# ---- design 1 ----
Design 1, placed standard cells:
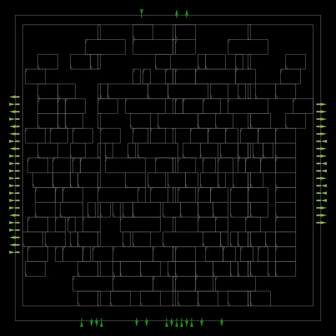

[src/rtl/seletor_destino_pipeline_pkg.sv]
// Shared processor definitions: reg_dst destination-mode encodings and default register-index width.
// Pure declarations, no logic; imported by the destination selector and its stage register.
package pacote_processador;

    localparam int REG_WIDTH_PADRAO = 5;

    typedef enum logic [1:0] {
        DST_RD     = 2'b00,
        DST_RT     = 2'b01,
        DST_RA     = 2'b10,
        DST_NENHUM = 2'b11
    } modo_destino_t;

endpackage

[src/rtl/seletor_destino_pipeline_if.sv]
// Decoder-side bundle of the destination selector: field/mode inputs, pipeline control and the hazard outputs.
// master = decoder/control driving the fields, slave = the selector producing stage and conflict information.
interface seletor_destino_pipeline_if #(
    parameter int REG_WIDTH = 5,
    parameter int DEPTH     = 3
);
    localparam int DIST_WIDTH = $clog2(DEPTH + 1);

    logic [REG_WIDTH-1:0]       reg_t;
    logic [REG_WIDTH-1:0]       reg_d;
    logic [1:0]                 reg_dst;
    logic                       escreve_reg;
    logic                       avanca;
    logic                       descarta;
    logic [REG_WIDTH-1:0]       fonte_s;
    logic [REG_WIDTH-1:0]       fonte_t;
    logic [REG_WIDTH-1:0]       destino_escolhido;
    logic [DEPTH*REG_WIDTH-1:0] destino_estagio;
    logic [DEPTH-1:0]           valido_estagio;
    logic                       conflito_s;
    logic                       conflito_t;
    logic [DIST_WIDTH-1:0]      distancia_s;
    logic [DIST_WIDTH-1:0]      distancia_t;

    modport master (
        output reg_t, reg_d, reg_dst, escreve_reg, avanca, descarta, fonte_s, fonte_t,
        input  destino_escolhido, destino_estagio, valido_estagio,
               conflito_s, conflito_t, distancia_s, distancia_t
    );

    modport slave (
        input  reg_t, reg_d, reg_dst, escreve_reg, avanca, descarta, fonte_s, fonte_t,
        output destino_escolhido, destino_estagio, valido_estagio,
               conflito_s, conflito_t, distancia_s, distancia_t
    );
endinterface

[src/rtl/seletor_destino_pipeline_estagio.sv]
// One in-flight destination slot (valid + register index); loads on habilita, else limpa drops only the valid bit.
// One cycle from habilita to visible contents; holds when neither control is set.
module estagio_destino #(
    parameter int REG_WIDTH = pacote_processador::REG_WIDTH_PADRAO
) (
    input  logic                 clock,
    input  logic                 reset,
    input  logic                 habilita,
    input  logic                 limpa,
    input  logic                 valido_novo,
    input  logic [REG_WIDTH-1:0] destino_novo,
    output logic                 valido,
    output logic [REG_WIDTH-1:0] destino
);

    always_ff @(posedge clock) begin
        if (reset) begin
            valido  <= 1'b0;
            destino <= '0;
        end else if (habilita) begin
            valido  <= valido_novo;
            destino <= destino_novo;
        end else if (limpa) begin
            valido  <= 1'b0;
        end
    end

endmodule

[src/rtl/seletor_destino_pipeline.sv]
// Picks the writeback register (rd/rt/link/none), tracks it through DEPTH stages and flags RAW hits for rs/rt.
// Stage 0 shows an entry one cycle after the accepting avanca edge; avanca=0 stalls, descarta bubbles stage 0.
module seletor_destino_pipeline
    import pacote_processador::*;
#(
    parameter int REG_WIDTH = REG_WIDTH_PADRAO,
    parameter int DEPTH     = 3,
    parameter int RA_INDEX  = 31
) (
    input  logic                          clock,
    input  logic                          reset,
    seletor_destino_pipeline_if.slave     bus
);

    localparam int DIST_WIDTH = $clog2(DEPTH + 1);

    logic [REG_WIDTH-1:0]  escolhido;
    logic                  novo_valido;
    logic [DEPTH-1:0]      valido;
    logic [REG_WIDTH-1:0]  destino [DEPTH];
    logic                  conflito_s_c;
    logic                  conflito_t_c;
    logic [DIST_WIDTH-1:0] distancia_s_c;
    logic [DIST_WIDTH-1:0] distancia_t_c;

    always_comb begin
        escolhido = '0;
        case (modo_destino_t'(bus.reg_dst))
            DST_RD:     escolhido = bus.reg_d;
            DST_RT:     escolhido = bus.reg_t;
            DST_RA:     escolhido = REG_WIDTH'(RA_INDEX);
            DST_NENHUM: escolhido = '0;
            default:    escolhido = '0;
        endcase
    end

    // r0 is hardwired to zero, so writing it is never a real hazard source
    assign novo_valido = bus.escreve_reg
                       & (modo_destino_t'(bus.reg_dst) != DST_NENHUM)
                       & (escolhido != '0)
                       & ~bus.descarta;

    for (genvar i = 0; i < DEPTH; i++) begin : g_estagio
        if (i == 0) begin : g_entrada
            estagio_destino #(.REG_WIDTH(REG_WIDTH)) u_estagio (
                .clock        (clock),
                .reset        (reset),
                .habilita     (bus.avanca),
                .limpa        (bus.descarta),
                .valido_novo  (novo_valido),
                .destino_novo (escolhido),
                .valido       (valido[i]),
                .destino      (destino[i])
            );
        end else begin : g_interno
            estagio_destino #(.REG_WIDTH(REG_WIDTH)) u_estagio (
                .clock        (clock),
                .reset        (reset),
                .habilita     (bus.avanca),
                .limpa        (1'b0),
                .valido_novo  (valido[i-1]),
                .destino_novo (destino[i-1]),
                .valido       (valido[i]),
                .destino      (destino[i])
            );
        end
        assign bus.destino_estagio[i*REG_WIDTH +: REG_WIDTH] = destino[i];
    end

    // Scan oldest to youngest so the youngest match overwrites the distance
    always_comb begin
        conflito_s_c  = 1'b0;
        conflito_t_c  = 1'b0;
        distancia_s_c = '0;
        distancia_t_c = '0;
        for (int i = DEPTH - 1; i >= 0; i--) begin
            if (valido[i] && (destino[i] == bus.fonte_s) && (bus.fonte_s != '0)) begin
                conflito_s_c  = 1'b1;
                distancia_s_c = DIST_WIDTH'(i + 1);
            end
            if (valido[i] && (destino[i] == bus.fonte_t) && (bus.fonte_t != '0)) begin
                conflito_t_c  = 1'b1;
                distancia_t_c = DIST_WIDTH'(i + 1);
            end
        end
    end

    assign bus.destino_escolhido = escolhido;
    assign bus.valido_estagio    = valido;
    assign bus.conflito_s        = conflito_s_c;
    assign bus.conflito_t        = conflito_t_c;
    assign bus.distancia_s       = distancia_s_c;
    assign bus.distancia_t       = distancia_t_c;

endmodule

[src/flat_wrapper.sv]
// flat-port wrapper written by rule: the top's interface ports become plain ports
module seletor_destino_pipeline_flat import pacote_processador::*;
#(
    parameter int REG_WIDTH = REG_WIDTH_PADRAO,
    parameter int DEPTH     = 3,
    parameter int RA_INDEX  = 31
)
  (clock, reset, bus_reg_t, bus_reg_d, bus_reg_dst, bus_escreve_reg, bus_avanca, bus_descarta, bus_fonte_s, bus_fonte_t, bus_destino_escolhido, bus_destino_estagio, bus_valido_estagio, bus_conflito_s, bus_conflito_t, bus_distancia_s, bus_distancia_t);
  seletor_destino_pipeline_if #(.REG_WIDTH(REG_WIDTH), .DEPTH(DEPTH)) bus_i ();
  input  logic clock;
  input  logic reset;
  input wire logic [$bits(bus_i.reg_t)-1:0] bus_reg_t;
  input wire logic [$bits(bus_i.reg_d)-1:0] bus_reg_d;
  input wire logic [$bits(bus_i.reg_dst)-1:0] bus_reg_dst;
  input wire logic [$bits(bus_i.escreve_reg)-1:0] bus_escreve_reg;
  input wire logic [$bits(bus_i.avanca)-1:0] bus_avanca;
  input wire logic [$bits(bus_i.descarta)-1:0] bus_descarta;
  input wire logic [$bits(bus_i.fonte_s)-1:0] bus_fonte_s;
  input wire logic [$bits(bus_i.fonte_t)-1:0] bus_fonte_t;
  output wire logic [$bits(bus_i.destino_escolhido)-1:0] bus_destino_escolhido;
  output wire logic [$bits(bus_i.destino_estagio)-1:0] bus_destino_estagio;
  output wire logic [$bits(bus_i.valido_estagio)-1:0] bus_valido_estagio;
  output wire logic [$bits(bus_i.conflito_s)-1:0] bus_conflito_s;
  output wire logic [$bits(bus_i.conflito_t)-1:0] bus_conflito_t;
  output wire logic [$bits(bus_i.distancia_s)-1:0] bus_distancia_s;
  output wire logic [$bits(bus_i.distancia_t)-1:0] bus_distancia_t;
  assign bus_i.reg_t = bus_reg_t;
  assign bus_i.reg_d = bus_reg_d;
  assign bus_i.reg_dst = bus_reg_dst;
  assign bus_i.escreve_reg = bus_escreve_reg;
  assign bus_i.avanca = bus_avanca;
  assign bus_i.descarta = bus_descarta;
  assign bus_i.fonte_s = bus_fonte_s;
  assign bus_i.fonte_t = bus_fonte_t;
  assign bus_destino_escolhido = bus_i.destino_escolhido;
  assign bus_destino_estagio = bus_i.destino_estagio;
  assign bus_valido_estagio = bus_i.valido_estagio;
  assign bus_conflito_s = bus_i.conflito_s;
  assign bus_conflito_t = bus_i.conflito_t;
  assign bus_distancia_s = bus_i.distancia_s;
  assign bus_distancia_t = bus_i.distancia_t;
  seletor_destino_pipeline #(.REG_WIDTH(REG_WIDTH), .DEPTH(DEPTH), .RA_INDEX(RA_INDEX)) u_core (.clock(clock), .reset(reset), .bus(bus_i));
endmodule
[config.mk]
export PLATFORM = sky130hd
export DESIGN_NAME = seletor_destino_pipeline_flat
export DESIGN_NICKNAME = d
export VERILOG_FILES = /design/src/rtl/seletor_destino_pipeline_pkg.sv /design/src/rtl/seletor_destino_pipeline_if.sv /design/src/rtl/seletor_destino_pipeline_estagio.sv /design/src/rtl/seletor_destino_pipeline.sv /design/src/flat_wrapper.sv
export SDC_FILE = /design/constraint.sdc
export NUM_CORES = 1
export LEC_CHECK = 0
export CORE_UTILIZATION = 40
export CTS_CLUSTER_DIAMETER = 200
export DETAILED_ROUTE_END_ITERATION = 7
export HOLD_SLACK_MARGIN = 0.06
export PLACE_DENSITY = 0.79
export SLEW_MARGIN = 20
export SYNTH_ARGS = -nofsm -noshare
export SYNTH_HDL_FRONTEND = slang
export SYNTH_HIERARCHICAL = 1
export SYNTH_SLANG_ARGS = --single-unit
[constraint.sdc]
create_clock -name clock -period 3.6 [get_ports clock]
set_clock_uncertainty 0.1 [all_clocks]
set_input_delay 0.36 -clock clock [delete_from_list [all_inputs] [get_ports clock]]
set_output_delay 0.36 -clock clock [all_outputs]
set_load 0.02 [all_outputs]
# ---- design 2 ----
==> config.mk <==
export PLATFORM = sky130hd
export DESIGN_NAME = memory_arbiter
export DESIGN_NICKNAME = d
export VERILOG_FILES = /design/src/rtl/cpu_types_pkg.sv /design/src/rtl/memory_arbiter_rr_pick2.sv /design/src/rtl/memory_arbiter.sv
export SDC_FILE = /design/constraint.sdc
export NUM_CORES = 1
export LEC_CHECK = 0
export ABC_CLOCK_PERIOD_IN_PS = 1700
export CAP_MARGIN = 20
export CORE_AREA = 2 2 170 172
export CTS_CLUSTER_DIAMETER = 50
export DETAILED_ROUTE_END_ITERATION = 10
export DIE_AREA = 0 0 172 174
export PLACE_DENSITY = 0.54
export SLEW_MARGIN = 20
export SYNTH_ARGS = -nofsm -noshare
export SYNTH_HDL_FRONTEND = slang
export SYNTH_SLANG_ARGS = --single-unit
==> constraint.sdc <==
create_clock -name CLK -period 1.7 [get_ports CLK]
set_input_delay 0.34 -clock CLK [delete_from_list [all_inputs] [get_ports CLK]]
set_output_delay 0.34 -clock CLK [all_outputs]
set_load 0.02 [all_outputs]
==> src/rtl/cpu_types_pkg.sv <==
// cpu_types_pkg: shared word, RAM-handshake and arbiter types for the multicore MIPS memory path.
package cpu_types_pkg;
  typedef logic [31:0] word_t;
  typedef enum logic [1:0] {FREE, BUSY, ACCESS, ERROR} ramstate_t;
  typedef enum logic {IDLE, GRANT} arb_state_t;
  typedef enum logic {CLS_I, CLS_D} arb_class_t;
endpackage

==> src/rtl/memory_arbiter_rr_pick2.sv <==
// rr_pick2: two-request round-robin picker; on a tie the core other than last wins.
module rr_pick2 (
  input  logic [1:0] req,
  input  logic       last,
  output logic       gnt,
  output logic       any
);
  always_comb begin
    any = |req;
    gnt = &req ? ~last : req[1];
  end
endmodule

==> src/rtl/memory_arbiter.sv <==
// memory_arbiter: shares one RAM port between both cores' icaches and dcaches, dcache first.
module memory_arbiter
  import cpu_types_pkg::*;
#(
  parameter int CPUS = 2
) (
  input  logic                 CLK,
  input  logic                 RST,
  input  logic      [CPUS-1:0] iREN,
  input  word_t     [CPUS-1:0] iaddr,
  input  logic      [CPUS-1:0] dREN,
  input  logic      [CPUS-1:0] dWEN,
  input  word_t     [CPUS-1:0] daddr,
  input  word_t     [CPUS-1:0] dstore,
  output logic      [CPUS-1:0] iwait,
  output logic      [CPUS-1:0] dwait,
  output word_t     [CPUS-1:0] iload,
  output word_t     [CPUS-1:0] dload,
  output logic                 ramREN,
  output logic                 ramWEN,
  output word_t                ramaddr,
  output word_t                ramstore,
  input  word_t                ramload,
  input  ramstate_t            ramstate
);
  arb_state_t state;
  arb_class_t cls;
  logic core, ptr_i, ptr_d;
  logic gnt_i, gnt_d, any_i, any_d;
  logic live, busy, wr, done;
  rr_pick2 u_pick_i (.req(iREN[1:0]), .last(ptr_i), .gnt(gnt_i), .any(any_i));
  rr_pick2 u_pick_d (.req(dREN[1:0] | dWEN[1:0]), .last(ptr_d), .gnt(gnt_d), .any(any_d));
  // a winner that drops its request mid-grant aborts without completing
  always_comb begin
    live = cls == CLS_D ? dREN[core] | dWEN[core] : iREN[core];
    busy = state == GRANT && live;
    wr = busy && cls == CLS_D && dWEN[core];
    done = busy && ramstate == ACCESS;
    ramWEN = wr;
    ramREN = busy && !wr;
    ramaddr = state == GRANT ? (cls == CLS_D ? daddr[core] : iaddr[core]) : '0;
    ramstore = state == GRANT && cls == CLS_D ? dstore[core] : '0;
    iwait = '1;
    dwait = '1;
    iload = '0;
    dload = '0;
    if (done && cls == CLS_D) begin
      dwait[core] = 1'b0;
      dload[core] = ramload;
    end
    if (done && cls == CLS_I) begin
      iwait[core] = 1'b0;
      iload[core] = ramload;
    end
  end
  always_ff @(posedge CLK) begin
    if (RST) begin
      state <= IDLE;
      cls <= CLS_I;
      core <= 1'b0;
      ptr_i <= 1'b0;
      ptr_d <= 1'b0;
    end else if (state == IDLE) begin
      if (any_d || any_i) begin
        state <= GRANT;
        cls <= any_d ? CLS_D : CLS_I;
        core <= any_d ? gnt_d : gnt_i;
      end
    end else if (!live || ramstate == ACCESS) begin
      state <= IDLE;
      if (done && cls == CLS_D) ptr_d <= core;
      if (done && cls == CLS_I) ptr_i <= core;
    end
  end
endmodule

# ---- design 3 ----
File: config.mk
export PLATFORM = sky130hd
export DESIGN_NAME = au_lead_sign_norm
export DESIGN_NICKNAME = d
export VERILOG_FILES = /design/src/rtl/au_pkg.sv /design/src/rtl/au_lead_sign_step.sv /design/src/rtl/au_lead_sign_norm.sv
export SDC_FILE = /design/constraint.sdc
export NUM_CORES = 1
export LEC_CHECK = 0
export CORE_UTILIZATION = 42
export DETAILED_ROUTE_END_ITERATION = 8
export PLACE_DENSITY = 0.75
export SLEW_MARGIN = 25
export SYNTH_ARGS = -nofsm -noshare
export SYNTH_HDL_FRONTEND = slang
export SYNTH_SLANG_ARGS = --single-unit
File: constraint.sdc
create_clock -name clk -period 2.9 [get_ports clk]
set_input_delay 0.29 -clock clk [delete_from_list [all_inputs] [get_ports clk]]
set_output_delay 0.29 -clock clk [all_outputs]
set_load 0.02 [all_outputs]
File: src/rtl/au_pkg.sv
// Shared types and helpers for the arithmetic-unit normaliser.
// Holds the FSM state encoding and a constant clog2.
package au_pkg;

    typedef enum logic [1:0] {
        IDLE,
        BUSY,
        DONE
    } state_t;

    function automatic int clog2(input int v);
        int r;
        r = 0;
        for (int i = 0; i < 31; i++) begin
            if ((1 << i) < v) r = i + 1;
        end
        return r;
    endfunction

endpackage

File: src/rtl/au_lead_sign_step.sv
// Leading-sign counter over a small window of the shift register.
// Counts copies of the top bit directly below it, saturating at STEP.
module au_lead_sign_step
    import au_pkg::*;
#(
    parameter int STEP = 1,
    parameter int LW   = 1
) (
    input  logic [STEP:0] t,
    output logic [LW-1:0] loc
);

    // walk down from the sign bit, stop counting at the first differing bit
    always_comb begin
        logic run;
        loc = '0;
        run = 1'b1;
        for (int i = STEP - 1; i >= 0; i--) begin
            if (run && (t[i] == t[STEP])) begin
                loc = loc + LW'(1);
            end else begin
                run = 1'b0;
            end
        end
    end

endmodule

File: src/rtl/au_lead_sign_norm.sv
// Sequential two's-complement normaliser with ready/valid on both sides.
// Shifts up to STEP redundant sign bits out per cycle and reports the count.
module au_lead_sign_norm
    import au_pkg::*;
#(
    parameter  int WIDTH = 16,
    parameter  int STEP  = 1,
    localparam int CW    = clog2(WIDTH)
) (
    input  logic             clk,
    input  logic             rst,
    input  logic             in_valid,
    output logic             in_ready,
    input  logic [WIDTH-1:0] a,
    output logic             out_valid,
    input  logic             out_ready,
    output logic [WIDTH-1:0] z,
    output logic [CW-1:0]    cnt,
    output logic             all_sign
);

    state_t           state;
    state_t           state_nx;
    logic [WIDTH-1:0] sreg;
    logic [CW-1:0]    loc;
    logic [CW:0]      room;
    logic [CW:0]      k;
    logic [CW:0]      sum;
    logic             fin;
    logic             accept;

    assign in_ready  = (state == IDLE) | ((state == DONE) & out_ready);
    assign accept    = in_valid & in_ready;
    assign out_valid = (state == DONE);
    assign z         = sreg;

    au_lead_sign_step #(
        .STEP(STEP),
        .LW  (CW)
    ) u_step (
        .t  (sreg[WIDTH-1 -: STEP+1]),
        .loc(loc)
    );

    // shift amount this cycle, clamped so cnt never passes WIDTH-1
    always_comb begin
        room = (CW+1)'(WIDTH - 1) - {1'b0, cnt};
        k    = ({1'b0, loc} < room) ? {1'b0, loc} : room;
        sum  = {1'b0, cnt} + k;
        fin  = (loc < CW'(STEP)) | (sum == (CW+1)'(WIDTH - 1));
    end

    // next-state logic
    always_comb begin
        state_nx = state;
        unique case (state)
            IDLE: if (accept) state_nx = BUSY;
            BUSY: if (fin) state_nx = DONE;
            DONE: if (out_ready) state_nx = in_valid ? BUSY : IDLE;
            default: state_nx = IDLE;
        endcase
    end

    // state register
    always_ff @(posedge clk or posedge rst) begin
        if (rst) state <= IDLE;
        else     state <= state_nx;
    end

    // load on accept, shift while busy, hold otherwise
    always_ff @(posedge clk or posedge rst) begin
        if (rst) begin
            sreg     <= '0;
            cnt      <= '0;
            all_sign <= 1'b0;
        end else if (accept) begin
            sreg     <= a;
            cnt      <= '0;
            all_sign <= (a == {WIDTH{a[0]}});
        end else if (state == BUSY) begin
            sreg     <= sreg << k;
            cnt      <= sum[CW-1:0];
        end
    end

endmodule

# ---- design 4 ----
--- src/rtl/enc_16x4_queue.sv ---
// enc_16x4_queue: sequential 16-to-4 encoder.
// Request strobes are collected in a sticky pending register and issued one
// index at a time through a valid/ready output register. RR selects fixed
// priority (highest index first, RR=0) or round-robin from last issued + 1 (RR=1).
module enc_16x4_queue #(
    parameter int unsigned RR = 0
) (
    input  logic        clk,
    input  logic        rst_n,
    input  logic [15:0] req,
    input  logic        clr,
    output logic [3:0]  code,
    output logic        valid,
    input  logic        ready,
    output logic [15:0] pending,
    output logic        overflow
);

    logic [15:0] pending_q, pending_d;
    logic [3:0]  code_q, code_d;
    logic        valid_q, valid_d;
    logic        overflow_q, overflow_d;
    logic [3:0]  last_q, last_d;

    logic [3:0]  sel;
    logic        any;
    logic        load;
    logic [15:0] pop_mask;

    // Pick the next index to issue from the registered pending bits.
    always_comb begin
        sel = '0;
        any = |pending_q;
        if (RR == 0) begin
            // Ascending scan: the last hit is the highest set index.
            for (int unsigned i = 0; i < 16; i++) begin
                if (pending_q[i]) sel = 4'(i);
            end
        end else begin
            // Descending offset scan: the last hit is the closest index after last_q.
            for (int unsigned k = 16; k >= 1; k--) begin
                if (pending_q[last_q + 4'(k)]) sel = last_q + 4'(k);
            end
        end
    end

    // Next-state for the pending register, output stage and round-robin pointer.
    always_comb begin
        load       = !valid_q || ready;
        pop_mask   = (load && any) ? (16'd1 << sel) : '0;
        pending_d  = (pending_q & ~pop_mask) | req;
        overflow_d = |(req & pending_q & ~pop_mask);
        code_d     = code_q;
        valid_d    = valid_q;
        last_d     = last_q;
        if (load) begin
            if (any) begin
                code_d  = sel;
                valid_d = 1'b1;
                if (RR != 0) last_d = sel;
            end else begin
                valid_d = 1'b0;
            end
        end
        if (clr) begin
            pending_d  = '0;
            code_d     = '0;
            valid_d    = 1'b0;
            overflow_d = 1'b0;
            last_d     = last_q;
        end
    end

    // State registers with synchronous active-low reset.
    always_ff @(posedge clk) begin
        if (!rst_n) begin
            pending_q  <= '0;
            code_q     <= '0;
            valid_q    <= 1'b0;
            overflow_q <= 1'b0;
            last_q     <= 4'hF;
        end else begin
            pending_q  <= pending_d;
            code_q     <= code_d;
            valid_q    <= valid_d;
            overflow_q <= overflow_d;
            last_q     <= last_d;
        end
    end

    assign code     = code_q;
    assign valid    = valid_q;
    assign pending  = pending_q;
    assign overflow = overflow_q;

endmodule

--- config.mk ---
export PLATFORM = sky130hd
export DESIGN_NAME = enc_16x4_queue
export DESIGN_NICKNAME = d
export VERILOG_FILES = /design/src/rtl/enc_16x4_queue.sv
export SDC_FILE = /design/constraint.sdc
export NUM_CORES = 1
export LEC_CHECK = 0
export ABC_AREA = 1
export CELL_PAD_IN_SITES_DETAIL_PLACEMENT = 0
export CELL_PAD_IN_SITES_GLOBAL_PLACEMENT = 1
export CORE_ASPECT_RATIO = 2
export CORE_MARGIN = 2
export CORE_UTILIZATION = 28
export DETAILED_ROUTE_END_ITERATION = 7
export GPL_TIMING_DRIVEN = 0
export MAX_ROUTING_LAYER = met4
export PLACE_DENSITY = 0.87
export SLEW_MARGIN = 20
export SYNTH_ARGS = -nofsm -noshare
export SYNTH_HDL_FRONTEND = slang
export SYNTH_SLANG_ARGS = --single-unit
export TNS_END_PERCENT = 5
--- constraint.sdc ---
create_clock -name clk -period 1.6 [get_ports clk]
set_input_delay 0.24 -clock clk [delete_from_list [all_inputs] [get_ports clk]]
set_output_delay 0.24 -clock clk [all_outputs]
set_load 0.02 [all_outputs]
# ---- design 5 ----
<file path="config.mk">
export PLATFORM = sky130hd
export DESIGN_NAME = pico_io_host
export DESIGN_NICKNAME = d
export VERILOG_FILES = /design/src/rtl/pico_io_host.sv
export SDC_FILE = /design/constraint.sdc
export NUM_CORES = 1
export LEC_CHECK = 0
export CAP_MARGIN = 25
export CORE_AREA = 3 3 79 81
export DETAILED_ROUTE_END_ITERATION = 10
export DIE_AREA = 0 0 82 84
export PLACE_DENSITY = 0.74
export SLEW_MARGIN = 20
export SYNTH_ARGS = -nofsm -noshare
export SYNTH_HDL_FRONTEND = slang
export SYNTH_SLANG_ARGS = --single-unit
</file>
<file path="constraint.sdc">
create_clock -name clk -period 2 [get_ports clk]
set_clock_uncertainty 0.1 [all_clocks]
set_input_delay 0.4 -clock clk [delete_from_list [all_inputs] [get_ports clk]]
set_output_delay 0.4 -clock clk [all_outputs]
set_load 0.02 [all_outputs]
</file>
<file path="src/rtl/pico_io_host.sv">
`timescale 1ns/1ps
`default_nettype none
// ============================================================================
// Module      : pico_io_host
// Description : Host-side bridge for the picoMIPS I/O handshake. Words from
//               a host valid/ready stream are buffered in a small FIFO. Each
//               word is presented on the processor input bus and followed by
//               a one-cycle io_handshake pulse. After a fixed settle interval
//               the processor output bus is captured into a valid/ready
//               result stream.
// Ports       : clk, n_reset        - clock, async active-low reset
//               host_in_*           - input stream (data/valid/ready)
//               host_out_*          - result stream (data/valid/ready)
//               cpu_out_bus         - processor out_bus
//               cpu_in_bus          - processor in_bus (registered)
//               io_handshake        - processor io_handshake (registered pulse)
//               busy                - sequencer is not idle
// Revision    : 1.0 - initial release
// ============================================================================
module pico_io_host #(
   parameter int N            = 8,
   parameter int Depth        = 4,
   parameter int SettleCycles = 4
) (
   input  logic         clk,
   input  logic         n_reset,
   input  logic [N-1:0] host_in_data,
   input  logic         host_in_valid,
   output logic         host_in_ready,
   output logic [N-1:0] host_out_data,
   output logic         host_out_valid,
   input  logic         host_out_ready,
   input  logic [N-1:0] cpu_out_bus,
   output logic [N-1:0] cpu_in_bus,
   output logic         io_handshake,
   output logic         busy
);

   localparam int c_AW = $clog2(Depth);
   // Counter needs at least one bit even when SettleCycles is 1.
   localparam int c_CW = (SettleCycles > 1) ? $clog2(SettleCycles) : 1;
   localparam logic [c_AW:0]   c_FULL = Depth[c_AW:0];
   localparam logic [c_CW-1:0] c_SETTLE_LOAD = c_CW'(SettleCycles - 1);

   typedef enum logic [2:0] {
      S_IDLE     = 3'd0,
      S_SETUP    = 3'd1,
      S_PULSE    = 3'd2,
      S_SETTLE   = 3'd3,
      S_WAIT_OUT = 3'd4
   } state_t;

   state_t r_state;
   state_t w_next_state;

   // FIFO storage and bookkeeping
   logic [N-1:0]  r_mem [Depth];
   logic [c_AW-1:0] r_wptr;
   logic [c_AW-1:0] r_rptr;
   logic [c_AW:0]   r_count;

   logic [c_CW-1:0] r_settle;
   logic [N-1:0]    r_cpu_in;
   logic            r_hs;
   logic [N-1:0]    r_out_data;
   logic            r_out_valid;

   logic w_push;
   logic w_pop;
   logic w_load_in;
   logic w_set_hs;
   logic w_capture;
   logic w_accept;
   logic w_dec;
   logic [N-1:0] w_head;

   // Readiness comes from the registered count only, so a pop in the same
   // cycle never lets a full FIFO take a word.
   assign host_in_ready = (r_count != c_FULL);
   assign w_push        = host_in_valid && host_in_ready;
   assign w_head        = r_mem[r_rptr];

   // ------------------------------------------------------------------------
   // Sequencer: next state and per-state strobes
   // ------------------------------------------------------------------------
   always_comb begin
      w_next_state = r_state;
      w_load_in    = 1'b0;
      w_set_hs     = 1'b0;
      w_pop        = 1'b0;
      w_capture    = 1'b0;
      w_accept     = 1'b0;
      w_dec        = 1'b0;
      case (r_state)
         S_IDLE: begin
            if (r_count != '0) begin
               w_load_in    = 1'b1;
               w_next_state = S_SETUP;
            end
         end
         S_SETUP: begin
            w_set_hs     = 1'b1;
            w_next_state = S_PULSE;
         end
         S_PULSE: begin
            // PULSE is only reachable with a non-empty FIFO.
            w_pop        = 1'b1;
            w_next_state = S_SETTLE;
         end
         S_SETTLE: begin
            if (r_settle == '0) begin
               w_capture    = 1'b1;
               w_next_state = S_WAIT_OUT;
            end else begin
               w_dec = 1'b1;
            end
         end
         S_WAIT_OUT: begin
            if (host_out_ready) begin
               w_accept     = 1'b1;
               w_next_state = S_IDLE;
            end
         end
         default: w_next_state = S_IDLE;
      endcase
   end

   always_ff @(posedge clk or negedge n_reset) begin
      if (!n_reset) begin
         r_state <= S_IDLE;
      end else begin
         r_state <= w_next_state;
      end
   end

   // ------------------------------------------------------------------------
   // Datapath registers
   // ------------------------------------------------------------------------
   always_ff @(posedge clk or negedge n_reset) begin
      if (!n_reset) begin
         r_cpu_in    <= '0;
         r_hs        <= 1'b0;
         r_settle    <= '0;
         r_out_data  <= '0;
         r_out_valid <= 1'b0;
      end else begin
         // High only for the PULSE cycle that follows SETUP.
         r_hs <= w_set_hs;
         if (w_load_in) begin
            r_cpu_in <= w_head;
         end
         if (w_pop) begin
            r_settle <= c_SETTLE_LOAD;
         end else if (w_dec) begin
            r_settle <= r_settle - 1'b1;
         end
         if (w_capture) begin
            r_out_data  <= cpu_out_bus;
            r_out_valid <= 1'b1;
         end else if (w_accept) begin
            r_out_valid <= 1'b0;
         end
      end
   end

   // ------------------------------------------------------------------------
   // FIFO
   // ------------------------------------------------------------------------
   always_ff @(posedge clk) begin
      if (w_push) begin
         r_mem[r_wptr] <= host_in_data;
      end
   end

   always_ff @(posedge clk or negedge n_reset) begin
      if (!n_reset) begin
         r_wptr  <= '0;
         r_rptr  <= '0;
         r_count <= '0;
      end else begin
         // Depth is a power of two, so pointers wrap by natural overflow.
         if (w_push) begin
            r_wptr <= r_wptr + 1'b1;
         end
         if (w_pop) begin
            r_rptr <= r_rptr + 1'b1;
         end
         case ({w_push, w_pop})
            2'b10:   r_count <= r_count + 1'b1;
            2'b01:   r_count <= r_count - 1'b1;
            default: r_count <= r_count;
         endcase
      end
   end

   assign cpu_in_bus     = r_cpu_in;
   assign io_handshake   = r_hs;
   assign host_out_data  = r_out_data;
   assign host_out_valid = r_out_valid;
   assign busy           = (r_state != S_IDLE);

endmodule
`default_nettype wire

</file>
Design 5, metal 1:
Drawn at 4 px/um. Supply wires on this layer in gray.
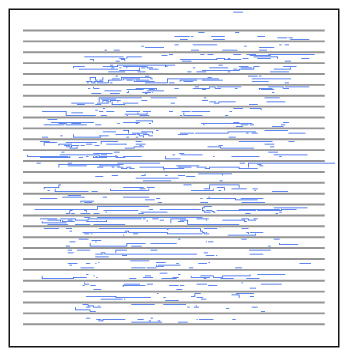
- share of all routed wire: 39%
- wire length on this layer: 1700 um
- nets with wire on the layer: 216
- main direction: horizontal
global-route track usage on met1: 16.79%
Vias: 1415
Routed WL: 4.402 mm

Design 5, placed standard cells:
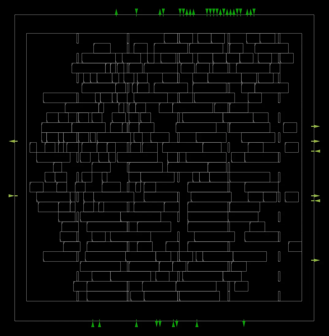
fillers: 440
num rows: 27
Layout Cells excl Fill: 286

==> reports/metrics.csv, design 5 <==
metric,value,unit
"Seq share, synth",67.69,%
setup bufs post-CTS,1,
failing checks,setup timing,
post-synthesis cell type count,33,
critical path's slowest cell,or3b_4,
largest net degree at the start of global routing,31,
CTS sink count,62,
Synth Flop Type,edfxtp_1,
GP Congestion,0.7996,
Clock Latency Late Sink,0.33,ns
status,"finished, violations left",
wire length on met1,1.702,mm
Final nets,236,
top cells by count,"32 x edfxtp_1, 30 x dfrtp_1, 17 x mux2_2",
largest driver fanout on the critical path,3,
1st-iter DRT viols,78,
synthesis-stage register bit count,62,
antenna cell count,0,
Core Area,5540,um^2
vias in the first global route,1524,
fin util,59.21,%
setup ws final,-0.07566,ns
syn_area_per_cell,17.09,um^2
P_sw,1599,uW
Worst VDD drop,786.1,uV
flop share of the area,52.17,%
Final Setup Violations,1,
# IOs,40,
M3 GR Usage,3.996,%
crit path capture,r_count[2],
layout cells sized above 1,33.18,%
worst-margin pin slew,0.4128,ns
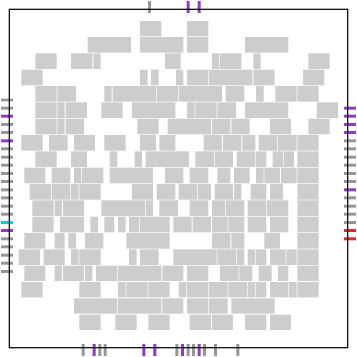
Design 1: I/O pins on the die edge
Drawn at 6 px/um. Pins as bars across the die edge, other pins in gray.
- `bus_destino_estagio`: purple (pins 15; direction output; edge 5 east, 5 south, 3 west, 2 north)
- `bus_distancia_s`: red (pins 2; direction output; edge east)
- `bus_escreve_reg`: cyan (pins 1; direction input; edge west)
Die Ht: 56.14 um
number of port buffers: 55
Die Wd: 56.14 um

## Picture notes: 'placed standard cells' of design 1
num rows: 19
Core Area: 2758 um^2
fillers: 260
flop share of the area: 20.38%
tapcell count: 31

==> reports/metrics.csv, design 1 <==
metric,value,unit
status,"complete, no violations",
"commonest non-fill, non-tap cell in the layout",clkdlybuf4s50_1,
largest net degree at the start of global routing,22,
floorplan core density,42.51,%
crit path kind,in -> out,
ClkCell Share,2.052,%
Worst Path Buf+Inv,2,
WP data arrival,2.59,ns
Post-Syn Instances,133,
Yosys warning count,6,
area fraction in mux cells,12.81,%
Root Driver,clkbuf_4,
fin util,64.11,%
CTS tree,yes,
synthesis-stage register bit count,18,
ao+oa area frac,7.791,%
Longest Clk Path Bufs,2,
fin area,1768,um^2
fmax,0.3280,GHz
HP Class,reg -> reg,
Post-synth area hogs,"dfxtp_1 31%, xnor2_1 16%, mux2i_1 13%",
hold bufs inserted after CTS,0,
fraction of area in multi-input gates,44.02,%
Final nets,218,
Worst EP required,3.14,ns
antenna cell count,0,
mi-comb count,112,
ys async rst share,0,%
OpenROAD warning count,26,
Layout Cells excl Fill,221,
worst hold endpoint,u_core/g_estagio[2].g_interno.u_estagio/valido,
Routed WL,3.044,mm
Signal buffers,55,
Seq. pwr,218,uW
layout cells sized above 1,2.632,%
Clock Latency Late Sink,0.29,ns
Final Setup Violations,0,
worst-margin pin slew,1.039,ns
clock power share,26.0,%
# IOs,56,
Crit path max-delay family,buffers and inverters,
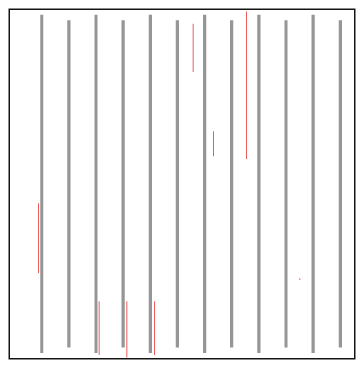
Design 2: signal wires on met4
Drawn at 2 px/um. Supply wires on this layer in gray.
- main direction: vertical
- share of all routed wire: 1.1%
Routed WL: 21.29 mm
Vias: 4572

==> reports/metrics.csv, design 2 <==
metric,value,unit
Data buffer area share,61.12,%
largest driver fanout on the critical path,6,
P_sw,1118,uW
setup ws final,-0.4529,ns
CP most frequent cell,buf_12,
Final Setup Violations,198,
status,"finished, violations left",
met2 WL post-DR,11.48,mm
failing checks,setup timing,
setup bufs post-CTS,18,
WHS Path Cells,2,
Die Ht,174,um
GP Congestion,0.7815,
Synth-to-Final Area Change,251.1,%
vias in the first global route,4680,
Signal buffers,537,
antenna cell count,0,
Design 4, metal 1:
Drawn at 4 px/um. Supply wires on this layer in gray.
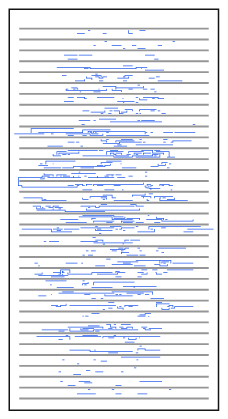
- nets with wire on the layer: 231
- wire length on this layer: 1280 um
- share of all routed wire: 35%

==> reports/metrics.csv, design 4 <==
metric,value,unit
status,"finished, violations left",
M3 GR Usage,1.339,%
Synth Cell Area,1286,um^2
setup ws final,-0.3265,ns
failing checks,setup timing,
Clock Latency Late Sink,0.27,ns
"Slew Viols, Final",0,
number of port buffers,41,
comb area leader,simple AND/OR/NAND/NOR gates,
RSZ-0062 raised after global routing,true,
DRC,0,
area fraction in mux cells,0,%
critical path's slowest cell,dfxtp_4,
most frequent cells in the layout,"38 x clkdlybuf4s50_1, 33 x nand2_1, 29 x nor2_1, 28 x inv_1, 17 x a21oi_1",
Synth-to-Final Area Change,46.30,%
drt pass-1 iters,4,
Core Area,4382,um^2
Final Setup Violations,11,
worst r2r path cells,19,
Design 3, metal 1:
Drawn at 6 px/um. Supply wires on this layer in gray.
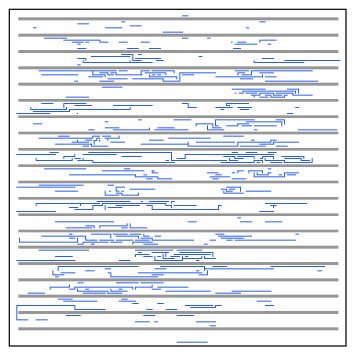
- nets with wire on the layer: 151
- longest straight run: 14.7 um
- share of all routed wire: 45%
global-route track usage on met1: 23.16%
Routed WL: 2.670 mm
Vias: 1055

Design 3, placed standard cells:
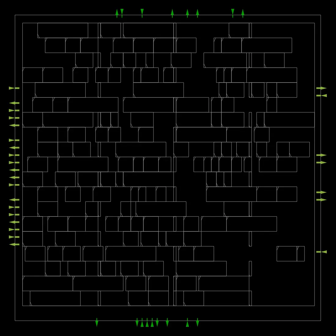
num rows: 19
flop share of the area: 34.43%
tapcell count: 31
fin util: 60.62%

==> reports/metrics.csv, design 3 <==
metric,value,unit
Worst EP required,3.15,ns
Die Wd,55.87,um
Worst Hold Slack,0.4471,ns
CTS resizes,0,
GRT busiest layer,met2,
clock slew at the register clock pins of the worst setup and hold paths,0.13,ns
Seq. pwr,580,uW
post-synthesis cell type count,35,
fin area,1672,um^2
clock power share,8.5,%
Critical Path End Type,flip-flop,
status,"complete, no violations",
"commonest non-fill, non-tap cell in the layout",clkdlybuf4s50_1,
final hold violation count,0,
Post-synth area hogs,"dfrtp_1 47%, o22a_1 8.6%, o21a_1 7.4%",
fraction of area in multi-input gates,34.28,%
CP max stage delay,0.45,ns
crit-path cells,"nand4_1, and2_1, ha_1, ha_1, nand2_1, or4_4, o211ai_2, a22o_1",
fillers,245,
Layout Cells excl Fill,188,
grt met2 use,32.01,%
largest driver fanout on the critical path,6,
Area leader share,47.23,%
CP startpoint kind,flip-flop,
M3 GR Usage,3.256,%
ao+oa area frac,26.28,%
DR top layer,met4,
most frequent cells in the layout,"42 x clkdlybuf4s50_1, 23 x dfrtp_1, 12 x o22a_1, 12 x o21a_1",
full die area,3121,um^2
Synth Cell Area,1219,um^2
worst r2r path cells,8,
antenna cell count,0,
r2r endpoint,state[1],
Final nets,180,
met2 WL post-DR,1.292,mm
number of port buffers,42,
Synth Area in Adders,2.053,%
total gr overflow,0,

==> notes/layouts.md <==
Pictures saved along the way, in no particular order.

M2 wires.
picture 1
Drawn at 4 px/um.
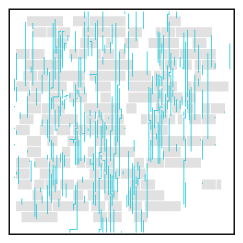
picture 2
Drawn at 1.5 px/um.
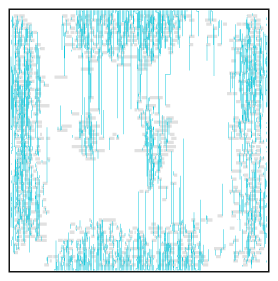
picture 3
Drawn at 4 px/um.
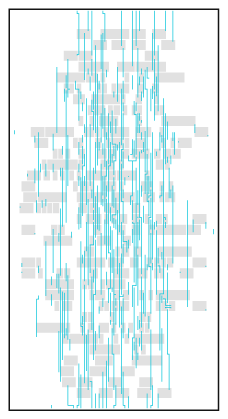
picture 4
Drawn at 3 px/um.
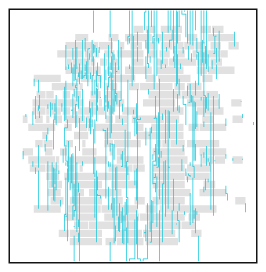
picture 5
Drawn at 4 px/um.
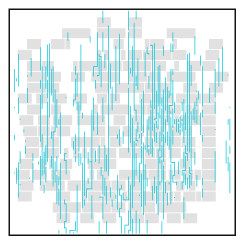
Design 2 is picture 2.
Design 4 is picture 3.
Design 1 is picture 5.
Design 5 is picture 4.
Design 3 is picture 1.
The one with the largest die is picture 2.


# ---- design 6 ----
## src/rtl/mpc_sequencer.sv

```systemverilog
// ---------------------------------------------------------------------------
// mpc_sequencer
//
// Microprogram counter sequencer for a microcoded datapath. Each cycle in RUN
// the microinstruction addressed by mpc executes; when it retires, mpc loads
// the next address built from the NEXT_ADDRESS field plus the JAMN/JAMZ/JMPC
// modifiers. Memory wait states hold the current microinstruction (STALL) and
// a halt request freezes the machine until reset (HALT).
//
// Ports
//   clk           in   system clock, all state changes on the rising edge
//   reset         in   synchronous active-high reset
//   next_addr     in   [8:0] NEXT_ADDRESS field of the current microinstruction
//   jamn          in   OR alu_n into bit 8 of the next address
//   jamz          in   OR alu_z into bit 8 of the next address
//   jmpc          in   OR mbr into bits 7:0 of the next address
//   mbr           in   [7:0] opcode byte used for jmpc dispatch
//   alu_n         in   ALU negative result of the current microinstruction
//   alu_z         in   ALU zero result of the current microinstruction
//   mem_busy      in   memory not ready, hold the current microinstruction
//   halt_req      in   request to stop microprogram execution
//   mpc           out  [8:0] current microprogram address
//   n_flag        out  latched N of the last retired microinstruction
//   z_flag        out  latched Z of the last retired microinstruction
//   uinstr_valid  out  mpc addresses an executing microinstruction this cycle
//   stalled       out  sequencer is waiting on memory
//   halted        out  sequencer is halted
//   ucycle_cnt    out  [15:0] retired microinstruction count, wraps silently
// ---------------------------------------------------------------------------
module mpc_sequencer #(
    parameter int ADDR_W = 9,
    parameter int CNT_W  = 16
) (
    input  logic              clk,
    input  logic              reset,
    input  logic [ADDR_W-1:0] next_addr,
    input  logic              jamn,
    input  logic              jamz,
    input  logic              jmpc,
    input  logic [7:0]        mbr,
    input  logic              alu_n,
    input  logic              alu_z,
    input  logic              mem_busy,
    input  logic              halt_req,
    output logic [ADDR_W-1:0] mpc,
    output logic              n_flag,
    output logic              z_flag,
    output logic              uinstr_valid,
    output logic              stalled,
    output logic              halted,
    output logic [CNT_W-1:0]  ucycle_cnt
);

    typedef enum logic [1:0] {
        ST_INIT  = 2'd0,
        ST_RUN   = 2'd1,
        ST_STALL = 2'd2,
        ST_HALT  = 2'd3
    } state_e;

    state_e              state_q, state_d;
    logic [ADDR_W-1:0]   mpc_q, mpc_d;
    logic                n_q, n_d;
    logic                z_q, z_d;
    logic [CNT_W-1:0]    cnt_q, cnt_d;
    logic                retire;
    logic [ADDR_W-1:0]   target_addr;

    // Next-address formation. The jams look at the ALU outputs of the
    // microinstruction that is executing right now, not at the latched
    // flags, so a conditional branch takes effect on the very next address.
    function automatic logic [ADDR_W-1:0] form_next_addr(
        input logic [ADDR_W-1:0] field,
        input logic              jn,
        input logic              jz,
        input logic              jm,
        input logic [7:0]        opcode,
        input logic              n,
        input logic              z
    );
        logic [ADDR_W-1:0] addr;
        addr          = field;
        addr[8]       = field[8] | (jz & z) | (jn & n);
        addr[7:0]     = field[7:0] | (jm ? opcode : 8'h00);
        return addr;
    endfunction

    assign target_addr = form_next_addr(next_addr, jamn, jamz, jmpc, mbr,
                                        alu_n, alu_z);

    // Stall has priority over halt: a halt request seen together with
    // mem_busy is dropped and only re-sampled once back in RUN.
    assign retire = (state_q == ST_RUN) && !mem_busy && !halt_req;

    always_comb begin
        state_d = state_q;
        mpc_d   = mpc_q;
        n_d     = n_q;
        z_d     = z_q;
        cnt_d   = cnt_q;

        unique case (state_q)
            ST_INIT: begin
                state_d = ST_RUN;
            end
            ST_RUN: begin
                if (mem_busy) begin
                    state_d = ST_STALL;
                end else if (halt_req) begin
                    state_d = ST_HALT;
                end
            end
            ST_STALL: begin
                // Returning to RUN re-executes the same mpc.
                if (!mem_busy) begin
                    state_d = ST_RUN;
                end
            end
            ST_HALT: begin
                state_d = ST_HALT;
            end
            default: begin
                state_d = ST_INIT;
            end
        endcase

        if (retire) begin
            mpc_d = target_addr;
            n_d   = alu_n;
            z_d   = alu_z;
            cnt_d = cnt_q + 1'b1;   // natural wrap, no overflow flag
        end
    end

    always_ff @(posedge clk) begin
        if (reset) begin
            state_q <= ST_INIT;
            mpc_q   <= '0;
            n_q     <= 1'b0;
            z_q     <= 1'b0;
            cnt_q   <= '0;
        end else begin
            state_q <= state_d;
            mpc_q   <= mpc_d;
            n_q     <= n_d;
            z_q     <= z_d;
            cnt_q   <= cnt_d;
        end
    end

    // Outputs come straight from registers or from the state decode only,
    // so no input reaches an output combinationally.
    assign mpc          = mpc_q;
    assign n_flag       = n_q;
    assign z_flag       = z_q;
    assign ucycle_cnt   = cnt_q;
    assign uinstr_valid = (state_q == ST_RUN);
    assign stalled      = (state_q == ST_STALL);
    assign halted       = (state_q == ST_HALT);

endmodule

```

## config.mk

```make
export PLATFORM = sky130hd
export DESIGN_NAME = mpc_sequencer
export DESIGN_NICKNAME = d
export VERILOG_FILES = /design/src/rtl/mpc_sequencer.sv
export SDC_FILE = /design/constraint.sdc
export NUM_CORES = 1
export LEC_CHECK = 0
export ABC_AREA = 1
export CAP_MARGIN = 40
export CORE_MARGIN = 8
export CORE_UTILIZATION = 38
export DETAILED_ROUTE_END_ITERATION = 10
export PLACE_DENSITY_LB_ADDON = 0.12
export SLEW_MARGIN = 20
export SYNTH_ARGS = -nofsm -noshare
export SYNTH_HDL_FRONTEND = slang
export SYNTH_SLANG_ARGS = --single-unit
```

## constraint.sdc

```tcl
create_clock -name clk -period 1.05 [get_ports clk]
set_clock_uncertainty 0.05 [all_clocks]
set_input_delay 0.2625 -clock clk [delete_from_list [all_inputs] [get_ports clk]]
set_output_delay 0.2625 -clock clk [all_outputs]
set_load 0.02 [all_outputs]
```

# ---- design 7 ----
--- src/rtl/serial_frame_pkg.sv ---
// Shared types and defaults for the serial frame arbiter and its shift register.
// The winner function holds the round-robin tie-break so the FSM stays readable.
package serial_frame_pkg;

  localparam int NBITS_DEFAULT = 4;

  typedef enum logic [1:0] {IDLE, SHIFT, DONE} frame_state_t;
  typedef enum logic {GRANT_A, GRANT_B} grant_t;

  // On a tie the requester that was not served last wins.
  function automatic grant_t pick_winner(input logic req_a, input logic req_b, input grant_t last);
    if (req_a && req_b) return (last == GRANT_A) ? GRANT_B : GRANT_A;
    return req_a ? GRANT_A : GRANT_B;
  endfunction

endpackage

--- src/rtl/frame_shreg.sv ---
// Parallel-load / serial-shift register: new bits enter at the MSB, the LSB leaves first.
// A load takes priority over a shift in the same cycle.
module frame_shreg
  import serial_frame_pkg::*;
#(
  parameter int NBITS = NBITS_DEFAULT
) (
  input  logic             clk_2,
  input  logic             reset,
  input  logic             load,
  input  logic             shift,
  input  logic [NBITS-1:0] din,
  input  logic             ser_in,
  output logic [NBITS-1:0] q
);

  logic [NBITS-1:0] r_q;

  always_ff @(posedge clk_2 or posedge reset) begin
    if (reset) begin
      r_q <= '0;
    end else if (load) begin
      r_q <= din;
    end else if (shift) begin
      r_q <= {ser_in, r_q[NBITS-1:1]};
    end
  end

  assign q = r_q;

endmodule

--- src/rtl/serial_frame_arbiter.sv ---
// Round-robin arbiter that lends one shift register to requesters A and B and
// runs a full-duplex frame: transmit LSB-first while receiving into the MSB.
module serial_frame_arbiter
  import serial_frame_pkg::*;
#(
  parameter int NBITS = NBITS_DEFAULT,
  parameter int CNT_W = $clog2(NBITS)
) (
  input  logic             clk_2,
  input  logic             reset,
  input  logic             req_a,
  input  logic [NBITS-1:0] data_a,
  input  logic             req_b,
  input  logic [NBITS-1:0] data_b,
  input  logic             abort,
  input  logic             ser_in,
  output logic             ser_out,
  output logic             ser_valid,
  output logic             grant_a,
  output logic             grant_b,
  output logic             busy,
  output logic             done,
  output logic [NBITS-1:0] rx_data
);

  frame_state_t     r_state;
  grant_t           r_last_grant;
  logic [CNT_W-1:0] r_bit_cnt;
  logic             r_grant_a;
  logic             r_grant_b;
  logic             r_done;
  logic [NBITS-1:0] r_rx_data;

  grant_t           w_winner;
  logic             w_any_req;
  logic             w_load;
  logic             w_shift;
  logic [NBITS-1:0] w_load_data;
  logic [NBITS-1:0] w_q;

  assign w_any_req   = req_a | req_b;
  assign w_winner    = pick_winner(req_a, req_b, r_last_grant);
  assign w_load_data = (w_winner == GRANT_A) ? data_a : data_b;
  assign w_load      = (r_state == IDLE) && w_any_req;
  // An aborted edge leaves the partial word untouched.
  assign w_shift     = (r_state == SHIFT) && !abort;

  frame_shreg #(
    .NBITS (NBITS)
  ) u_shreg (
    .clk_2  (clk_2),
    .reset  (reset),
    .load   (w_load),
    .shift  (w_shift),
    .din    (w_load_data),
    .ser_in (ser_in),
    .q      (w_q)
  );

  always_ff @(posedge clk_2 or posedge reset) begin
    if (reset) begin
      r_state      <= IDLE;
      r_last_grant <= GRANT_B;
      r_bit_cnt    <= '0;
      r_grant_a    <= 1'b0;
      r_grant_b    <= 1'b0;
      r_done       <= 1'b0;
      r_rx_data    <= '0;
    end else begin
      r_grant_a <= 1'b0;
      r_grant_b <= 1'b0;
      r_done    <= 1'b0;
      case (r_state)
        IDLE: begin
          if (w_any_req) begin
            r_last_grant <= w_winner;
            r_grant_a    <= (w_winner == GRANT_A);
            r_grant_b    <= (w_winner == GRANT_B);
            r_bit_cnt    <= '0;
            r_state      <= SHIFT;
          end
        end
        SHIFT: begin
          if (abort) begin
            r_state <= IDLE;
          end else begin
            r_bit_cnt <= r_bit_cnt + 1'b1;
            if (r_bit_cnt == CNT_W'(NBITS - 1)) begin
              r_rx_data <= {ser_in, w_q[NBITS-1:1]};
              r_done    <= 1'b1;
              r_state   <= DONE;
            end
          end
        end
        DONE: begin
          r_state <= IDLE;
        end
        default: begin
          r_state <= IDLE;
        end
      endcase
    end
  end

  assign ser_out   = w_q[0];
  assign ser_valid = (r_state == SHIFT);
  assign busy      = (r_state != IDLE);
  assign grant_a   = r_grant_a;
  assign grant_b   = r_grant_b;
  assign done      = r_done;
  assign rx_data   = r_rx_data;

endmodule

--- config.mk ---
export PLATFORM = sky130hd
export DESIGN_NAME = serial_frame_arbiter
export DESIGN_NICKNAME = d
export VERILOG_FILES = /design/src/rtl/serial_frame_pkg.sv /design/src/rtl/frame_shreg.sv /design/src/rtl/serial_frame_arbiter.sv
export SDC_FILE = /design/constraint.sdc
export NUM_CORES = 1
export LEC_CHECK = 0
export CAP_MARGIN = 20
export CELL_PAD_IN_SITES_DETAIL_PLACEMENT = 0
export CELL_PAD_IN_SITES_GLOBAL_PLACEMENT = 1
export CORE_MARGIN = 10
export CORE_UTILIZATION = 35
export DETAILED_ROUTE_END_ITERATION = 10
export GPL_TIMING_DRIVEN = 0
export PLACE_DENSITY = 0.84
export SYNTH_ARGS = -nofsm -noshare
export SYNTH_HDL_FRONTEND = slang
export SYNTH_SLANG_ARGS = --single-unit
--- constraint.sdc ---
create_clock -name clk_2 -period 1.7 [get_ports clk_2]
set_input_delay 0.255 -clock clk_2 [delete_from_list [all_inputs] [get_ports clk_2]]
set_output_delay 0.255 -clock clk_2 [all_outputs]
set_load 0.005 [all_outputs]

## Gallery

Metal 3.
panel A
Drawn at 4 px/um.
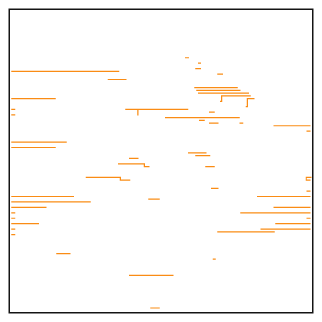
panel B
Drawn at 6 px/um.
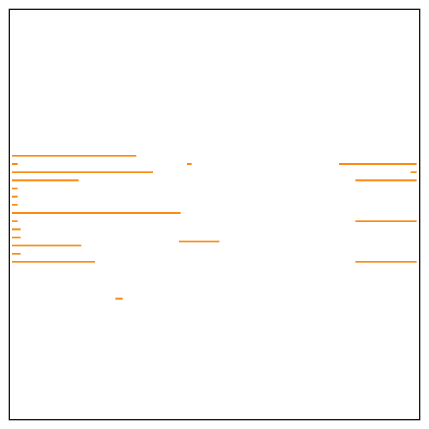
design 6: panel A
design 7: panel B
- largest die: panel A

Key to panel A:
- share of all routed wire: 6.3%
- wire length on this layer: 350 um
- main direction: horizontal

Design 6, M2 wires:
Drawn at 4 px/um.
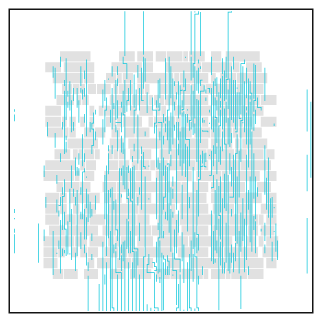
- wire length on this layer: 2930 um
- longest straight run: 30.1 um
- share of all routed wire: 52%
- nets with wire on the layer: 284

Design 6, signal wires on met4:
Drawn at 4 px/um. Supply wires on this layer in gray.
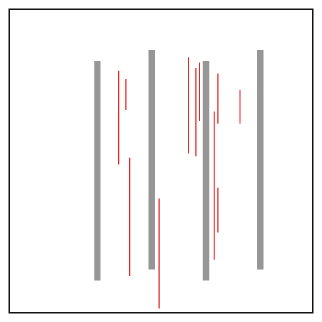
- share of all routed wire: 3.8%
- main direction: vertical
- wire length on this layer: 215 um
Routed WL: 5.605 mm
Vias: 1739

==> reports/metrics.csv, design 6 <==
metric,value,unit
M3 GR Usage,5.658,%
DR top layer,met4,
ao+oa area frac,17.75,%
tapcell count,46,
flop share of the area,22.44,%
worst r2r path cells,8,
# IOs,56,
Final Setup Violations,59,
setup ws final,-0.3902,ns
crit path kind,reg -> reg,
CP max stage delay,0.39,ns
critical path's slowest cell,dfxtp_4,
Yosys warning count,0,
synthesis-stage register bit count,29,
Die Ht,75.52,um
r2r endpoint,ucycle_cnt[6],
Die Wd,75.52,um
All-Layer GR Usage,17.30,%
most frequent cells in the layout,"38 x buf_6, 37 x buf_4, 27 x nand2_1, 24 x a21oi_1, 24 x clkdlybuf4s50_1",
clock slew at the register clock pins of the worst setup and hold paths,0.12,ns
fin util,83.71,%
Data buffer area share,39.29,%
status,"finished, violations left",
failing checks,setup timing,
comb area leader,simple AND/OR/NAND/NOR gates,
Design 7, placed standard cells:
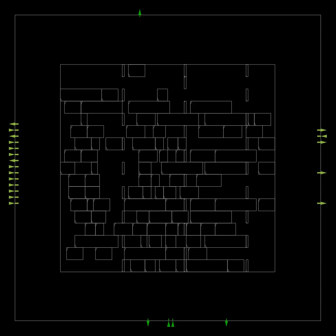
Core Area: 2212 um^2
Layout Cells excl Fill: 124
fillers: 207

==> reports/metrics.csv, design 7 <==
metric,value,unit
status,"complete, no violations",
fin area,1142,um^2
Synth Flop Type,dfrtp_1,
most frequent cells in the layout,"21 x clkdlybuf4s50_1, 15 x dfrtp_1, 4 x a21oi_1, 4 x mux2_4",
r2r endpoint,u_shreg.q[0],
Data buffer area share,24.64,%
leading area contributor after synthesis,dfrtp_1,
Layout clock buffers,4,
yosys cell count,67,
YS chip area,812.0,um^2
fin util,51.64,%
total gr overflow,0,
setup ws final,0.1494,ns
tapcell count,28,
antenna cell count,0,
num rows,17,
"commonest non-fill, non-tap cell in the layout",clkdlybuf4s50_1,
crit-path cells,"buf_6, nor2_4, inv_2, dlygate4sd2_1",
clock slew at the register clock pins of the worst setup and hold paths,0.10,ns
Avg WL per Cell,14.63,um
logic area,376.6,um^2
Clock Latency Late Sink,0.29,ns
M3 GR Usage,3.752,%
Worst EP required,1.44,ns
CP startpoint kind,flip-flop,
Routed Antenna Nets,0,
Yosys warning count,0,
full die area,4646,um^2
Crit path max-delay family,buffers and inverters,

# ---- design 8 ----
`src/rtl/sync_fifo_param_if.sv`:
```
// Handshake bundle for sync_fifo_param: producer/consumer requests plus FIFO status.
// The master drives the requests; the slave (the FIFO) drives data out and status.
interface sync_fifo_param_if #(
    parameter int unsigned DATA_W = 8,
    parameter int unsigned DEPTH  = 64
);
    logic                     wr_en;
    logic [DATA_W-1:0]        wr_data;
    logic                     rd_en;
    logic                     err_clr;
    logic [DATA_W-1:0]        rd_data;
    logic                     full;
    logic                     empty;
    logic                     almost_full;
    logic                     almost_empty;
    logic [$clog2(DEPTH):0]   count;
    logic                     overflow;
    logic                     underflow;

    modport master (
        output wr_en, wr_data, rd_en, err_clr,
        input  rd_data, full, empty, almost_full, almost_empty, count, overflow, underflow
    );

    modport slave (
        input  wr_en, wr_data, rd_en, err_clr,
        output rd_data, full, empty, almost_full, almost_empty, count, overflow, underflow
    );
endinterface

```
`src/rtl/sync_fifo_param.sv`:
```
// Parametrised single-clock FIFO with thresholds, occupancy, sticky error flags
// and optional first-word-fall-through read mode.
module sync_fifo_param #(
    parameter int unsigned DATA_W   = 8,
    parameter int unsigned DEPTH    = 64,
    parameter int unsigned AF_LEVEL = DEPTH - 4,
    parameter int unsigned AE_LEVEL = 4,
    parameter int unsigned FWFT     = 0
) (
    input  logic             clk,
    input  logic             reset,
    sync_fifo_param_if.slave bus
);
    localparam int unsigned PTR_W = $clog2(DEPTH);
    localparam int unsigned CNT_W = PTR_W + 1;

    logic [DATA_W-1:0] mem [DEPTH];
    logic [PTR_W-1:0]  wr_ptr_q, wr_ptr_d;
    logic [PTR_W-1:0]  rd_ptr_q, rd_ptr_d;
    logic [CNT_W-1:0]  count_q, count_d;
    logic              overflow_q, overflow_d;
    logic              underflow_q, underflow_d;
    logic              full, empty, wr_ok, rd_ok;

    // Status is decoded from registered count only, never from the requests.
    assign full  = (count_q == CNT_W'(DEPTH));
    assign empty = (count_q == '0);
    assign wr_ok = bus.wr_en && !full;
    assign rd_ok = bus.rd_en && !empty;

    always_comb begin
        wr_ptr_d    = wr_ptr_q;
        rd_ptr_d    = rd_ptr_q;
        count_d     = count_q;
        overflow_d  = overflow_q;
        underflow_d = underflow_q;

        if (wr_ok) wr_ptr_d = wr_ptr_q + 1'b1;
        if (rd_ok) rd_ptr_d = rd_ptr_q + 1'b1;

        unique case ({wr_ok, rd_ok})
            2'b10:   count_d = count_q + 1'b1;
            2'b01:   count_d = count_q - 1'b1;
            default: count_d = count_q;
        endcase

        // A rejection in the same cycle as err_clr keeps the flag set.
        if (bus.wr_en && full)       overflow_d = 1'b1;
        else if (bus.err_clr)        overflow_d = 1'b0;
        if (bus.rd_en && empty)      underflow_d = 1'b1;
        else if (bus.err_clr)        underflow_d = 1'b0;
    end

    always_ff @(posedge clk) begin
        if (reset) begin
            wr_ptr_q    <= '0;
            rd_ptr_q    <= '0;
            count_q     <= '0;
            overflow_q  <= 1'b0;
            underflow_q <= 1'b0;
        end else begin
            wr_ptr_q    <= wr_ptr_d;
            rd_ptr_q    <= rd_ptr_d;
            count_q     <= count_d;
            overflow_q  <= overflow_d;
            underflow_q <= underflow_d;
        end
    end

    always_ff @(posedge clk) begin
        if (wr_ok) mem[wr_ptr_q] <= bus.wr_data;
    end

    generate
        if (FWFT != 0) begin : g_fwft
            assign bus.rd_data = empty ? '0 : mem[rd_ptr_q];
        end else begin : g_reg
            logic [DATA_W-1:0] rd_data_q;
            always_ff @(posedge clk) begin
                if (reset)      rd_data_q <= '0;
                else if (rd_ok) rd_data_q <= mem[rd_ptr_q];
            end
            assign bus.rd_data = rd_data_q;
        end
    endgenerate

    assign bus.full         = full;
    assign bus.empty        = empty;
    assign bus.almost_full  = (count_q >= CNT_W'(AF_LEVEL));
    assign bus.almost_empty = (count_q <= CNT_W'(AE_LEVEL));
    assign bus.count        = count_q;
    assign bus.overflow     = overflow_q;
    assign bus.underflow    = underflow_q;
endmodule

```
`src/flat_wrapper.sv`:
```
// flat-port wrapper written by rule: the top's interface ports become plain ports
module sync_fifo_param_flat 
#(
    parameter int unsigned DATA_W   = 8,
    parameter int unsigned DEPTH    = 64,
    parameter int unsigned AF_LEVEL = DEPTH - 4,
    parameter int unsigned AE_LEVEL = 4,
    parameter int unsigned FWFT     = 0
)
  (clk, reset, bus_wr_en, bus_wr_data, bus_rd_en, bus_err_clr, bus_rd_data, bus_full, bus_empty, bus_almost_full, bus_almost_empty, bus_count, bus_overflow, bus_underflow);
  sync_fifo_param_if #(.DATA_W(DATA_W), .DEPTH(DEPTH)) bus_i ();
  input  logic clk;
  input  logic reset;
  input wire logic [$bits(bus_i.wr_en)-1:0] bus_wr_en;
  input wire logic [$bits(bus_i.wr_data)-1:0] bus_wr_data;
  input wire logic [$bits(bus_i.rd_en)-1:0] bus_rd_en;
  input wire logic [$bits(bus_i.err_clr)-1:0] bus_err_clr;
  output wire logic [$bits(bus_i.rd_data)-1:0] bus_rd_data;
  output wire logic [$bits(bus_i.full)-1:0] bus_full;
  output wire logic [$bits(bus_i.empty)-1:0] bus_empty;
  output wire logic [$bits(bus_i.almost_full)-1:0] bus_almost_full;
  output wire logic [$bits(bus_i.almost_empty)-1:0] bus_almost_empty;
  output wire logic [$bits(bus_i.count)-1:0] bus_count;
  output wire logic [$bits(bus_i.overflow)-1:0] bus_overflow;
  output wire logic [$bits(bus_i.underflow)-1:0] bus_underflow;
  assign bus_i.wr_en = bus_wr_en;
  assign bus_i.wr_data = bus_wr_data;
  assign bus_i.rd_en = bus_rd_en;
  assign bus_i.err_clr = bus_err_clr;
  assign bus_rd_data = bus_i.rd_data;
  assign bus_full = bus_i.full;
  assign bus_empty = bus_i.empty;
  assign bus_almost_full = bus_i.almost_full;
  assign bus_almost_empty = bus_i.almost_empty;
  assign bus_count = bus_i.count;
  assign bus_overflow = bus_i.overflow;
  assign bus_underflow = bus_i.underflow;
  sync_fifo_param #(.DATA_W(DATA_W), .DEPTH(DEPTH), .AF_LEVEL(AF_LEVEL), .AE_LEVEL(AE_LEVEL), .FWFT(FWFT)) u_core (.clk(clk), .reset(reset), .bus(bus_i));
endmodule
```
`config.mk`:
```
export PLATFORM = sky130hd
export DESIGN_NAME = sync_fifo_param_flat
export DESIGN_NICKNAME = d
export VERILOG_FILES = /design/src/rtl/sync_fifo_param_if.sv /design/src/rtl/sync_fifo_param.sv /design/src/flat_wrapper.sv
export SDC_FILE = /design/constraint.sdc
export NUM_CORES = 1
export LEC_CHECK = 0
export CAP_MARGIN = 20
export CORE_UTILIZATION = 42
export DETAILED_ROUTE_END_ITERATION = 6
export MAX_ROUTING_LAYER = met4
export PLACE_DENSITY = 0.59
export SETUP_SLACK_MARGIN = 0.1
export SLEW_MARGIN = 20
export SYNTH_ARGS = -nofsm -noshare
export SYNTH_HDL_FRONTEND = slang
export SYNTH_SLANG_ARGS = --single-unit
```
`constraint.sdc`:
```
create_clock -name clk -period 6.4 [get_ports clk]
set_input_delay 1.28 -clock clk [delete_from_list [all_inputs] [get_ports clk]]
set_output_delay 1.28 -clock clk [all_outputs]
set_load 0.01 [all_outputs]
```
# ---- design 9 ----
<file path="config.mk">
export PLATFORM = sky130hd
export DESIGN_NAME = fsgnjx_unit
export DESIGN_NICKNAME = d
export VERILOG_FILES = /design/src/rtl/fpu_pkg.sv /design/src/rtl/fsgnjx_core.sv /design/src/rtl/fsgnjx_unit.sv
export SDC_FILE = /design/constraint.sdc
export NUM_CORES = 1
export LEC_CHECK = 0
export CAP_MARGIN = 0
export CORE_MARGIN = 2
export CORE_UTILIZATION = 39
export DETAILED_ROUTE_END_ITERATION = 8
export PLACE_DENSITY = 0.82
export SYNTH_ARGS = -nofsm -noshare
export SYNTH_HDL_FRONTEND = slang
export SYNTH_HIERARCHICAL = 1
export SYNTH_SLANG_ARGS = --single-unit
</file>
<file path="constraint.sdc">
create_clock -name clk -period 3 [get_ports clk]
set_clock_uncertainty 0.1 [all_clocks]
set_input_delay 0.45 -clock clk [delete_from_list [all_inputs] [get_ports clk]]
set_output_delay 0.45 -clock clk [all_outputs]
set_load 0.005 [all_outputs]
</file>
<file path="src/rtl/fpu_pkg.sv">
// Shared FPU definitions: the binary32 field layout and sign-related constants
// used by the sign-injection units.
package fpu_pkg;

  typedef struct packed {
    logic       sgn;
    logic [7:0] exp;
    logic [22:0] man;
  } fp32_t;

  localparam logic [31:0] FP32_POS_ZERO = 32'h0000_0000;
  localparam logic [31:0] FP32_NEG_ZERO = 32'h8000_0000;
  localparam int unsigned FP32_SIGN_BIT = 31;

endpackage

</file>
<file path="src/rtl/fsgnjx_core.sv">
// Combinational sign-injection-XOR (FSGNJX.S / FABS.S when x1 == x2).
// Ports:
//   x1 - magnitude source, binary32
//   x2 - sign source, only bit 31 is consumed
//   y  - x1 with sign = sign(x1) ^ sign(x2); exponent and mantissa pass through
module fsgnjx_core
  import fpu_pkg::*;
(
  input  logic [31:0] x1,
  input  logic [31:0] x2,
  output logic [31:0] y
);

  fp32_t mag;
  fp32_t res;
  logic  unused_x2;

  // Only the raw sign bit of x2 matters, whatever its class (zero, NaN, Inf).
  assign unused_x2 = ^x2[30:0];

  always_comb begin
    mag     = fp32_t'(x1);
    res     = mag;
    res.sgn = mag.sgn ^ x2[FP32_SIGN_BIT];
  end

  assign y = res;

endmodule

</file>
<file path="src/rtl/fsgnjx_unit.sv">
// FSGNJX.S execute unit: sign-injection-XOR core followed by one output
// register with a valid/ready handshake on both sides.
// Ports:
//   clk       - clock, rising edge
//   rstn      - asynchronous active-low reset
//   in_valid  - x1/x2 carry an operand pair this cycle
//   in_ready  - unit can accept an operand pair
//   x1, x2    - operands (x2 supplies only its sign bit)
//   out_valid - y holds a result
//   out_ready - consumer takes y this cycle
//   y         - registered result
module fsgnjx_unit
  import fpu_pkg::*;
(
  input  logic        clk,
  input  logic        rstn,
  input  logic        in_valid,
  output logic        in_ready,
  input  logic [31:0] x1,
  input  logic [31:0] x2,
  output logic        out_valid,
  input  logic        out_ready,
  output logic [31:0] y
);

  logic [31:0] core_y;
  logic        accept;

  fsgnjx_core u_core (
    .x1 (x1),
    .x2 (x2),
    .y  (core_y)
  );

  // A retiring result frees the register in the same cycle a new one loads.
  assign in_ready = !out_valid || out_ready;
  assign accept   = in_valid && in_ready;

  // y loads only on an accepted transfer so idle (possibly X) operands never reach it.
  always_ff @(posedge clk or negedge rstn) begin
    if (!rstn) begin
      out_valid <= 1'b0;
      y         <= FP32_POS_ZERO;
    end else if (accept) begin
      out_valid <= 1'b1;
      y         <= core_y;
    end else if (out_ready) begin
      out_valid <= 1'b0;
    end
  end

endmodule

</file>

==> notes/layouts.md <==
Pictures saved along the way, in no particular order.

Metal 1.
shot_01.png
Drawn at 6 px/um. Supply wires on this layer in gray.
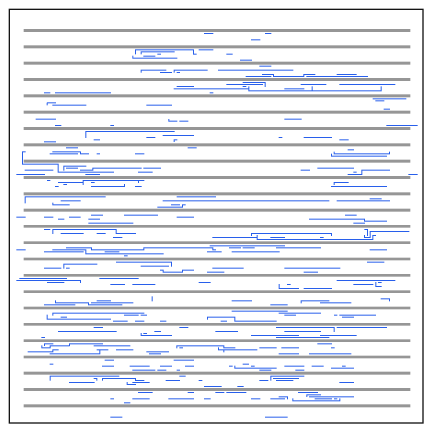
shot_02.png
Drawn at 1.5 px/um. Supply wires on this layer in gray.
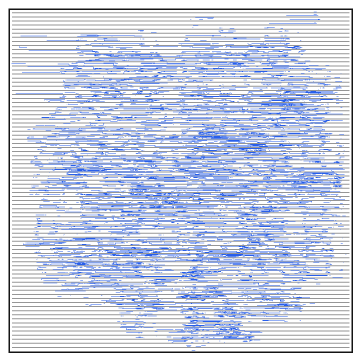
- largest die: shot_02.png
design 8: shot_02.png
design 9: shot_01.png

Key to shot_01.png:
- share of all routed wire: 41%
- nets with wire on the layer: 153
- wire length on this layer: 1190 um
- longest straight run: 27.6 um
- main direction: horizontal

Design 9, placed standard cells:
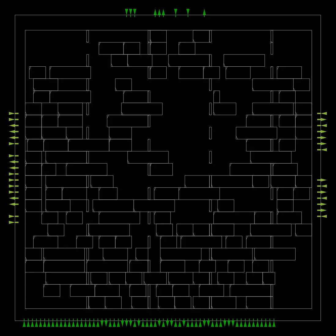
num rows: 23
fin util: 54.53%

==> reports/metrics.csv, design 9 <==
metric,value,unit
detailed placer's ending HPWL,2.111,mm
Simple-Gate Area Share,1.992,%
initial antenna violation count,0,
Via density,4.335,
global-route track usage on met1,15.93,%
drt pass-1 iters,3,
final period utilization,69.72,%
logic area,514.2,um^2
most frequent cells in the layout,"70 x clkdlybuf4s50_1, 33 x dfrtp_1, 30 x mux2_4, 6 x clkbuf_8, 2 x mux2_2",
clock power share,27.1,%
crit path kind,in -> out,
yosys cell count,103,
leading area contributor after synthesis,dfrtp_1,
post-layout minimum cycle time,2.092,ns
total gr overflow,0,
Worst Path Buf+Inv,2,
worst-margin pin slew,0.5927,ns
dpl cells,190,
Avg WL per Cell,14.87,um
Final Total Pwr,1204,uW
max reg flops,32,
DR top layer,met4,
synthesis-stage register bit count,33,
ClkCell Share,3.929,%
CP startpoint kind,input pin,
# IOs,102,
OpenROAD warning count,57,
crit path capture,in_ready,
syn_area_per_cell,15.85,um^2
Flop area,825.8,um^2
cell count along the critical path,3,
dpl ws,0.8862,ns
status,"complete, no violations",
DP Area,2111,um^2
inverter count,0,
Vias,854,
mi-comb count,36,
Critical Path End Type,primary output,
Clock Latency Late Sink,0.28,ns
full die area,4720,um^2
Clock Power,326,uW
Design 8, metal 3:
Drawn at 1.5 px/um.
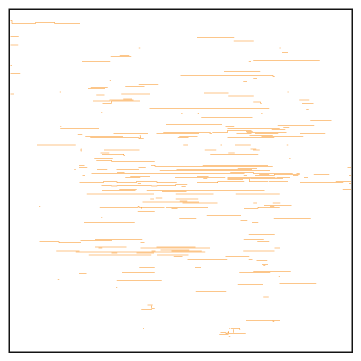
- longest straight run: 102 um
- wire length on this layer: 3480 um
- main direction: horizontal
- nets with wire on the layer: 116
- share of all routed wire: 6.8%
M3 GR Usage: 3.715%
Vias: 10900
Routed WL: 51.31 mm

==> reports/metrics.csv, design 8 <==
metric,value,unit
cell count along the critical path,3,
Die Ht,227.7,um
Area leader share,71.88,%
flop count,541,
Longest Clk Path Bufs,3,
Comb power,1350,uW
vias in the first global route,11100,
LEAKAGE,0.007401,uW
OpenROAD warning count,27,
ao+oa area frac,5.054,%
logic area,5062,um^2
Critical Path End Type,primary output,
GP Congestion,0.8004,
ys async rst share,0,%
floorplan core density,42.63,%
first-pass GRT wire length,75.77,mm
Post-Syn Instances,1163,
Worst Path Buf+Inv,1,
Core Area,50170,um^2
tapcell count,672,
full die area,51830,um^2
fraction of area in multi-input gates,20.96,%
drt pass-1 iters,5,
Worst R2R Start,u_core.bus.count[2],
P_sw,2202,uW
area fraction in mux cells,13.41,%
wire length on met1,21.87,mm
setup ws final,2.632,ns
"commonest non-fill, non-tap cell in the layout",edfxtp_1,
1st-iter DRT viols,1086,
"Slew Viols, Final",0,
yosys cell count,1163,
Slew HR,25.10,%
r2r endpoint,u_core.bus.count[6],
Synth Cell Area,21390,um^2
PD cells,360.9,nW/um^2
WL met3,3.475,mm
num rows,82,
xor and xnor area share after synthesis,0.5324,%
status,"complete, no violations",

# ---- design 10 ----
Design 10, I/O pins on the die edge:
Drawn at 4 px/um. Pins as bars across the die edge, other pins in gray.
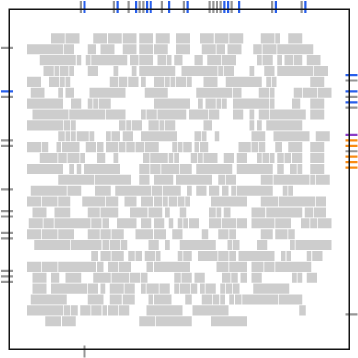

[config.mk]
export PLATFORM = sky130hd
export DESIGN_NAME = weight_fifo_drain_ctrl
export DESIGN_NICKNAME = d
export VERILOG_FILES = /design/src/rtl/weight_fifo_pkg.sv /design/src/rtl/weight_fifo_drain_ctrl_lane_skew.sv /design/src/rtl/weight_fifo_drain_ctrl.sv
export SDC_FILE = /design/constraint.sdc
export NUM_CORES = 1
export LEC_CHECK = 0
export CORE_MARGIN = 4
export CORE_UTILIZATION = 54
export CTS_CLUSTER_SIZE = 8
export DETAILED_ROUTE_END_ITERATION = 10
export GPL_ROUTABILITY_DRIVEN = 0
export PLACE_DENSITY_LB_ADDON = 0.08
export SYNTH_ARGS = -nofsm -noshare
export SYNTH_HDL_FRONTEND = slang
export SYNTH_SLANG_ARGS = --single-unit
[constraint.sdc]
create_clock -name clk -period 3.2 [get_ports clk]
set_clock_uncertainty 0.15 [all_clocks]
set_input_delay 0.64 -clock clk [delete_from_list [all_inputs] [get_ports clk]]
set_output_delay 0.64 -clock clk [all_outputs]
set_load 0.01 [all_outputs]
[src/rtl/weight_fifo_pkg.sv]
// Shared types and helpers for the weight-FIFO drain controller.
package weight_fifo_pkg;

  typedef enum logic [1:0] {
    IDLE  = 2'd0,
    DRAIN = 2'd1,
    TAIL  = 2'd2
  } state_e;

  // Burst-length field must hold FIFO_DEPTH itself, hence the extra bit.
  function automatic int unsigned len_width(input int unsigned depth);
    return $clog2(depth) + 1;
  endfunction

  function automatic int unsigned clamp_len(input int unsigned cfg, input int unsigned depth);
    return (cfg > depth) ? depth : cfg;
  endfunction

  function automatic int unsigned clamp_rep(input int unsigned cfg);
    return (cfg == 0) ? 1 : cfg;
  endfunction

endpackage

[src/rtl/weight_fifo_drain_ctrl_lane_skew.sv]
// Per-lane activity register: diagonal shift (skew) or broadcast of lane 0.
module lane_skew_shreg #(
  parameter int unsigned WIDTH = 16
) (
  input  logic             clk,
  input  logic             rstn,
  input  logic             hold,
  input  logic             clr,
  input  logic             skew,
  input  logic             din,
  output logic [WIDTH-1:0] q
);

  logic [WIDTH-1:0] q_nxt;

  always_comb begin
    q_nxt    = '0;
    q_nxt[0] = din;
    for (int i = 1; i < WIDTH; i++) begin
      q_nxt[i] = skew ? q[i-1] : din;
    end
  end

  always_ff @(posedge clk or negedge rstn) begin
    if (!rstn) begin
      q <= '0;
    end else if (clr) begin
      q <= '0;
    end else if (!hold) begin
      q <= q_nxt;
    end
  end

endmodule

[src/rtl/weight_fifo_drain_ctrl.sv]
// Drains FIFO_WIDTH weight-FIFO lanes into the PE array with burst length,
// repeat count, optional diagonal skew, downstream stall and abort.
module weight_fifo_drain_ctrl
  import weight_fifo_pkg::*;
#(
  parameter  int unsigned FIFO_WIDTH = 16,
  parameter  int unsigned FIFO_DEPTH = 16,
  parameter  int unsigned REP_WIDTH  = 8,
  localparam int unsigned LEN_WIDTH  = len_width(FIFO_DEPTH)
) (
  input  logic                  clk,
  input  logic                  rstn,
  input  logic                  start,
  input  logic [LEN_WIDTH-1:0]  cfg_len,
  input  logic [REP_WIDTH-1:0]  cfg_repeat,
  input  logic                  cfg_skew,
  input  logic                  stall,
  input  logic                  abort,
  output logic                  busy,
  output logic                  done,
  output logic                  cfg_err,
  output logic [FIFO_WIDTH-1:0] fifo_en,
  output logic [FIFO_WIDTH-1:0] w_wen
);

  localparam int unsigned TAIL_W    = (FIFO_WIDTH > 1) ? $clog2(FIFO_WIDTH) : 1;
  localparam int unsigned TAIL_LAST = (FIFO_WIDTH > 1) ? FIFO_WIDTH - 2 : 0;

  state_e                state;
  logic [LEN_WIDTH-1:0]  len_q;
  logic [REP_WIDTH-1:0]  rep_q;
  logic                  skew_q;
  logic [LEN_WIDTH-1:0]  word_cnt;
  logic [REP_WIDTH-1:0]  rep_cnt;
  logic [TAIL_W-1:0]     tail_cnt;
  logic [FIFO_WIDTH-1:0] lane_act;

  logic word_wrap;
  logic last_word;
  logic tail_last;
  logic use_tail;
  logic sr_din;
  logic sr_hold;
  logic sr_clr;
  logic sr_skew;
  logic done_c;

  assign word_wrap = (word_cnt == len_q - LEN_WIDTH'(1));
  assign last_word = word_wrap && (rep_cnt == rep_q - REP_WIDTH'(1));
  assign tail_last = (tail_cnt == TAIL_W'(TAIL_LAST));
  assign use_tail  = skew_q && (FIFO_WIDTH > 1);
  // Mode for the load at acceptance must come from the incoming config.
  assign sr_skew   = (state == IDLE) ? cfg_skew : skew_q;

  // Lane-0 feed, stall hold, abort clear and completion strobe.
  always_comb begin
    sr_din  = 1'b0;
    sr_hold = 1'b0;
    sr_clr  = 1'b0;
    done_c  = 1'b0;
    unique case (state)
      IDLE: begin
        sr_din = start && !abort && (cfg_len != '0);
      end
      DRAIN: begin
        if (abort) begin
          sr_clr = 1'b1;
        end else if (stall) begin
          sr_hold = 1'b1;
        end else begin
          sr_din = !last_word;
          done_c = last_word && !use_tail;
        end
      end
      TAIL: begin
        if (abort) begin
          sr_clr = 1'b1;
        end else if (stall) begin
          sr_hold = 1'b1;
        end else begin
          done_c = tail_last;
        end
      end
      default: sr_clr = 1'b1;
    endcase
  end

  always_ff @(posedge clk or negedge rstn) begin
    if (!rstn) begin
      state    <= IDLE;
      len_q    <= '0;
      rep_q    <= '0;
      skew_q   <= 1'b0;
      word_cnt <= '0;
      rep_cnt  <= '0;
      tail_cnt <= '0;
      cfg_err  <= 1'b0;
    end else begin
      cfg_err <= 1'b0;
      unique case (state)
        IDLE: begin
          if (start && !abort) begin
            if (cfg_len == '0) begin
              cfg_err <= 1'b1;
            end else begin
              len_q    <= LEN_WIDTH'(clamp_len(32'(cfg_len), FIFO_DEPTH));
              rep_q    <= REP_WIDTH'(clamp_rep(32'(cfg_repeat)));
              skew_q   <= cfg_skew;
              word_cnt <= '0;
              rep_cnt  <= '0;
              tail_cnt <= '0;
              state    <= DRAIN;
            end
          end
        end
        DRAIN: begin
          if (abort) begin
            state <= IDLE;
          end else if (!stall) begin
            if (last_word) begin
              state <= use_tail ? TAIL : IDLE;
            end else if (word_wrap) begin
              word_cnt <= '0;
              rep_cnt  <= rep_cnt + REP_WIDTH'(1);
            end else begin
              word_cnt <= word_cnt + LEN_WIDTH'(1);
            end
          end
        end
        TAIL: begin
          if (abort) begin
            state <= IDLE;
          end else if (!stall) begin
            if (tail_last) begin
              state <= IDLE;
            end else begin
              tail_cnt <= tail_cnt + TAIL_W'(1);
            end
          end
        end
        default: state <= IDLE;
      endcase
    end
  end

  lane_skew_shreg #(
    .WIDTH (FIFO_WIDTH)
  ) u_lane_skew (
    .clk  (clk),
    .rstn (rstn),
    .hold (sr_hold),
    .clr  (sr_clr),
    .skew (sr_skew),
    .din  (sr_din),
    .q    (lane_act)
  );

  assign busy    = (state != IDLE);
  assign done    = done_c;
  assign fifo_en = lane_act & {FIFO_WIDTH{!stall}};
  assign w_wen   = lane_act & {FIFO_WIDTH{!stall}};

endmodule

# ---- design 11 ----
==> src/rtl/instr_fetch_seq.sv <==
`timescale 1ns/1ps
// instr_fetch_seq: program counter owner and instruction fetch sequencer.
// It fetches one byte per instruction over a req/valid handshake and presents
// opcode/operand to the control unit. The control unit's jump decision and the
// datapath's jump target select the next PC.
//
// state | meaning
// IDLE  | post-reset bubble, outputs inactive
// FETCH | mem_req high at mem_addr=pc, waiting for mem_valid
// ISSUE | instr_valid high, opcode/operand live, waits for stall=0
// HALT  | HALT_OP retired, sequencer parked until reset
module instr_fetch_seq #(
    parameter int                ADDR_W   = 8,
    parameter logic [ADDR_W-1:0] RESET_PC = '0,
    parameter logic [3:0]        HALT_OP  = 4'b1111
) (
    input  logic              clk,
    input  logic              rst_n,
    output logic              mem_req,
    output logic [ADDR_W-1:0] mem_addr,
    input  logic [7:0]        mem_rdata,
    input  logic              mem_valid,
    output logic [3:0]        opcode,
    output logic [3:0]        operand,
    output logic              instr_valid,
    input  logic              jmp_enable,
    input  logic [ADDR_W-1:0] jmp_target,
    input  logic              stall,
    output logic [ADDR_W-1:0] pc,
    output logic              halted
);

    typedef enum logic [1:0] {
        IDLE  = 2'd0,
        FETCH = 2'd1,
        ISSUE = 2'd2,
        HALT  = 2'd3
    } state_t;

    state_t            state;
    state_t            state_nxt;
    logic [ADDR_W-1:0] pc_nxt;
    logic [3:0]        opcode_nxt;
    logic [3:0]        operand_nxt;

    // The fetch address is always the PC; no separate address register.
    assign mem_addr = pc;

    // State, PC and instruction registers; reset forces IDLE so mem_req drops at once.
    always_ff @(posedge clk or negedge rst_n) begin
        if (!rst_n) begin
            state   <= IDLE;
            pc      <= RESET_PC;
            opcode  <= 4'd0;
            operand <= 4'd0;
        end else begin
            state   <= state_nxt;
            pc      <= pc_nxt;
            opcode  <= opcode_nxt;
            operand <= operand_nxt;
        end
    end

    // Next-state, next-PC and Moore outputs decoded from the current state.
    always_comb begin
        state_nxt   = state;
        pc_nxt      = pc;
        opcode_nxt  = opcode;
        operand_nxt = operand;
        mem_req     = 1'b0;
        instr_valid = 1'b0;
        halted      = 1'b0;
        case (state)
            IDLE: begin
                state_nxt = FETCH;
            end
            FETCH: begin
                mem_req = 1'b1;
                if (mem_valid) begin
                    opcode_nxt  = mem_rdata[7:4];
                    operand_nxt = mem_rdata[3:0];
                    state_nxt   = ISSUE;
                end
            end
            ISSUE: begin
                instr_valid = 1'b1;
                // jmp_enable only matters on the edge that actually retires the instruction.
                if (!stall) begin
                    if (opcode == HALT_OP) begin
                        state_nxt = HALT;
                    end else begin
                        pc_nxt    = jmp_enable ? jmp_target : pc + ADDR_W'(1);
                        state_nxt = FETCH;
                    end
                end
            end
            HALT: begin
                halted = 1'b1;
            end
            default: begin
                state_nxt = IDLE;
            end
        endcase
    end

endmodule

==> config.mk <==
export PLATFORM = sky130hd
export DESIGN_NAME = instr_fetch_seq
export DESIGN_NICKNAME = d
export VERILOG_FILES = /design/src/rtl/instr_fetch_seq.sv
export SDC_FILE = /design/constraint.sdc
export NUM_CORES = 1
export LEC_CHECK = 0
export CAP_MARGIN = 40
export CORE_MARGIN = 2
export CORE_UTILIZATION = 40
export CTS_CLUSTER_SIZE = 25
export DETAILED_ROUTE_END_ITERATION = 7
export PLACE_DENSITY = 0.86
export SETUP_SLACK_MARGIN = 0.02
export SLEW_MARGIN = 15
export SYNTH_ARGS = -nofsm -noshare
export SYNTH_HDL_FRONTEND = slang
export SYNTH_SLANG_ARGS = --single-unit
==> constraint.sdc <==
create_clock -name clk -period 2.4 [get_ports clk]
set_clock_uncertainty 0.1 [all_clocks]
set_input_delay 0.48 -clock clk [delete_from_list [all_inputs] [get_ports clk]]
set_output_delay 0.48 -clock clk [all_outputs]
set_load 0.005 [all_outputs]
# ---- design 12 ----
===== config.mk =====
export PLATFORM = sky130hd
export DESIGN_NAME = cva6_tlb_plru
export DESIGN_NICKNAME = d
export VERILOG_FILES = /design/src/rtl/cva6_tlb_plru.sv
export SDC_FILE = /design/constraint.sdc
export NUM_CORES = 1
export LEC_CHECK = 0
export ABC_CLOCK_PERIOD_IN_PS = 3700
export CORE_MARGIN = 1
export CORE_UTILIZATION = 55
export DETAILED_ROUTE_END_ITERATION = 6
export PLACE_DENSITY_LB_ADDON = 0.15
export SETUP_SLACK_MARGIN = 0.3
export SLEW_MARGIN = 0
export SYNTH_ARGS = -nofsm -noshare
export SYNTH_HDL_FRONTEND = slang
export SYNTH_SLANG_ARGS = --single-unit

===== constraint.sdc =====
create_clock -name clk_i -period 3.7 [get_ports clk_i]
set_input_delay 0.74 -clock clk_i [delete_from_list [all_inputs] [get_ports clk_i]]
set_output_delay 0.74 -clock clk_i [all_outputs]
set_load 0.02 [all_outputs]

===== src/rtl/cva6_tlb_plru.sv =====
// Fully-associative Sv32 TLB with ASID tags, 4M superpages, tree pseudo-LRU replacement and a registered lookup.
// Optional hit/miss counters are enabled by defining CVA6_TLB_PERF_CNT_EN.
module cva6_tlb_plru #(
  parameter int unsigned TLB_ENTRIES   = 4,
  parameter int unsigned ASID_WIDTH    = 1,
  parameter int unsigned CONTENT_WIDTH = 32
) (
  input  logic                     clk_i,
  input  logic                     rst_ni,
  input  logic                     flush_i,
  input  logic [ASID_WIDTH-1:0]    asid_to_be_flushed_i,
  input  logic [31:0]              vaddr_to_be_flushed_i,
  input  logic                     update_valid_i,
  input  logic                     update_is_4M_i,
  input  logic [19:0]              update_vpn_i,
  input  logic [ASID_WIDTH-1:0]    update_asid_i,
  input  logic [CONTENT_WIDTH-1:0] update_content_i,
  input  logic                     lu_access_i,
  input  logic [ASID_WIDTH-1:0]    lu_asid_i,
  input  logic [31:0]              lu_vaddr_i,
  output logic                     lu_valid_o,
  output logic                     lu_hit_o,
  output logic                     lu_is_4M_o,
  output logic [CONTENT_WIDTH-1:0] lu_content_o
`ifdef CVA6_TLB_PERF_CNT_EN
  ,
  output logic [31:0]              hit_cnt_o,
  output logic [31:0]              miss_cnt_o
`endif
);

  localparam int unsigned IDX_W = (TLB_ENTRIES > 1) ? $clog2(TLB_ENTRIES) : 1;
  localparam int          NODES = int'(TLB_ENTRIES) - 1;

  typedef struct packed {
    logic                     valid;
    logic [ASID_WIDTH-1:0]    asid;
    logic [9:0]               vpn1;
    logic [9:0]               vpn0;
    logic                     is_4m;
    logic [CONTENT_WIDTH-1:0] content;
  } entry_t;

  entry_t           tags_q [TLB_ENTRIES];
  logic [NODES-1:0] plru_q, plru_d;

  logic [TLB_ENTRIES-1:0] lu_match, flush_sel, upd_match, invalid;
  logic [IDX_W-1:0]       lu_idx, upd_hit_idx, inv_idx, upd_idx;
  logic                   lu_hit_d, upd_en;

  // Node n has children 2n+1 (left, lower indices) and 2n+2; leaves follow the NODES inner nodes.
  function automatic logic [IDX_W-1:0] plru_victim(input logic [NODES-1:0] t);
    int   node;
    logic b;
    node = 0;
    for (int l = 0; l < int'(IDX_W); l++) begin
      b = 1'b0;
      for (int k = 0; k < NODES; k++) if (k == node) b = t[k];
      node = 2 * node + (b ? 2 : 1);
    end
    return IDX_W'(node - NODES);
  endfunction

  function automatic logic [NODES-1:0] plru_touch(input logic [NODES-1:0] t,
                                                  input logic [IDX_W-1:0] idx);
    logic [NODES-1:0] r;
    logic [IDX_W-1:0] sh;
    logic             d;
    int               node;
    r    = t;
    node = 0;
    for (int l = 0; l < int'(IDX_W); l++) begin
      sh = idx >> (int'(IDX_W) - 1 - l);
      d  = sh[0];
      for (int k = 0; k < NODES; k++) if (k == node) r[k] = ~d;
      node = 2 * node + (d ? 2 : 1);
    end
    return r;
  endfunction

  always_comb begin
    lu_match  = '0;
    flush_sel = '0;
    upd_match = '0;
    invalid   = '0;
    for (int i = 0; i < int'(TLB_ENTRIES); i++) begin
      lu_match[i] = tags_q[i].valid && (tags_q[i].asid == lu_asid_i) &&
                    (tags_q[i].vpn1 == lu_vaddr_i[31:22]) &&
                    (tags_q[i].is_4m || (tags_q[i].vpn0 == lu_vaddr_i[21:12]));
      flush_sel[i] = ((asid_to_be_flushed_i == '0) || (tags_q[i].asid == asid_to_be_flushed_i)) &&
                     ((vaddr_to_be_flushed_i == '0) ||
                      (tags_q[i].valid && (tags_q[i].vpn1 == vaddr_to_be_flushed_i[31:22]) &&
                       (tags_q[i].is_4m || (tags_q[i].vpn0 == vaddr_to_be_flushed_i[21:12]))));
      upd_match[i] = tags_q[i].valid && (tags_q[i].asid == update_asid_i) &&
                     (tags_q[i].vpn1 == update_vpn_i[19:10]) &&
                     (tags_q[i].is_4m == update_is_4M_i) &&
                     (update_is_4M_i || (tags_q[i].vpn0 == update_vpn_i[9:0]));
      invalid[i] = ~tags_q[i].valid;
    end
  end

  // Descending scans so the lowest matching index is the one left standing.
  always_comb begin
    lu_idx      = '0;
    upd_hit_idx = '0;
    inv_idx     = '0;
    for (int i = int'(TLB_ENTRIES) - 1; i >= 0; i--) begin
      if (lu_match[i])  lu_idx      = IDX_W'(i);
      if (upd_match[i]) upd_hit_idx = IDX_W'(i);
      if (invalid[i])   inv_idx     = IDX_W'(i);
    end
  end

  always_comb begin
    upd_en   = update_valid_i && !flush_i;
    lu_hit_d = lu_access_i && (|lu_match) && !flush_i;
    if (|upd_match)    upd_idx = upd_hit_idx;
    else if (|invalid) upd_idx = inv_idx;
    else               upd_idx = plru_victim(plru_q);
  end

  // Lookup touch first, update touch second, so the update owns any shared nodes.
  always_comb begin
    plru_d = plru_q;
    if (lu_hit_d) plru_d = plru_touch(plru_d, lu_idx);
    if (upd_en)   plru_d = plru_touch(plru_d, upd_idx);
  end

  always_ff @(posedge clk_i or negedge rst_ni) begin
    if (!rst_ni) begin
      plru_q <= '0;
      for (int i = 0; i < int'(TLB_ENTRIES); i++) tags_q[i] <= '0;
    end else begin
      plru_q <= plru_d;
      for (int i = 0; i < int'(TLB_ENTRIES); i++) begin
        if (flush_i && flush_sel[i]) begin
          tags_q[i].valid <= 1'b0;
        end else if (upd_en && (upd_idx == IDX_W'(i))) begin
          tags_q[i] <= '{valid: 1'b1, asid: update_asid_i, vpn1: update_vpn_i[19:10],
                         vpn0: update_vpn_i[9:0], is_4m: update_is_4M_i,
                         content: update_content_i};
        end
      end
    end
  end

  // Lookup is valid-only: lu_access_i is never back-pressured and lu_valid_o pulses one cycle later.
  always_ff @(posedge clk_i or negedge rst_ni) begin
    if (!rst_ni) begin
      lu_valid_o   <= 1'b0;
      lu_hit_o     <= 1'b0;
      lu_is_4M_o   <= 1'b0;
      lu_content_o <= '0;
    end else begin
      lu_valid_o   <= lu_access_i;
      lu_hit_o     <= lu_hit_d;
      lu_is_4M_o   <= lu_hit_d ? tags_q[lu_idx].is_4m : 1'b0;
      lu_content_o <= lu_hit_d ? tags_q[lu_idx].content : '0;
    end
  end

`ifdef CVA6_TLB_PERF_CNT_EN
  always_ff @(posedge clk_i or negedge rst_ni) begin
    if (!rst_ni) begin
      hit_cnt_o  <= '0;
      miss_cnt_o <= '0;
    end else if (lu_valid_o) begin
      if (lu_hit_o && (hit_cnt_o != 32'hFFFF_FFFF))   hit_cnt_o  <= hit_cnt_o + 32'd1;
      if (!lu_hit_o && (miss_cnt_o != 32'hFFFF_FFFF)) miss_cnt_o <= miss_cnt_o + 32'd1;
    end
  end
`endif

endmodule

# ---- design 13 ----
### src/rtl/uart_pkg.sv
// uart_pkg: register map, status/control bit indices, FSM state types and divisor clamp for uart_fifo_core
package uart_pkg;
  localparam logic [2:0] A_RXDATA = 3'd0, A_TXDATA = 3'd1, A_STATUS = 3'd2, A_CONTROL = 3'd3, A_DIVISOR = 3'd4;
  localparam int S_RXNE = 0, S_TXNF = 1, S_TXIDLE = 2, S_RXOVR = 3, S_FRERR = 4, S_PERR = 5, S_TXOVF = 6;
  localparam int C_IE_RX = 0, C_IE_TX = 1, C_IE_ERR = 2, C_PAR_EN = 3, C_PAR_ODD = 4;
  typedef enum logic [2:0] {TX_IDLE, TX_START, TX_DATA, TX_PARITY, TX_STOP} tx_state_t;
  typedef enum logic [2:0] {RX_IDLE, RX_START, RX_DATA, RX_PARITY, RX_STOP} rx_state_t;
  function automatic logic [15:0] clamp_div(input logic [15:0] d);
    return d < 16'd3 ? 16'd3 : d;
  endfunction
endpackage

### src/rtl/uart_fifo_core_if.sv
// uart_fifo_core_if: memory-mapped slave bus between CPU and uart_fifo_core
interface uart_fifo_core_if;
  logic [2:0] address;
  logic chipselect, read_n, write_n;
  logic [15:0] writedata, readdata;
  modport master(output address, chipselect, read_n, write_n, writedata, input readdata);
  modport slave(input address, chipselect, read_n, write_n, writedata, output readdata);
endinterface

### src/rtl/uart_sync_fifo.sv
// uart_sync_fifo: show-ahead synchronous FIFO, pushes when full and pops when empty are ignored
module uart_sync_fifo #(parameter int WIDTH = 8, parameter int DEPTH = 16) (
  input  logic clk,
  input  logic rst,
  input  logic push,
  input  logic pop,
  input  logic [WIDTH-1:0] din,
  output logic [WIDTH-1:0] dout,
  output logic full,
  output logic empty
);
  localparam int AW = $clog2(DEPTH);
  logic [WIDTH-1:0] mem [DEPTH];
  logic [AW-1:0] wp, rp;
  logic [AW:0] cnt;
  logic do_push, do_pop;
  assign do_push = push & !full;
  assign do_pop = pop & !empty;
  assign full = cnt == (AW+1)'(DEPTH);
  assign empty = cnt == '0;
  assign dout = mem[rp];
  // storage write
  always_ff @(posedge clk)
    if (do_push) mem[wp] <= din;
  // pointers and occupancy
  always_ff @(posedge clk)
    if (rst) begin
      wp <= '0;
      rp <= '0;
      cnt <= '0;
    end else begin
      wp <= do_push ? wp + 1'b1 : wp;
      rp <= do_pop ? rp + 1'b1 : rp;
      cnt <= cnt + (AW+1)'(do_push) - (AW+1)'(do_pop);
    end
endmodule

### src/rtl/uart_fifo_core.sv
// uart_fifo_core: FIFO-buffered full-duplex UART with runtime divisor and masked irq; parity via UART_PARITY_EN
module uart_fifo_core import uart_pkg::*; #(
  parameter int DATA_BITS = 8,
  parameter int STOP_BITS = 1,
  parameter int FIFO_DEPTH = 16,
  parameter int DEFAULT_DIV = 433
) (
  input  logic clk_clk,
  input  logic reset_reset,
  input  logic uart_rxd,
  output logic uart_txd,
  output logic int_irq,
  uart_fifo_core_if.slave bus
);
`ifdef UART_PARITY_EN
  localparam logic [4:0] CTRL_MASK = 5'h1f;
`else
  localparam logic [4:0] CTRL_MASK = 5'h07;
`endif
  localparam logic [2:0] LAST = 3'(DATA_BITS-1);
  logic rd, wr, st_wr;
  logic [4:0] control;
  logic [15:0] divisor, rdata;
  logic rxovr, frerr, perr, txovf;
  logic [6:0] status;
  logic tx_push, tx_pop, tx_full, tx_empty, rx_push, rx_pop, rx_full, rx_empty;
  logic [DATA_BITS-1:0] tx_dout, rx_dout;
  tx_state_t tx_st;
  logic [15:0] tx_div, tx_cnt;
  logic [DATA_BITS-1:0] tx_sh;
  logic [2:0] tx_bit;
  logic tx_par, tx_pen, tx_stop, tx_tick;
  rx_state_t rx_st;
  logic [15:0] rx_div, rx_cnt, rx_hend;
  logic [DATA_BITS-1:0] rx_sh;
  logic [2:0] rx_bit;
  logic rx_pen, rx_odd, rx_perr, rx_tick, s1, s2, s3;
  assign rd = bus.chipselect & !bus.read_n;
  assign wr = bus.chipselect & !bus.write_n;
  assign st_wr = wr & bus.address == A_STATUS;
  assign tx_push = wr & bus.address == A_TXDATA;
  assign tx_pop = tx_st == TX_IDLE & !tx_empty;
  assign rx_pop = rd & bus.address == A_RXDATA;
  assign rx_push = rx_st == RX_STOP & rx_tick;
  assign tx_tick = tx_cnt == tx_div;
  assign rx_hend = (rx_div - 16'd1) >> 1;
  assign rx_tick = rx_cnt == (rx_st == RX_START ? rx_hend : rx_div);
  uart_sync_fifo #(.WIDTH(DATA_BITS), .DEPTH(FIFO_DEPTH)) u_tx_fifo (
    .clk(clk_clk), .rst(reset_reset), .push(tx_push), .pop(tx_pop),
    .din(bus.writedata[DATA_BITS-1:0]), .dout(tx_dout), .full(tx_full), .empty(tx_empty)
  );
  uart_sync_fifo #(.WIDTH(DATA_BITS), .DEPTH(FIFO_DEPTH)) u_rx_fifo (
    .clk(clk_clk), .rst(reset_reset), .push(rx_push), .pop(rx_pop),
    .din(rx_sh), .dout(rx_dout), .full(rx_full), .empty(rx_empty)
  );
  // live status word
  always_comb begin
    status = '0;
    status[S_RXNE] = !rx_empty;
    status[S_TXNF] = !tx_full;
    status[S_TXIDLE] = tx_empty & tx_st == TX_IDLE;
    status[S_RXOVR] = rxovr;
    status[S_FRERR] = frerr;
    status[S_PERR] = perr;
    status[S_TXOVF] = txovf;
  end
  assign rdata = bus.address == A_RXDATA ? 16'(rx_dout & {DATA_BITS{!rx_empty}}) :
                 bus.address == A_STATUS ? {9'd0, status} :
                 bus.address == A_CONTROL ? {11'd0, control} :
                 bus.address == A_DIVISOR ? divisor : 16'd0;
  // registers, sticky flags, read data and interrupt
  always_ff @(posedge clk_clk)
    if (reset_reset) begin
      control <= '0;
      divisor <= 16'(DEFAULT_DIV);
      {rxovr, frerr, perr, txovf} <= '0;
      bus.readdata <= '0;
      int_irq <= 1'b0;
    end else begin
      if (wr & bus.address == A_CONTROL) control <= bus.writedata[4:0] & CTRL_MASK;
      if (wr & bus.address == A_DIVISOR) divisor <= clamp_div(bus.writedata);
      rxovr <= rxovr & !(st_wr & bus.writedata[S_RXOVR]) | rx_push & rx_full;
      frerr <= frerr & !(st_wr & bus.writedata[S_FRERR]) | rx_push & !s2;
      perr <= perr & !(st_wr & bus.writedata[S_PERR]) | rx_push & rx_perr;
      txovf <= txovf & !(st_wr & bus.writedata[S_TXOVF]) | tx_push & tx_full;
      if (rd) bus.readdata <= rdata;
      int_irq <= control[C_IE_RX] & status[S_RXNE] | control[C_IE_TX] & status[S_TXIDLE] | control[C_IE_ERR] & |status[S_TXOVF:S_RXOVR];
    end
  // transmit FSM: frame parameters latched when an entry is popped
  always_ff @(posedge clk_clk)
    if (reset_reset) begin
      tx_st <= TX_IDLE;
      uart_txd <= 1'b1;
      {tx_div, tx_cnt, tx_sh, tx_bit, tx_par, tx_pen, tx_stop} <= '0;
    end else if (tx_st == TX_IDLE) begin
      tx_cnt <= '0;
      tx_bit <= '0;
      tx_stop <= 1'b0;
      if (!tx_empty) begin
        tx_st <= TX_START;
        uart_txd <= 1'b0;
        tx_sh <= tx_dout;
        tx_div <= divisor;
        tx_par <= ^tx_dout ^ control[C_PAR_ODD];
        tx_pen <= control[C_PAR_EN];
      end
    end else if (!tx_tick) tx_cnt <= tx_cnt + 16'd1;
    else begin
      tx_cnt <= '0;
      case (tx_st)
        TX_START: begin
          tx_st <= TX_DATA;
          uart_txd <= tx_sh[0];
          tx_sh <= tx_sh >> 1;
        end
        TX_DATA: if (tx_bit == LAST) begin
          tx_st <= tx_pen ? TX_PARITY : TX_STOP;
          uart_txd <= tx_pen ? tx_par : 1'b1;
        end else begin
          tx_bit <= tx_bit + 3'd1;
          uart_txd <= tx_sh[0];
          tx_sh <= tx_sh >> 1;
        end
        TX_PARITY: begin
          tx_st <= TX_STOP;
          uart_txd <= 1'b1;
        end
        default: begin
          tx_st <= tx_stop == 1'(STOP_BITS-1) ? TX_IDLE : TX_STOP;
          tx_stop <= 1'b1;
        end
      endcase
    end
  // rxd synchroniser plus one delayed copy for falling-edge detection
  always_ff @(posedge clk_clk)
    if (reset_reset) {s1, s2, s3} <= 3'b111;
    else {s1, s2, s3} <= {uart_rxd, s1, s2};
  // receive FSM: half-bit start qualification, then mid-bit sampling
  always_ff @(posedge clk_clk)
    if (reset_reset) begin
      rx_st <= RX_IDLE;
      {rx_div, rx_cnt, rx_sh, rx_bit, rx_pen, rx_odd, rx_perr} <= '0;
    end else if (rx_st == RX_IDLE) begin
      rx_cnt <= '0;
      rx_bit <= '0;
      rx_perr <= 1'b0;
      if (s3 & !s2) begin
        rx_st <= RX_START;
        rx_div <= divisor;
        rx_pen <= control[C_PAR_EN];
        rx_odd <= control[C_PAR_ODD];
      end
    end else if (!rx_tick) rx_cnt <= rx_cnt + 16'd1;
    else begin
      rx_cnt <= '0;
      case (rx_st)
        RX_START: rx_st <= s2 ? RX_IDLE : RX_DATA;
        RX_DATA: begin
          rx_sh <= {s2, rx_sh[DATA_BITS-1:1]};
          rx_bit <= rx_bit + 3'd1;
          rx_st <= rx_bit == LAST ? (rx_pen ? RX_PARITY : RX_STOP) : RX_DATA;
        end
        RX_PARITY: begin
          rx_perr <= s2 != (^rx_sh ^ rx_odd);
          rx_st <= RX_STOP;
        end
        default: rx_st <= RX_IDLE;
      endcase
    end
endmodule

### src/flat_wrapper.sv
// flat-port wrapper written by rule: the top's interface ports become plain ports
module uart_fifo_core_flat import uart_pkg::*;
#(
  parameter int DATA_BITS = 8,
  parameter int STOP_BITS = 1,
  parameter int FIFO_DEPTH = 16,
  parameter int DEFAULT_DIV = 433
)
  (clk_clk, reset_reset, uart_rxd, uart_txd, int_irq, bus_address, bus_chipselect, bus_read_n, bus_write_n, bus_writedata, bus_readdata);
  uart_fifo_core_if bus_i ();
  input  logic clk_clk;
  input  logic reset_reset;
  input  logic uart_rxd;
  output logic uart_txd;
  output logic int_irq;
  input wire logic [$bits(bus_i.address)-1:0] bus_address;
  input wire logic [$bits(bus_i.chipselect)-1:0] bus_chipselect;
  input wire logic [$bits(bus_i.read_n)-1:0] bus_read_n;
  input wire logic [$bits(bus_i.write_n)-1:0] bus_write_n;
  input wire logic [$bits(bus_i.writedata)-1:0] bus_writedata;
  output wire logic [$bits(bus_i.readdata)-1:0] bus_readdata;
  assign bus_i.address = bus_address;
  assign bus_i.chipselect = bus_chipselect;
  assign bus_i.read_n = bus_read_n;
  assign bus_i.write_n = bus_write_n;
  assign bus_i.writedata = bus_writedata;
  assign bus_readdata = bus_i.readdata;
  uart_fifo_core #(.DATA_BITS(DATA_BITS), .STOP_BITS(STOP_BITS), .FIFO_DEPTH(FIFO_DEPTH), .DEFAULT_DIV(DEFAULT_DIV)) u_core (.clk_clk(clk_clk), .reset_reset(reset_reset), .uart_rxd(uart_rxd), .uart_txd(uart_txd), .int_irq(int_irq), .bus(bus_i));
endmodule
### config.mk
export PLATFORM = sky130hd
export DESIGN_NAME = uart_fifo_core_flat
export DESIGN_NICKNAME = d
export VERILOG_FILES = /design/src/rtl/uart_pkg.sv /design/src/rtl/uart_fifo_core_if.sv /design/src/rtl/uart_sync_fifo.sv /design/src/rtl/uart_fifo_core.sv /design/src/flat_wrapper.sv
export SDC_FILE = /design/constraint.sdc
export NUM_CORES = 1
export LEC_CHECK = 0
export ABC_AREA = 1
export CORE_MARGIN = 2
export CORE_UTILIZATION = 45
export DETAILED_ROUTE_END_ITERATION = 7
export GPL_ROUTABILITY_DRIVEN = 0
export PLACE_DENSITY = 0.63
export SLEW_MARGIN = 20
export SYNTH_ARGS = -nofsm -noshare
export SYNTH_HDL_FRONTEND = slang
export SYNTH_HIERARCHICAL = 1
export SYNTH_SLANG_ARGS = --single-unit
### constraint.sdc
create_clock -name clk_clk -period 3.2 [get_ports clk_clk]
set_clock_uncertainty 0.1 [all_clocks]
set_input_delay 0.48 -clock clk_clk [delete_from_list [all_inputs] [get_ports clk_clk]]
set_output_delay 0.48 -clock clk_clk [all_outputs]
set_load 0.02 [all_outputs]

==> layout pictures side by side <==
Metal 3.
image #1
Drawn at 6 px/um.
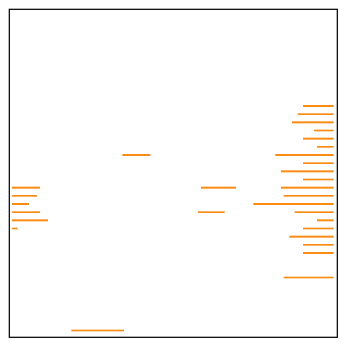
image #2
Drawn at 2 px/um.
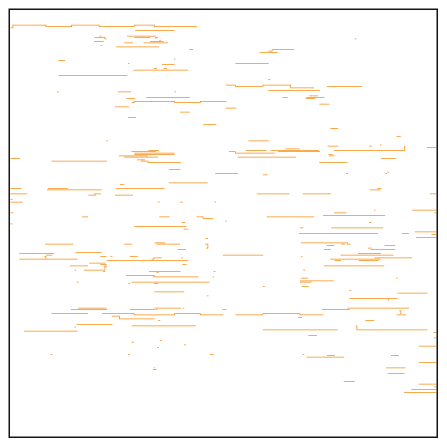
image #3
Drawn at 4 px/um.
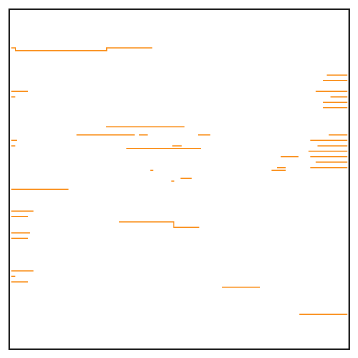
image #4
Drawn at 2 px/um.
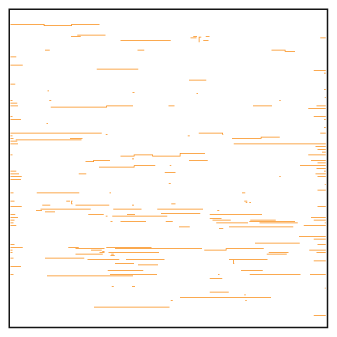
- largest die: image #2
- smallest die: image #1
image #4: design 12
image #2: design 13
image #3: design 10
image #1: design 11

Key to image #4:
- nets with wire on the layer: 143
- wire length on this layer: 1590 um
- share of all routed wire: 4.8%
- longest straight run: 45.8 um

Design 13, M2 wires:
Drawn at 1 px/um.
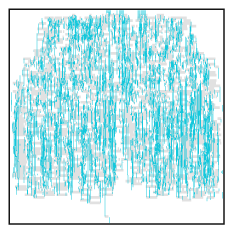
- main direction: vertical
- longest straight run: 116 um
- wire length on this layer: 21.6 mm
- nets with wire on the layer: 1788
- share of all routed wire: 45%

==> reports/metrics.csv, design 13 <==
metric,value,unit
initial antenna violation count,0,
failing checks,setup timing,
CP startpoint kind,flip-flop,
Die Ht,213.3,um
Synth-to-Final Area Change,16.03,%
setup ws final,-0.05882,ns
Comb pwr share,21.9,%
Flop area,11140,um^2
fillers,4009,
number of port buffers,42,
biggest regs,"u_core/u_rx_fifo/mem (128), u_core/u_tx_fifo/mem (128)",
cell count along the critical path,23,
status,"finished, violations left",
total negative slack,-0.05882,ns
post-synthesis cell type count,47,
tapcell count,585,
mi-comb count,1419,
Vias,15050,
Worst R2R Start,u_core/rx_div[3],
Clock Power,5510,uW
largest driver fanout on the critical path,7,
Final Setup Violations,1,
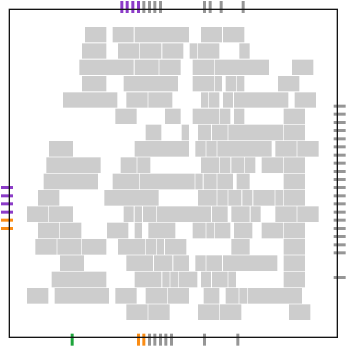
Design 11: I/O pins on the die edge
Drawn at 6 px/um. Pins as bars across the die edge, other pins in gray.
- `opcode`: orange (pins 4; direction output; edge 2 west, 2 south)
- `mem_rdata`: purple (pins 8; direction input; edge 4 north, 4 west)
- `clk`: green (pins 1; direction input; edge south)
- all pins by edge: 20 east, 12 north, 10 south, 6 west
Die Wd: 54.43 um
Die Ht: 54.43 um
number of port buffers: 47

Design 11, M2 wires:
Drawn at 4 px/um.
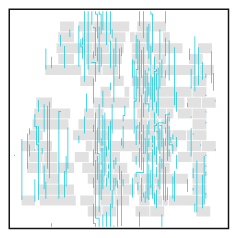
- wire length on this layer: 1200 um
- share of all routed wire: 52%
- main direction: vertical
Routed WL: 2.280 mm
Vias: 903

==> reports/metrics.csv, design 11 <==
metric,value,unit
status,"complete, no violations",
most frequent cells in the layout,"47 x clkdlybuf4s50_1, 18 x dfrtp_1, 8 x mux2_2, 7 x a21oi_1",
ClkCell Share,1.515,%
WHS Path Cells,1,
Clock Power,143,uW
inverter count,5,
LEAKAGE,0.0006477,uW
M3 GR Usage,2.732,%
r2r endpoint,mem_addr[7],
largest driver fanout on the critical path,4,
DP Area,1464,um^2
top cells by count,"18 x dfrtp_1, 8 x buf_4, 8 x mux2_2",
Post-Syn Instances,100,
Comb power,51.6,uW
num rows,18,
Critical Path End Type,primary output,
Worst VDD drop,305.0,uV
max reg flops,8,
mi-comb count,65,
clock power share,28.8,%
DR top layer,met4,
initial antenna violation count,0,
Signal buffers,49,
dpl ws,0.3533,ns
setup ws final,0.2541,ns
Synth Flop Type,dfrtp_1,
total negative slack,0,ns
Seq. pwr,303,uW
All-Layer GR Usage,17.16,%
Clock Latency Late Sink,0.28,ns
post-synthesis cell type count,33,
Synth Cell Area,1017,um^2
CP startpoint kind,flip-flop,
fraction of area in multi-input gates,31.73,%
DRC,0,
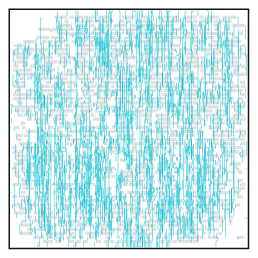
Design 12: M2 wires
Drawn at 1.5 px/um.
- wire length on this layer: 15500 um
- longest straight run: 67.0 um
Routed WL: 33.43 mm
Vias: 9048
grt met2 use: 43.94%

==> reports/metrics.csv, design 12 <==
metric,value,unit
post-synthesis cell type count,52,
layout cells sized above 1,23.37,%
first-pass GRT wire length,52.46,mm
flop count,258,
Signal buffers,210,
largest cell class by area,combinational gates,
Critical Path End Type,flip-flop,
Worst VDD drop,461.4,uV
1st-iter DRT viols,472,
CTS tree,yes,
comb area leader,multiplexers,
Synth-to-Final Area Change,22.15,%
Top Consumer,registers,
DR top layer,met4,
# IOs,160,
Die Ht,158.4,um
fraction of area in multi-input gates,40.17,%
P_sw,4195,uW
largest driver fanout on the critical path,12,
Simple-Gate Area Share,5.290,%
r2r endpoint,tags_q[104],
detailed placer's ending HPWL,23.88,mm
ys async rst share,100.0,%
syn_area_per_cell,12.59,um^2
status,"complete, no violations",
number of port buffers,147,
fmax,0.3110,GHz
worst-margin pin slew,0.9266,ns
crit path capture,tags_q[104],
PD cells,760.2,nW/um^2
Avg WL per Cell,21.37,um
Core Area,23750,um^2
met2 WL post-DR,15.54,mm
clock power share,20.5,%
wire length on met1,15.40,mm
DP Area,15610,um^2
fillers,1739,
tapcell count,319,
CP max stage delay,0.43,ns
Post-synth area hogs,"dfrtp_1 48%, mux2_2 15%, xnor2_1 10%",
Design 10, metal 1:
Drawn at 4 px/um. Supply wires on this layer in gray.
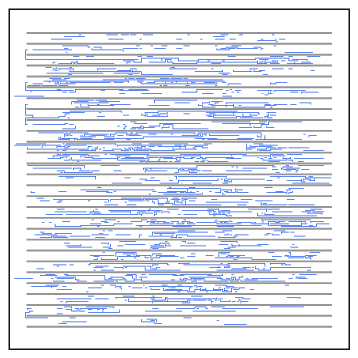
- longest straight run: 31.3 um
- wire length on this layer: 3290 um
- nets with wire on the layer: 391
- share of all routed wire: 48%
- main direction: horizontal
Vias: 2668
Routed WL: 6.786 mm

About 'I/O pins on the die edge' of design 10:
- `cfg_len`: orange (pins 5; direction input; edge east)
- `w_wen`: blue (pins 16; direction output; edge 12 north, 3 east, 1 west)
- `cfg_err`: purple (pins 1; direction output; edge east)
- all pins by edge: 26 north, 14 east, 13 west, 1 south

==> reports/metrics.csv, design 10 <==
metric,value,unit
fillers,455,
max reg flops,16,
dpl cells,467,
LEAKAGE,0.001708,uW
CTS resizes,6,
wire length on met1,3.286,mm
total gr overflow,0,
"Seq share, synth",39.48,%
CP max stage delay,0.57,ns
yosys cell count,348,
vias in the first global route,2581,
Worst Hold Slack,0.1086,ns
global-route track usage on met1,27.65,%
setup bufs post-CTS,0,
Clock Latency Late Sink,0.30,ns
CP startpoint kind,flip-flop,
ClkCell Share,2.021,%
Yosys warning count,0,
Data buffer area share,18.48,%
Signal buffers,78,
Worst R2R Start,len_q[1],
YS chip area,3169,um^2
CTS tree,yes,
CTS Buf Count,5,
DR top layer,met4,
Final Setup Violations,0,
Die Wd,84.61,um
final hold violation count,0,
Flop area,1252,um^2
status,"complete, no violations",
Post-synth area hogs,"dfrtp_1 39%, nand2_1 5.9%, buf_4 3.8%",
Layout Cells excl Fill,475,
Post-synth EDFFs,0,

# ---- design 14 ----
**config.mk**
```make
export PLATFORM = sky130hd
export DESIGN_NAME = clk_div_prog
export DESIGN_NICKNAME = d
export VERILOG_FILES = /design/src/rtl/clk_div_prog.sv
export SDC_FILE = /design/constraint.sdc
export NUM_CORES = 1
export LEC_CHECK = 0
export ABC_AREA = 0
export CAP_MARGIN = 20
export CORE_MARGIN = 3
export CORE_UTILIZATION = 35
export CTS_BUF_LIST = sky130_fd_sc_hd__clkbuf_8
export DETAILED_ROUTE_END_ITERATION = 16
export PLACE_DENSITY = 0.52
export SKIP_LAST_GASP = 1
export SLEW_MARGIN = 20
export SYNTH_ARGS = -nofsm -noshare
export SYNTH_HDL_FRONTEND = slang
export SYNTH_SLANG_ARGS = --single-unit
export TNS_END_PERCENT = 1
```
**constraint.sdc**
```tcl
create_clock -name clk -period 5.9 [get_ports clk]
set_input_delay 0.59 -clock clk [delete_from_list [all_inputs] [get_ports clk]]
set_output_delay 0.59 -clock clk [all_outputs]
set_load 0.05 [all_outputs]
```
**src/rtl/clk_div_prog.sv**
```systemverilog
// Runtime-programmable clock divider with duty-cycle control, shadow loading and a period-start tick.
// Optional start-phase offset port is enabled by defining CLK_DIV_PHASE_EN.
module clk_div_prog #(
    parameter int unsigned WIDTH        = 16,
    parameter int unsigned DEFAULT_DIV  = 255,
    parameter int unsigned DEFAULT_HIGH = 128
) (
    input  logic             clk,
    input  logic             rst_n,
    input  logic             en,
    input  logic [WIDTH-1:0] div_in,
    input  logic [WIDTH-1:0] high_in,
`ifdef CLK_DIV_PHASE_EN
    input  logic [WIDTH-1:0] phase_in,
`endif
    input  logic             load,
    input  logic             restart,
    output logic             pending,
    output logic             y,
    output logic             tick,
    output logic [WIDTH-1:0] count
);

    localparam logic [WIDTH-1:0] ONE      = WIDTH'(1);
    localparam logic [WIDTH-1:0] DIV_RST  = (DEFAULT_DIV == 0) ? ONE : WIDTH'(DEFAULT_DIV);
    localparam logic [WIDTH-1:0] HIGH_RST = WIDTH'(DEFAULT_HIGH);

    typedef enum logic {
        IDLE = 1'b0,
        RUN  = 1'b1
    } state_t;

    state_t           state;
    logic [WIDTH-1:0] div_act;
    logic [WIDTH-1:0] high_act;
    logic [WIDTH-1:0] div_sh;
    logic [WIDTH-1:0] high_sh;

    logic [WIDTH-1:0] in_div;
    logic [WIDTH-1:0] nxt_div;
    logic [WIDTH-1:0] nxt_high;
    logic [WIDTH-1:0] start_cnt;
    logic [WIDTH-1:0] seed_cnt;
    logic [WIDTH-1:0] inc_cnt;
    logic             at_end;

    // A zero divisor would give a one-cycle period with no low phase; store it as 1.
    function automatic logic [WIDTH-1:0] clamp_div(input logic [WIDTH-1:0] v);
        return (v == '0) ? ONE : v;
    endfunction

    // Values that take effect at the next period start: a same-edge load wins,
    // otherwise a waiting shadow, otherwise the current active pair.
    always_comb begin
        in_div   = clamp_div(div_in);
        nxt_div  = div_act;
        nxt_high = high_act;
        if (pending) begin
            nxt_div  = div_sh;
            nxt_high = high_sh;
        end
        if (load) begin
            nxt_div  = in_div;
            nxt_high = high_in;
        end
`ifdef CLK_DIV_PHASE_EN
        start_cnt = (phase_in > nxt_div) ? nxt_div : phase_in;
`else
        start_cnt = '0;
`endif
        seed_cnt = restart ? start_cnt : '0;
        inc_cnt  = count + ONE;
        at_end   = (count == div_act);
    end

    always_ff @(posedge clk or negedge rst_n) begin
        if (!rst_n) begin
            state    <= IDLE;
            count    <= '0;
            y        <= 1'b0;
            tick     <= 1'b0;
            pending  <= 1'b0;
            div_act  <= DIV_RST;
            high_act <= HIGH_RST;
            div_sh   <= DIV_RST;
            high_sh  <= HIGH_RST;
        end else begin
            case (state)
                IDLE: begin
                    count <= '0;
                    y     <= 1'b0;
                    tick  <= 1'b0;
                    if (en) begin
                        state    <= RUN;
                        div_act  <= nxt_div;
                        high_act <= nxt_high;
                        div_sh   <= nxt_div;
                        high_sh  <= nxt_high;
                        pending  <= 1'b0;
                        count    <= start_cnt;
                        tick     <= (start_cnt == '0);
                        y        <= (start_cnt < nxt_high);
                    end else if (load) begin
                        div_sh  <= in_div;
                        high_sh <= high_in;
                        pending <= 1'b1;
                    end else if (pending) begin
                        // No period is running, so shadows can go live on the next edge.
                        div_act  <= div_sh;
                        high_act <= high_sh;
                        pending  <= 1'b0;
                    end
                end

                RUN: begin
                    if (!en) begin
                        // Abandon the period; any pending values apply once idle.
                        state <= IDLE;
                        count <= '0;
                        y     <= 1'b0;
                        tick  <= 1'b0;
                        if (load) begin
                            div_sh  <= in_div;
                            high_sh <= high_in;
                            pending <= 1'b1;
                        end
                    end else if (restart || at_end) begin
                        div_act  <= nxt_div;
                        high_act <= nxt_high;
                        div_sh   <= nxt_div;
                        high_sh  <= nxt_high;
                        pending  <= 1'b0;
                        count    <= seed_cnt;
                        tick     <= (seed_cnt == '0);
                        y        <= (seed_cnt < nxt_high);
                    end else begin
                        count <= inc_cnt;
                        tick  <= 1'b0;
                        y     <= (inc_cnt < high_act);
                        if (load) begin
                            div_sh  <= in_div;
                            high_sh <= high_in;
                            pending <= 1'b1;
                        end
                    end
                end

                default: begin
                    state <= IDLE;
                    count <= '0;
                    y     <= 1'b0;
                    tick  <= 1'b0;
                end
            endcase
        end
    end

endmodule

```
Design 14, metal 1:
Drawn at 3 px/um. Supply wires on this layer in gray.
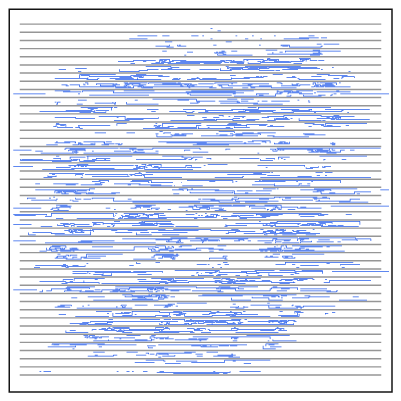
- nets with wire on the layer: 541
- share of all routed wire: 51%
- main direction: horizontal
Vias: 3879
Routed WL: 13.31 mm

==> reports/metrics.csv <==
metric,value,unit
leading area contributor after synthesis,dfrtp_1,
antenna cell count,0,
Slew HR,38.93,%
crit path kind,reg -> out,
initial antenna violation count,0,
Via density,5.373,
Area leader share,32.17,%
global-route track usage on met1,24.91,%
CTS resizes,0,
LEAKAGE,0.002492,uW
clock power share,25.5,%
CTS Buf Count,9,
Final Total Pwr,1533,uW
status,"complete, no violations",
most frequent cells in the layout,"65 x dfrtp_1, 53 x clkdlybuf4s50_1, 36 x o21ai_0, 34 x mux2i_1, 32 x nand3b_1",
YS chip area,5134,um^2
cell count along the critical path,2,
crit-path cells,"buf_4, clkdlybuf4s50_1",
Die Ht,127.1,um
Clock Latency Late Sink,0.37,ns
RSZ-0062 raised after global routing,false,
r2r endpoint,y,
post-layout minimum cycle time,2.815,ns
DR top layer,met4,
total negative slack,0,ns
"Seq share, synth",41.38,%
mi-comb count,361,
DRC,0,
Root Driver,clkbuf_8,
first-pass GRT wire length,21.38,mm
P_sw,481.7,uW
Internal,1051,uW
CP Launch Point,pending,
Sw Share,31.43,%
dpl ws,3.093,ns
largest cell class by area,combinational gates,
Synth-to-Final Area Change,16.50,%
WP data arrival,2.22,ns
GRT busiest layer,met2,
Post-Syn Instances,499,
layout cells sized above 1,15.31,%
OpenROAD warning count,26,
largest driver fanout on the critical path,51,


==> screenshots <==
Metal 3.
(a)
Drawn at 3 px/um.
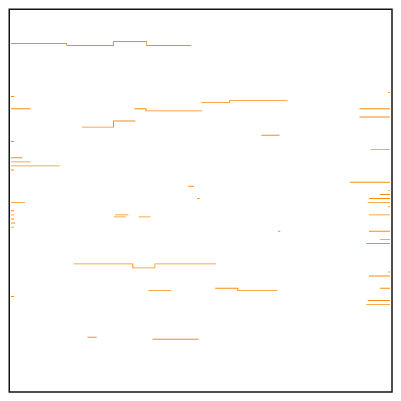
(b)
Drawn at 4 px/um.
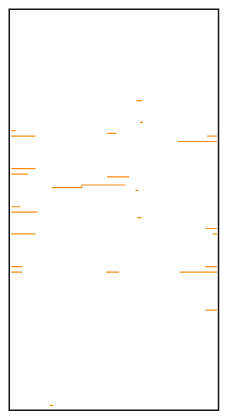
(c)
Drawn at 4 px/um.
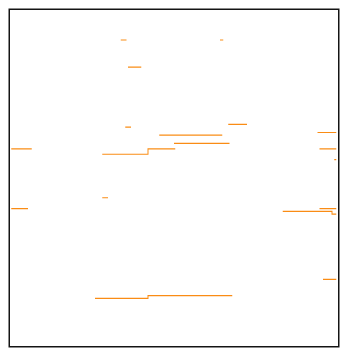
(d)
Drawn at 6 px/um.
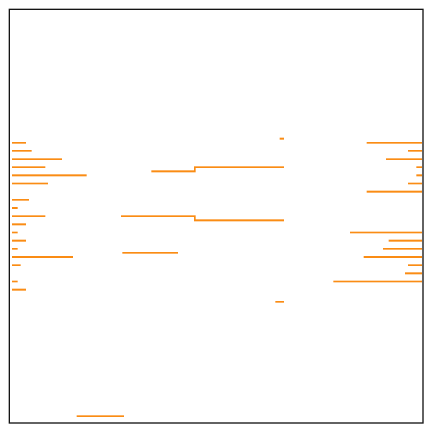
(e)
Drawn at 6 px/um.
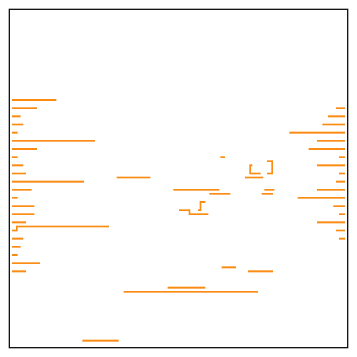
(f)
Drawn at 2 px/um.
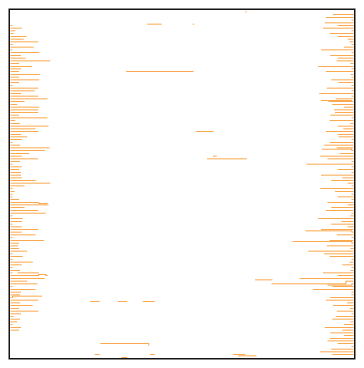
(f) is design 2.
(e) is design 1.
(d) is design 9.
(b) is design 4.
(a) is design 14.
(c) is design 5.
Of these, largest die: (f)

Key to (f):
- longest straight run: 37.0 um
- nets with wire on the layer: 250
- wire length on this layer: 2100 um
- share of all routed wire: 9.9%
- main direction: horizontal


==> gallery <==
Signal wires on met4.
Plate I
Drawn at 1.5 px/um. Supply wires on this layer in gray.
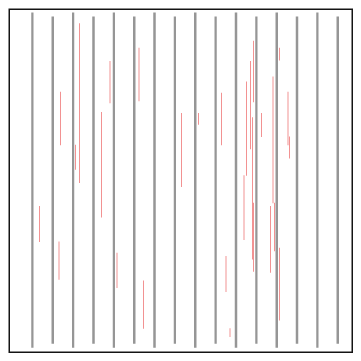
Plate II
Drawn at 3 px/um. Supply wires on this layer in gray.
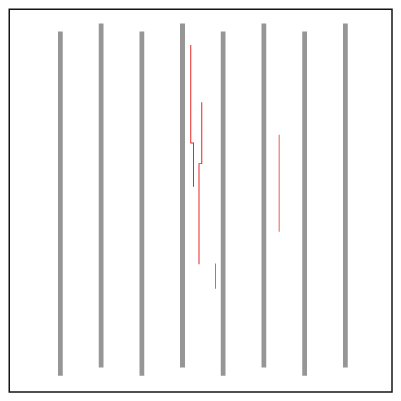
Plate III
Drawn at 2 px/um. Supply wires on this layer in gray.
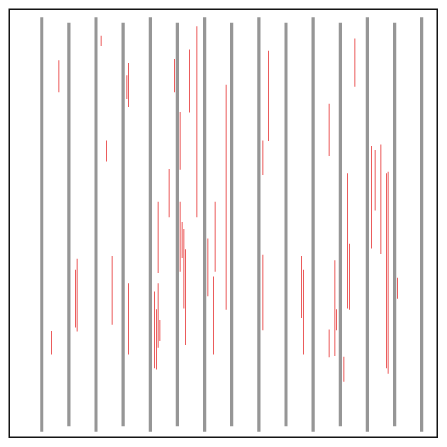
Plate IV
Drawn at 2 px/um. Supply wires on this layer in gray.
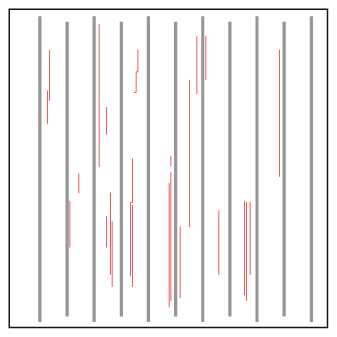
Plate II: design 14
Plate IV: design 12
Plate I: design 8
Plate III: design 13
Of these, smallest die: Plate II

Key to Plate I:
- wire length on this layer: 1140 um
- share of all routed wire: 2.2%
- longest straight run: 106 um

Power figures rest on the tool's default switching activity, not on a simulated workload.
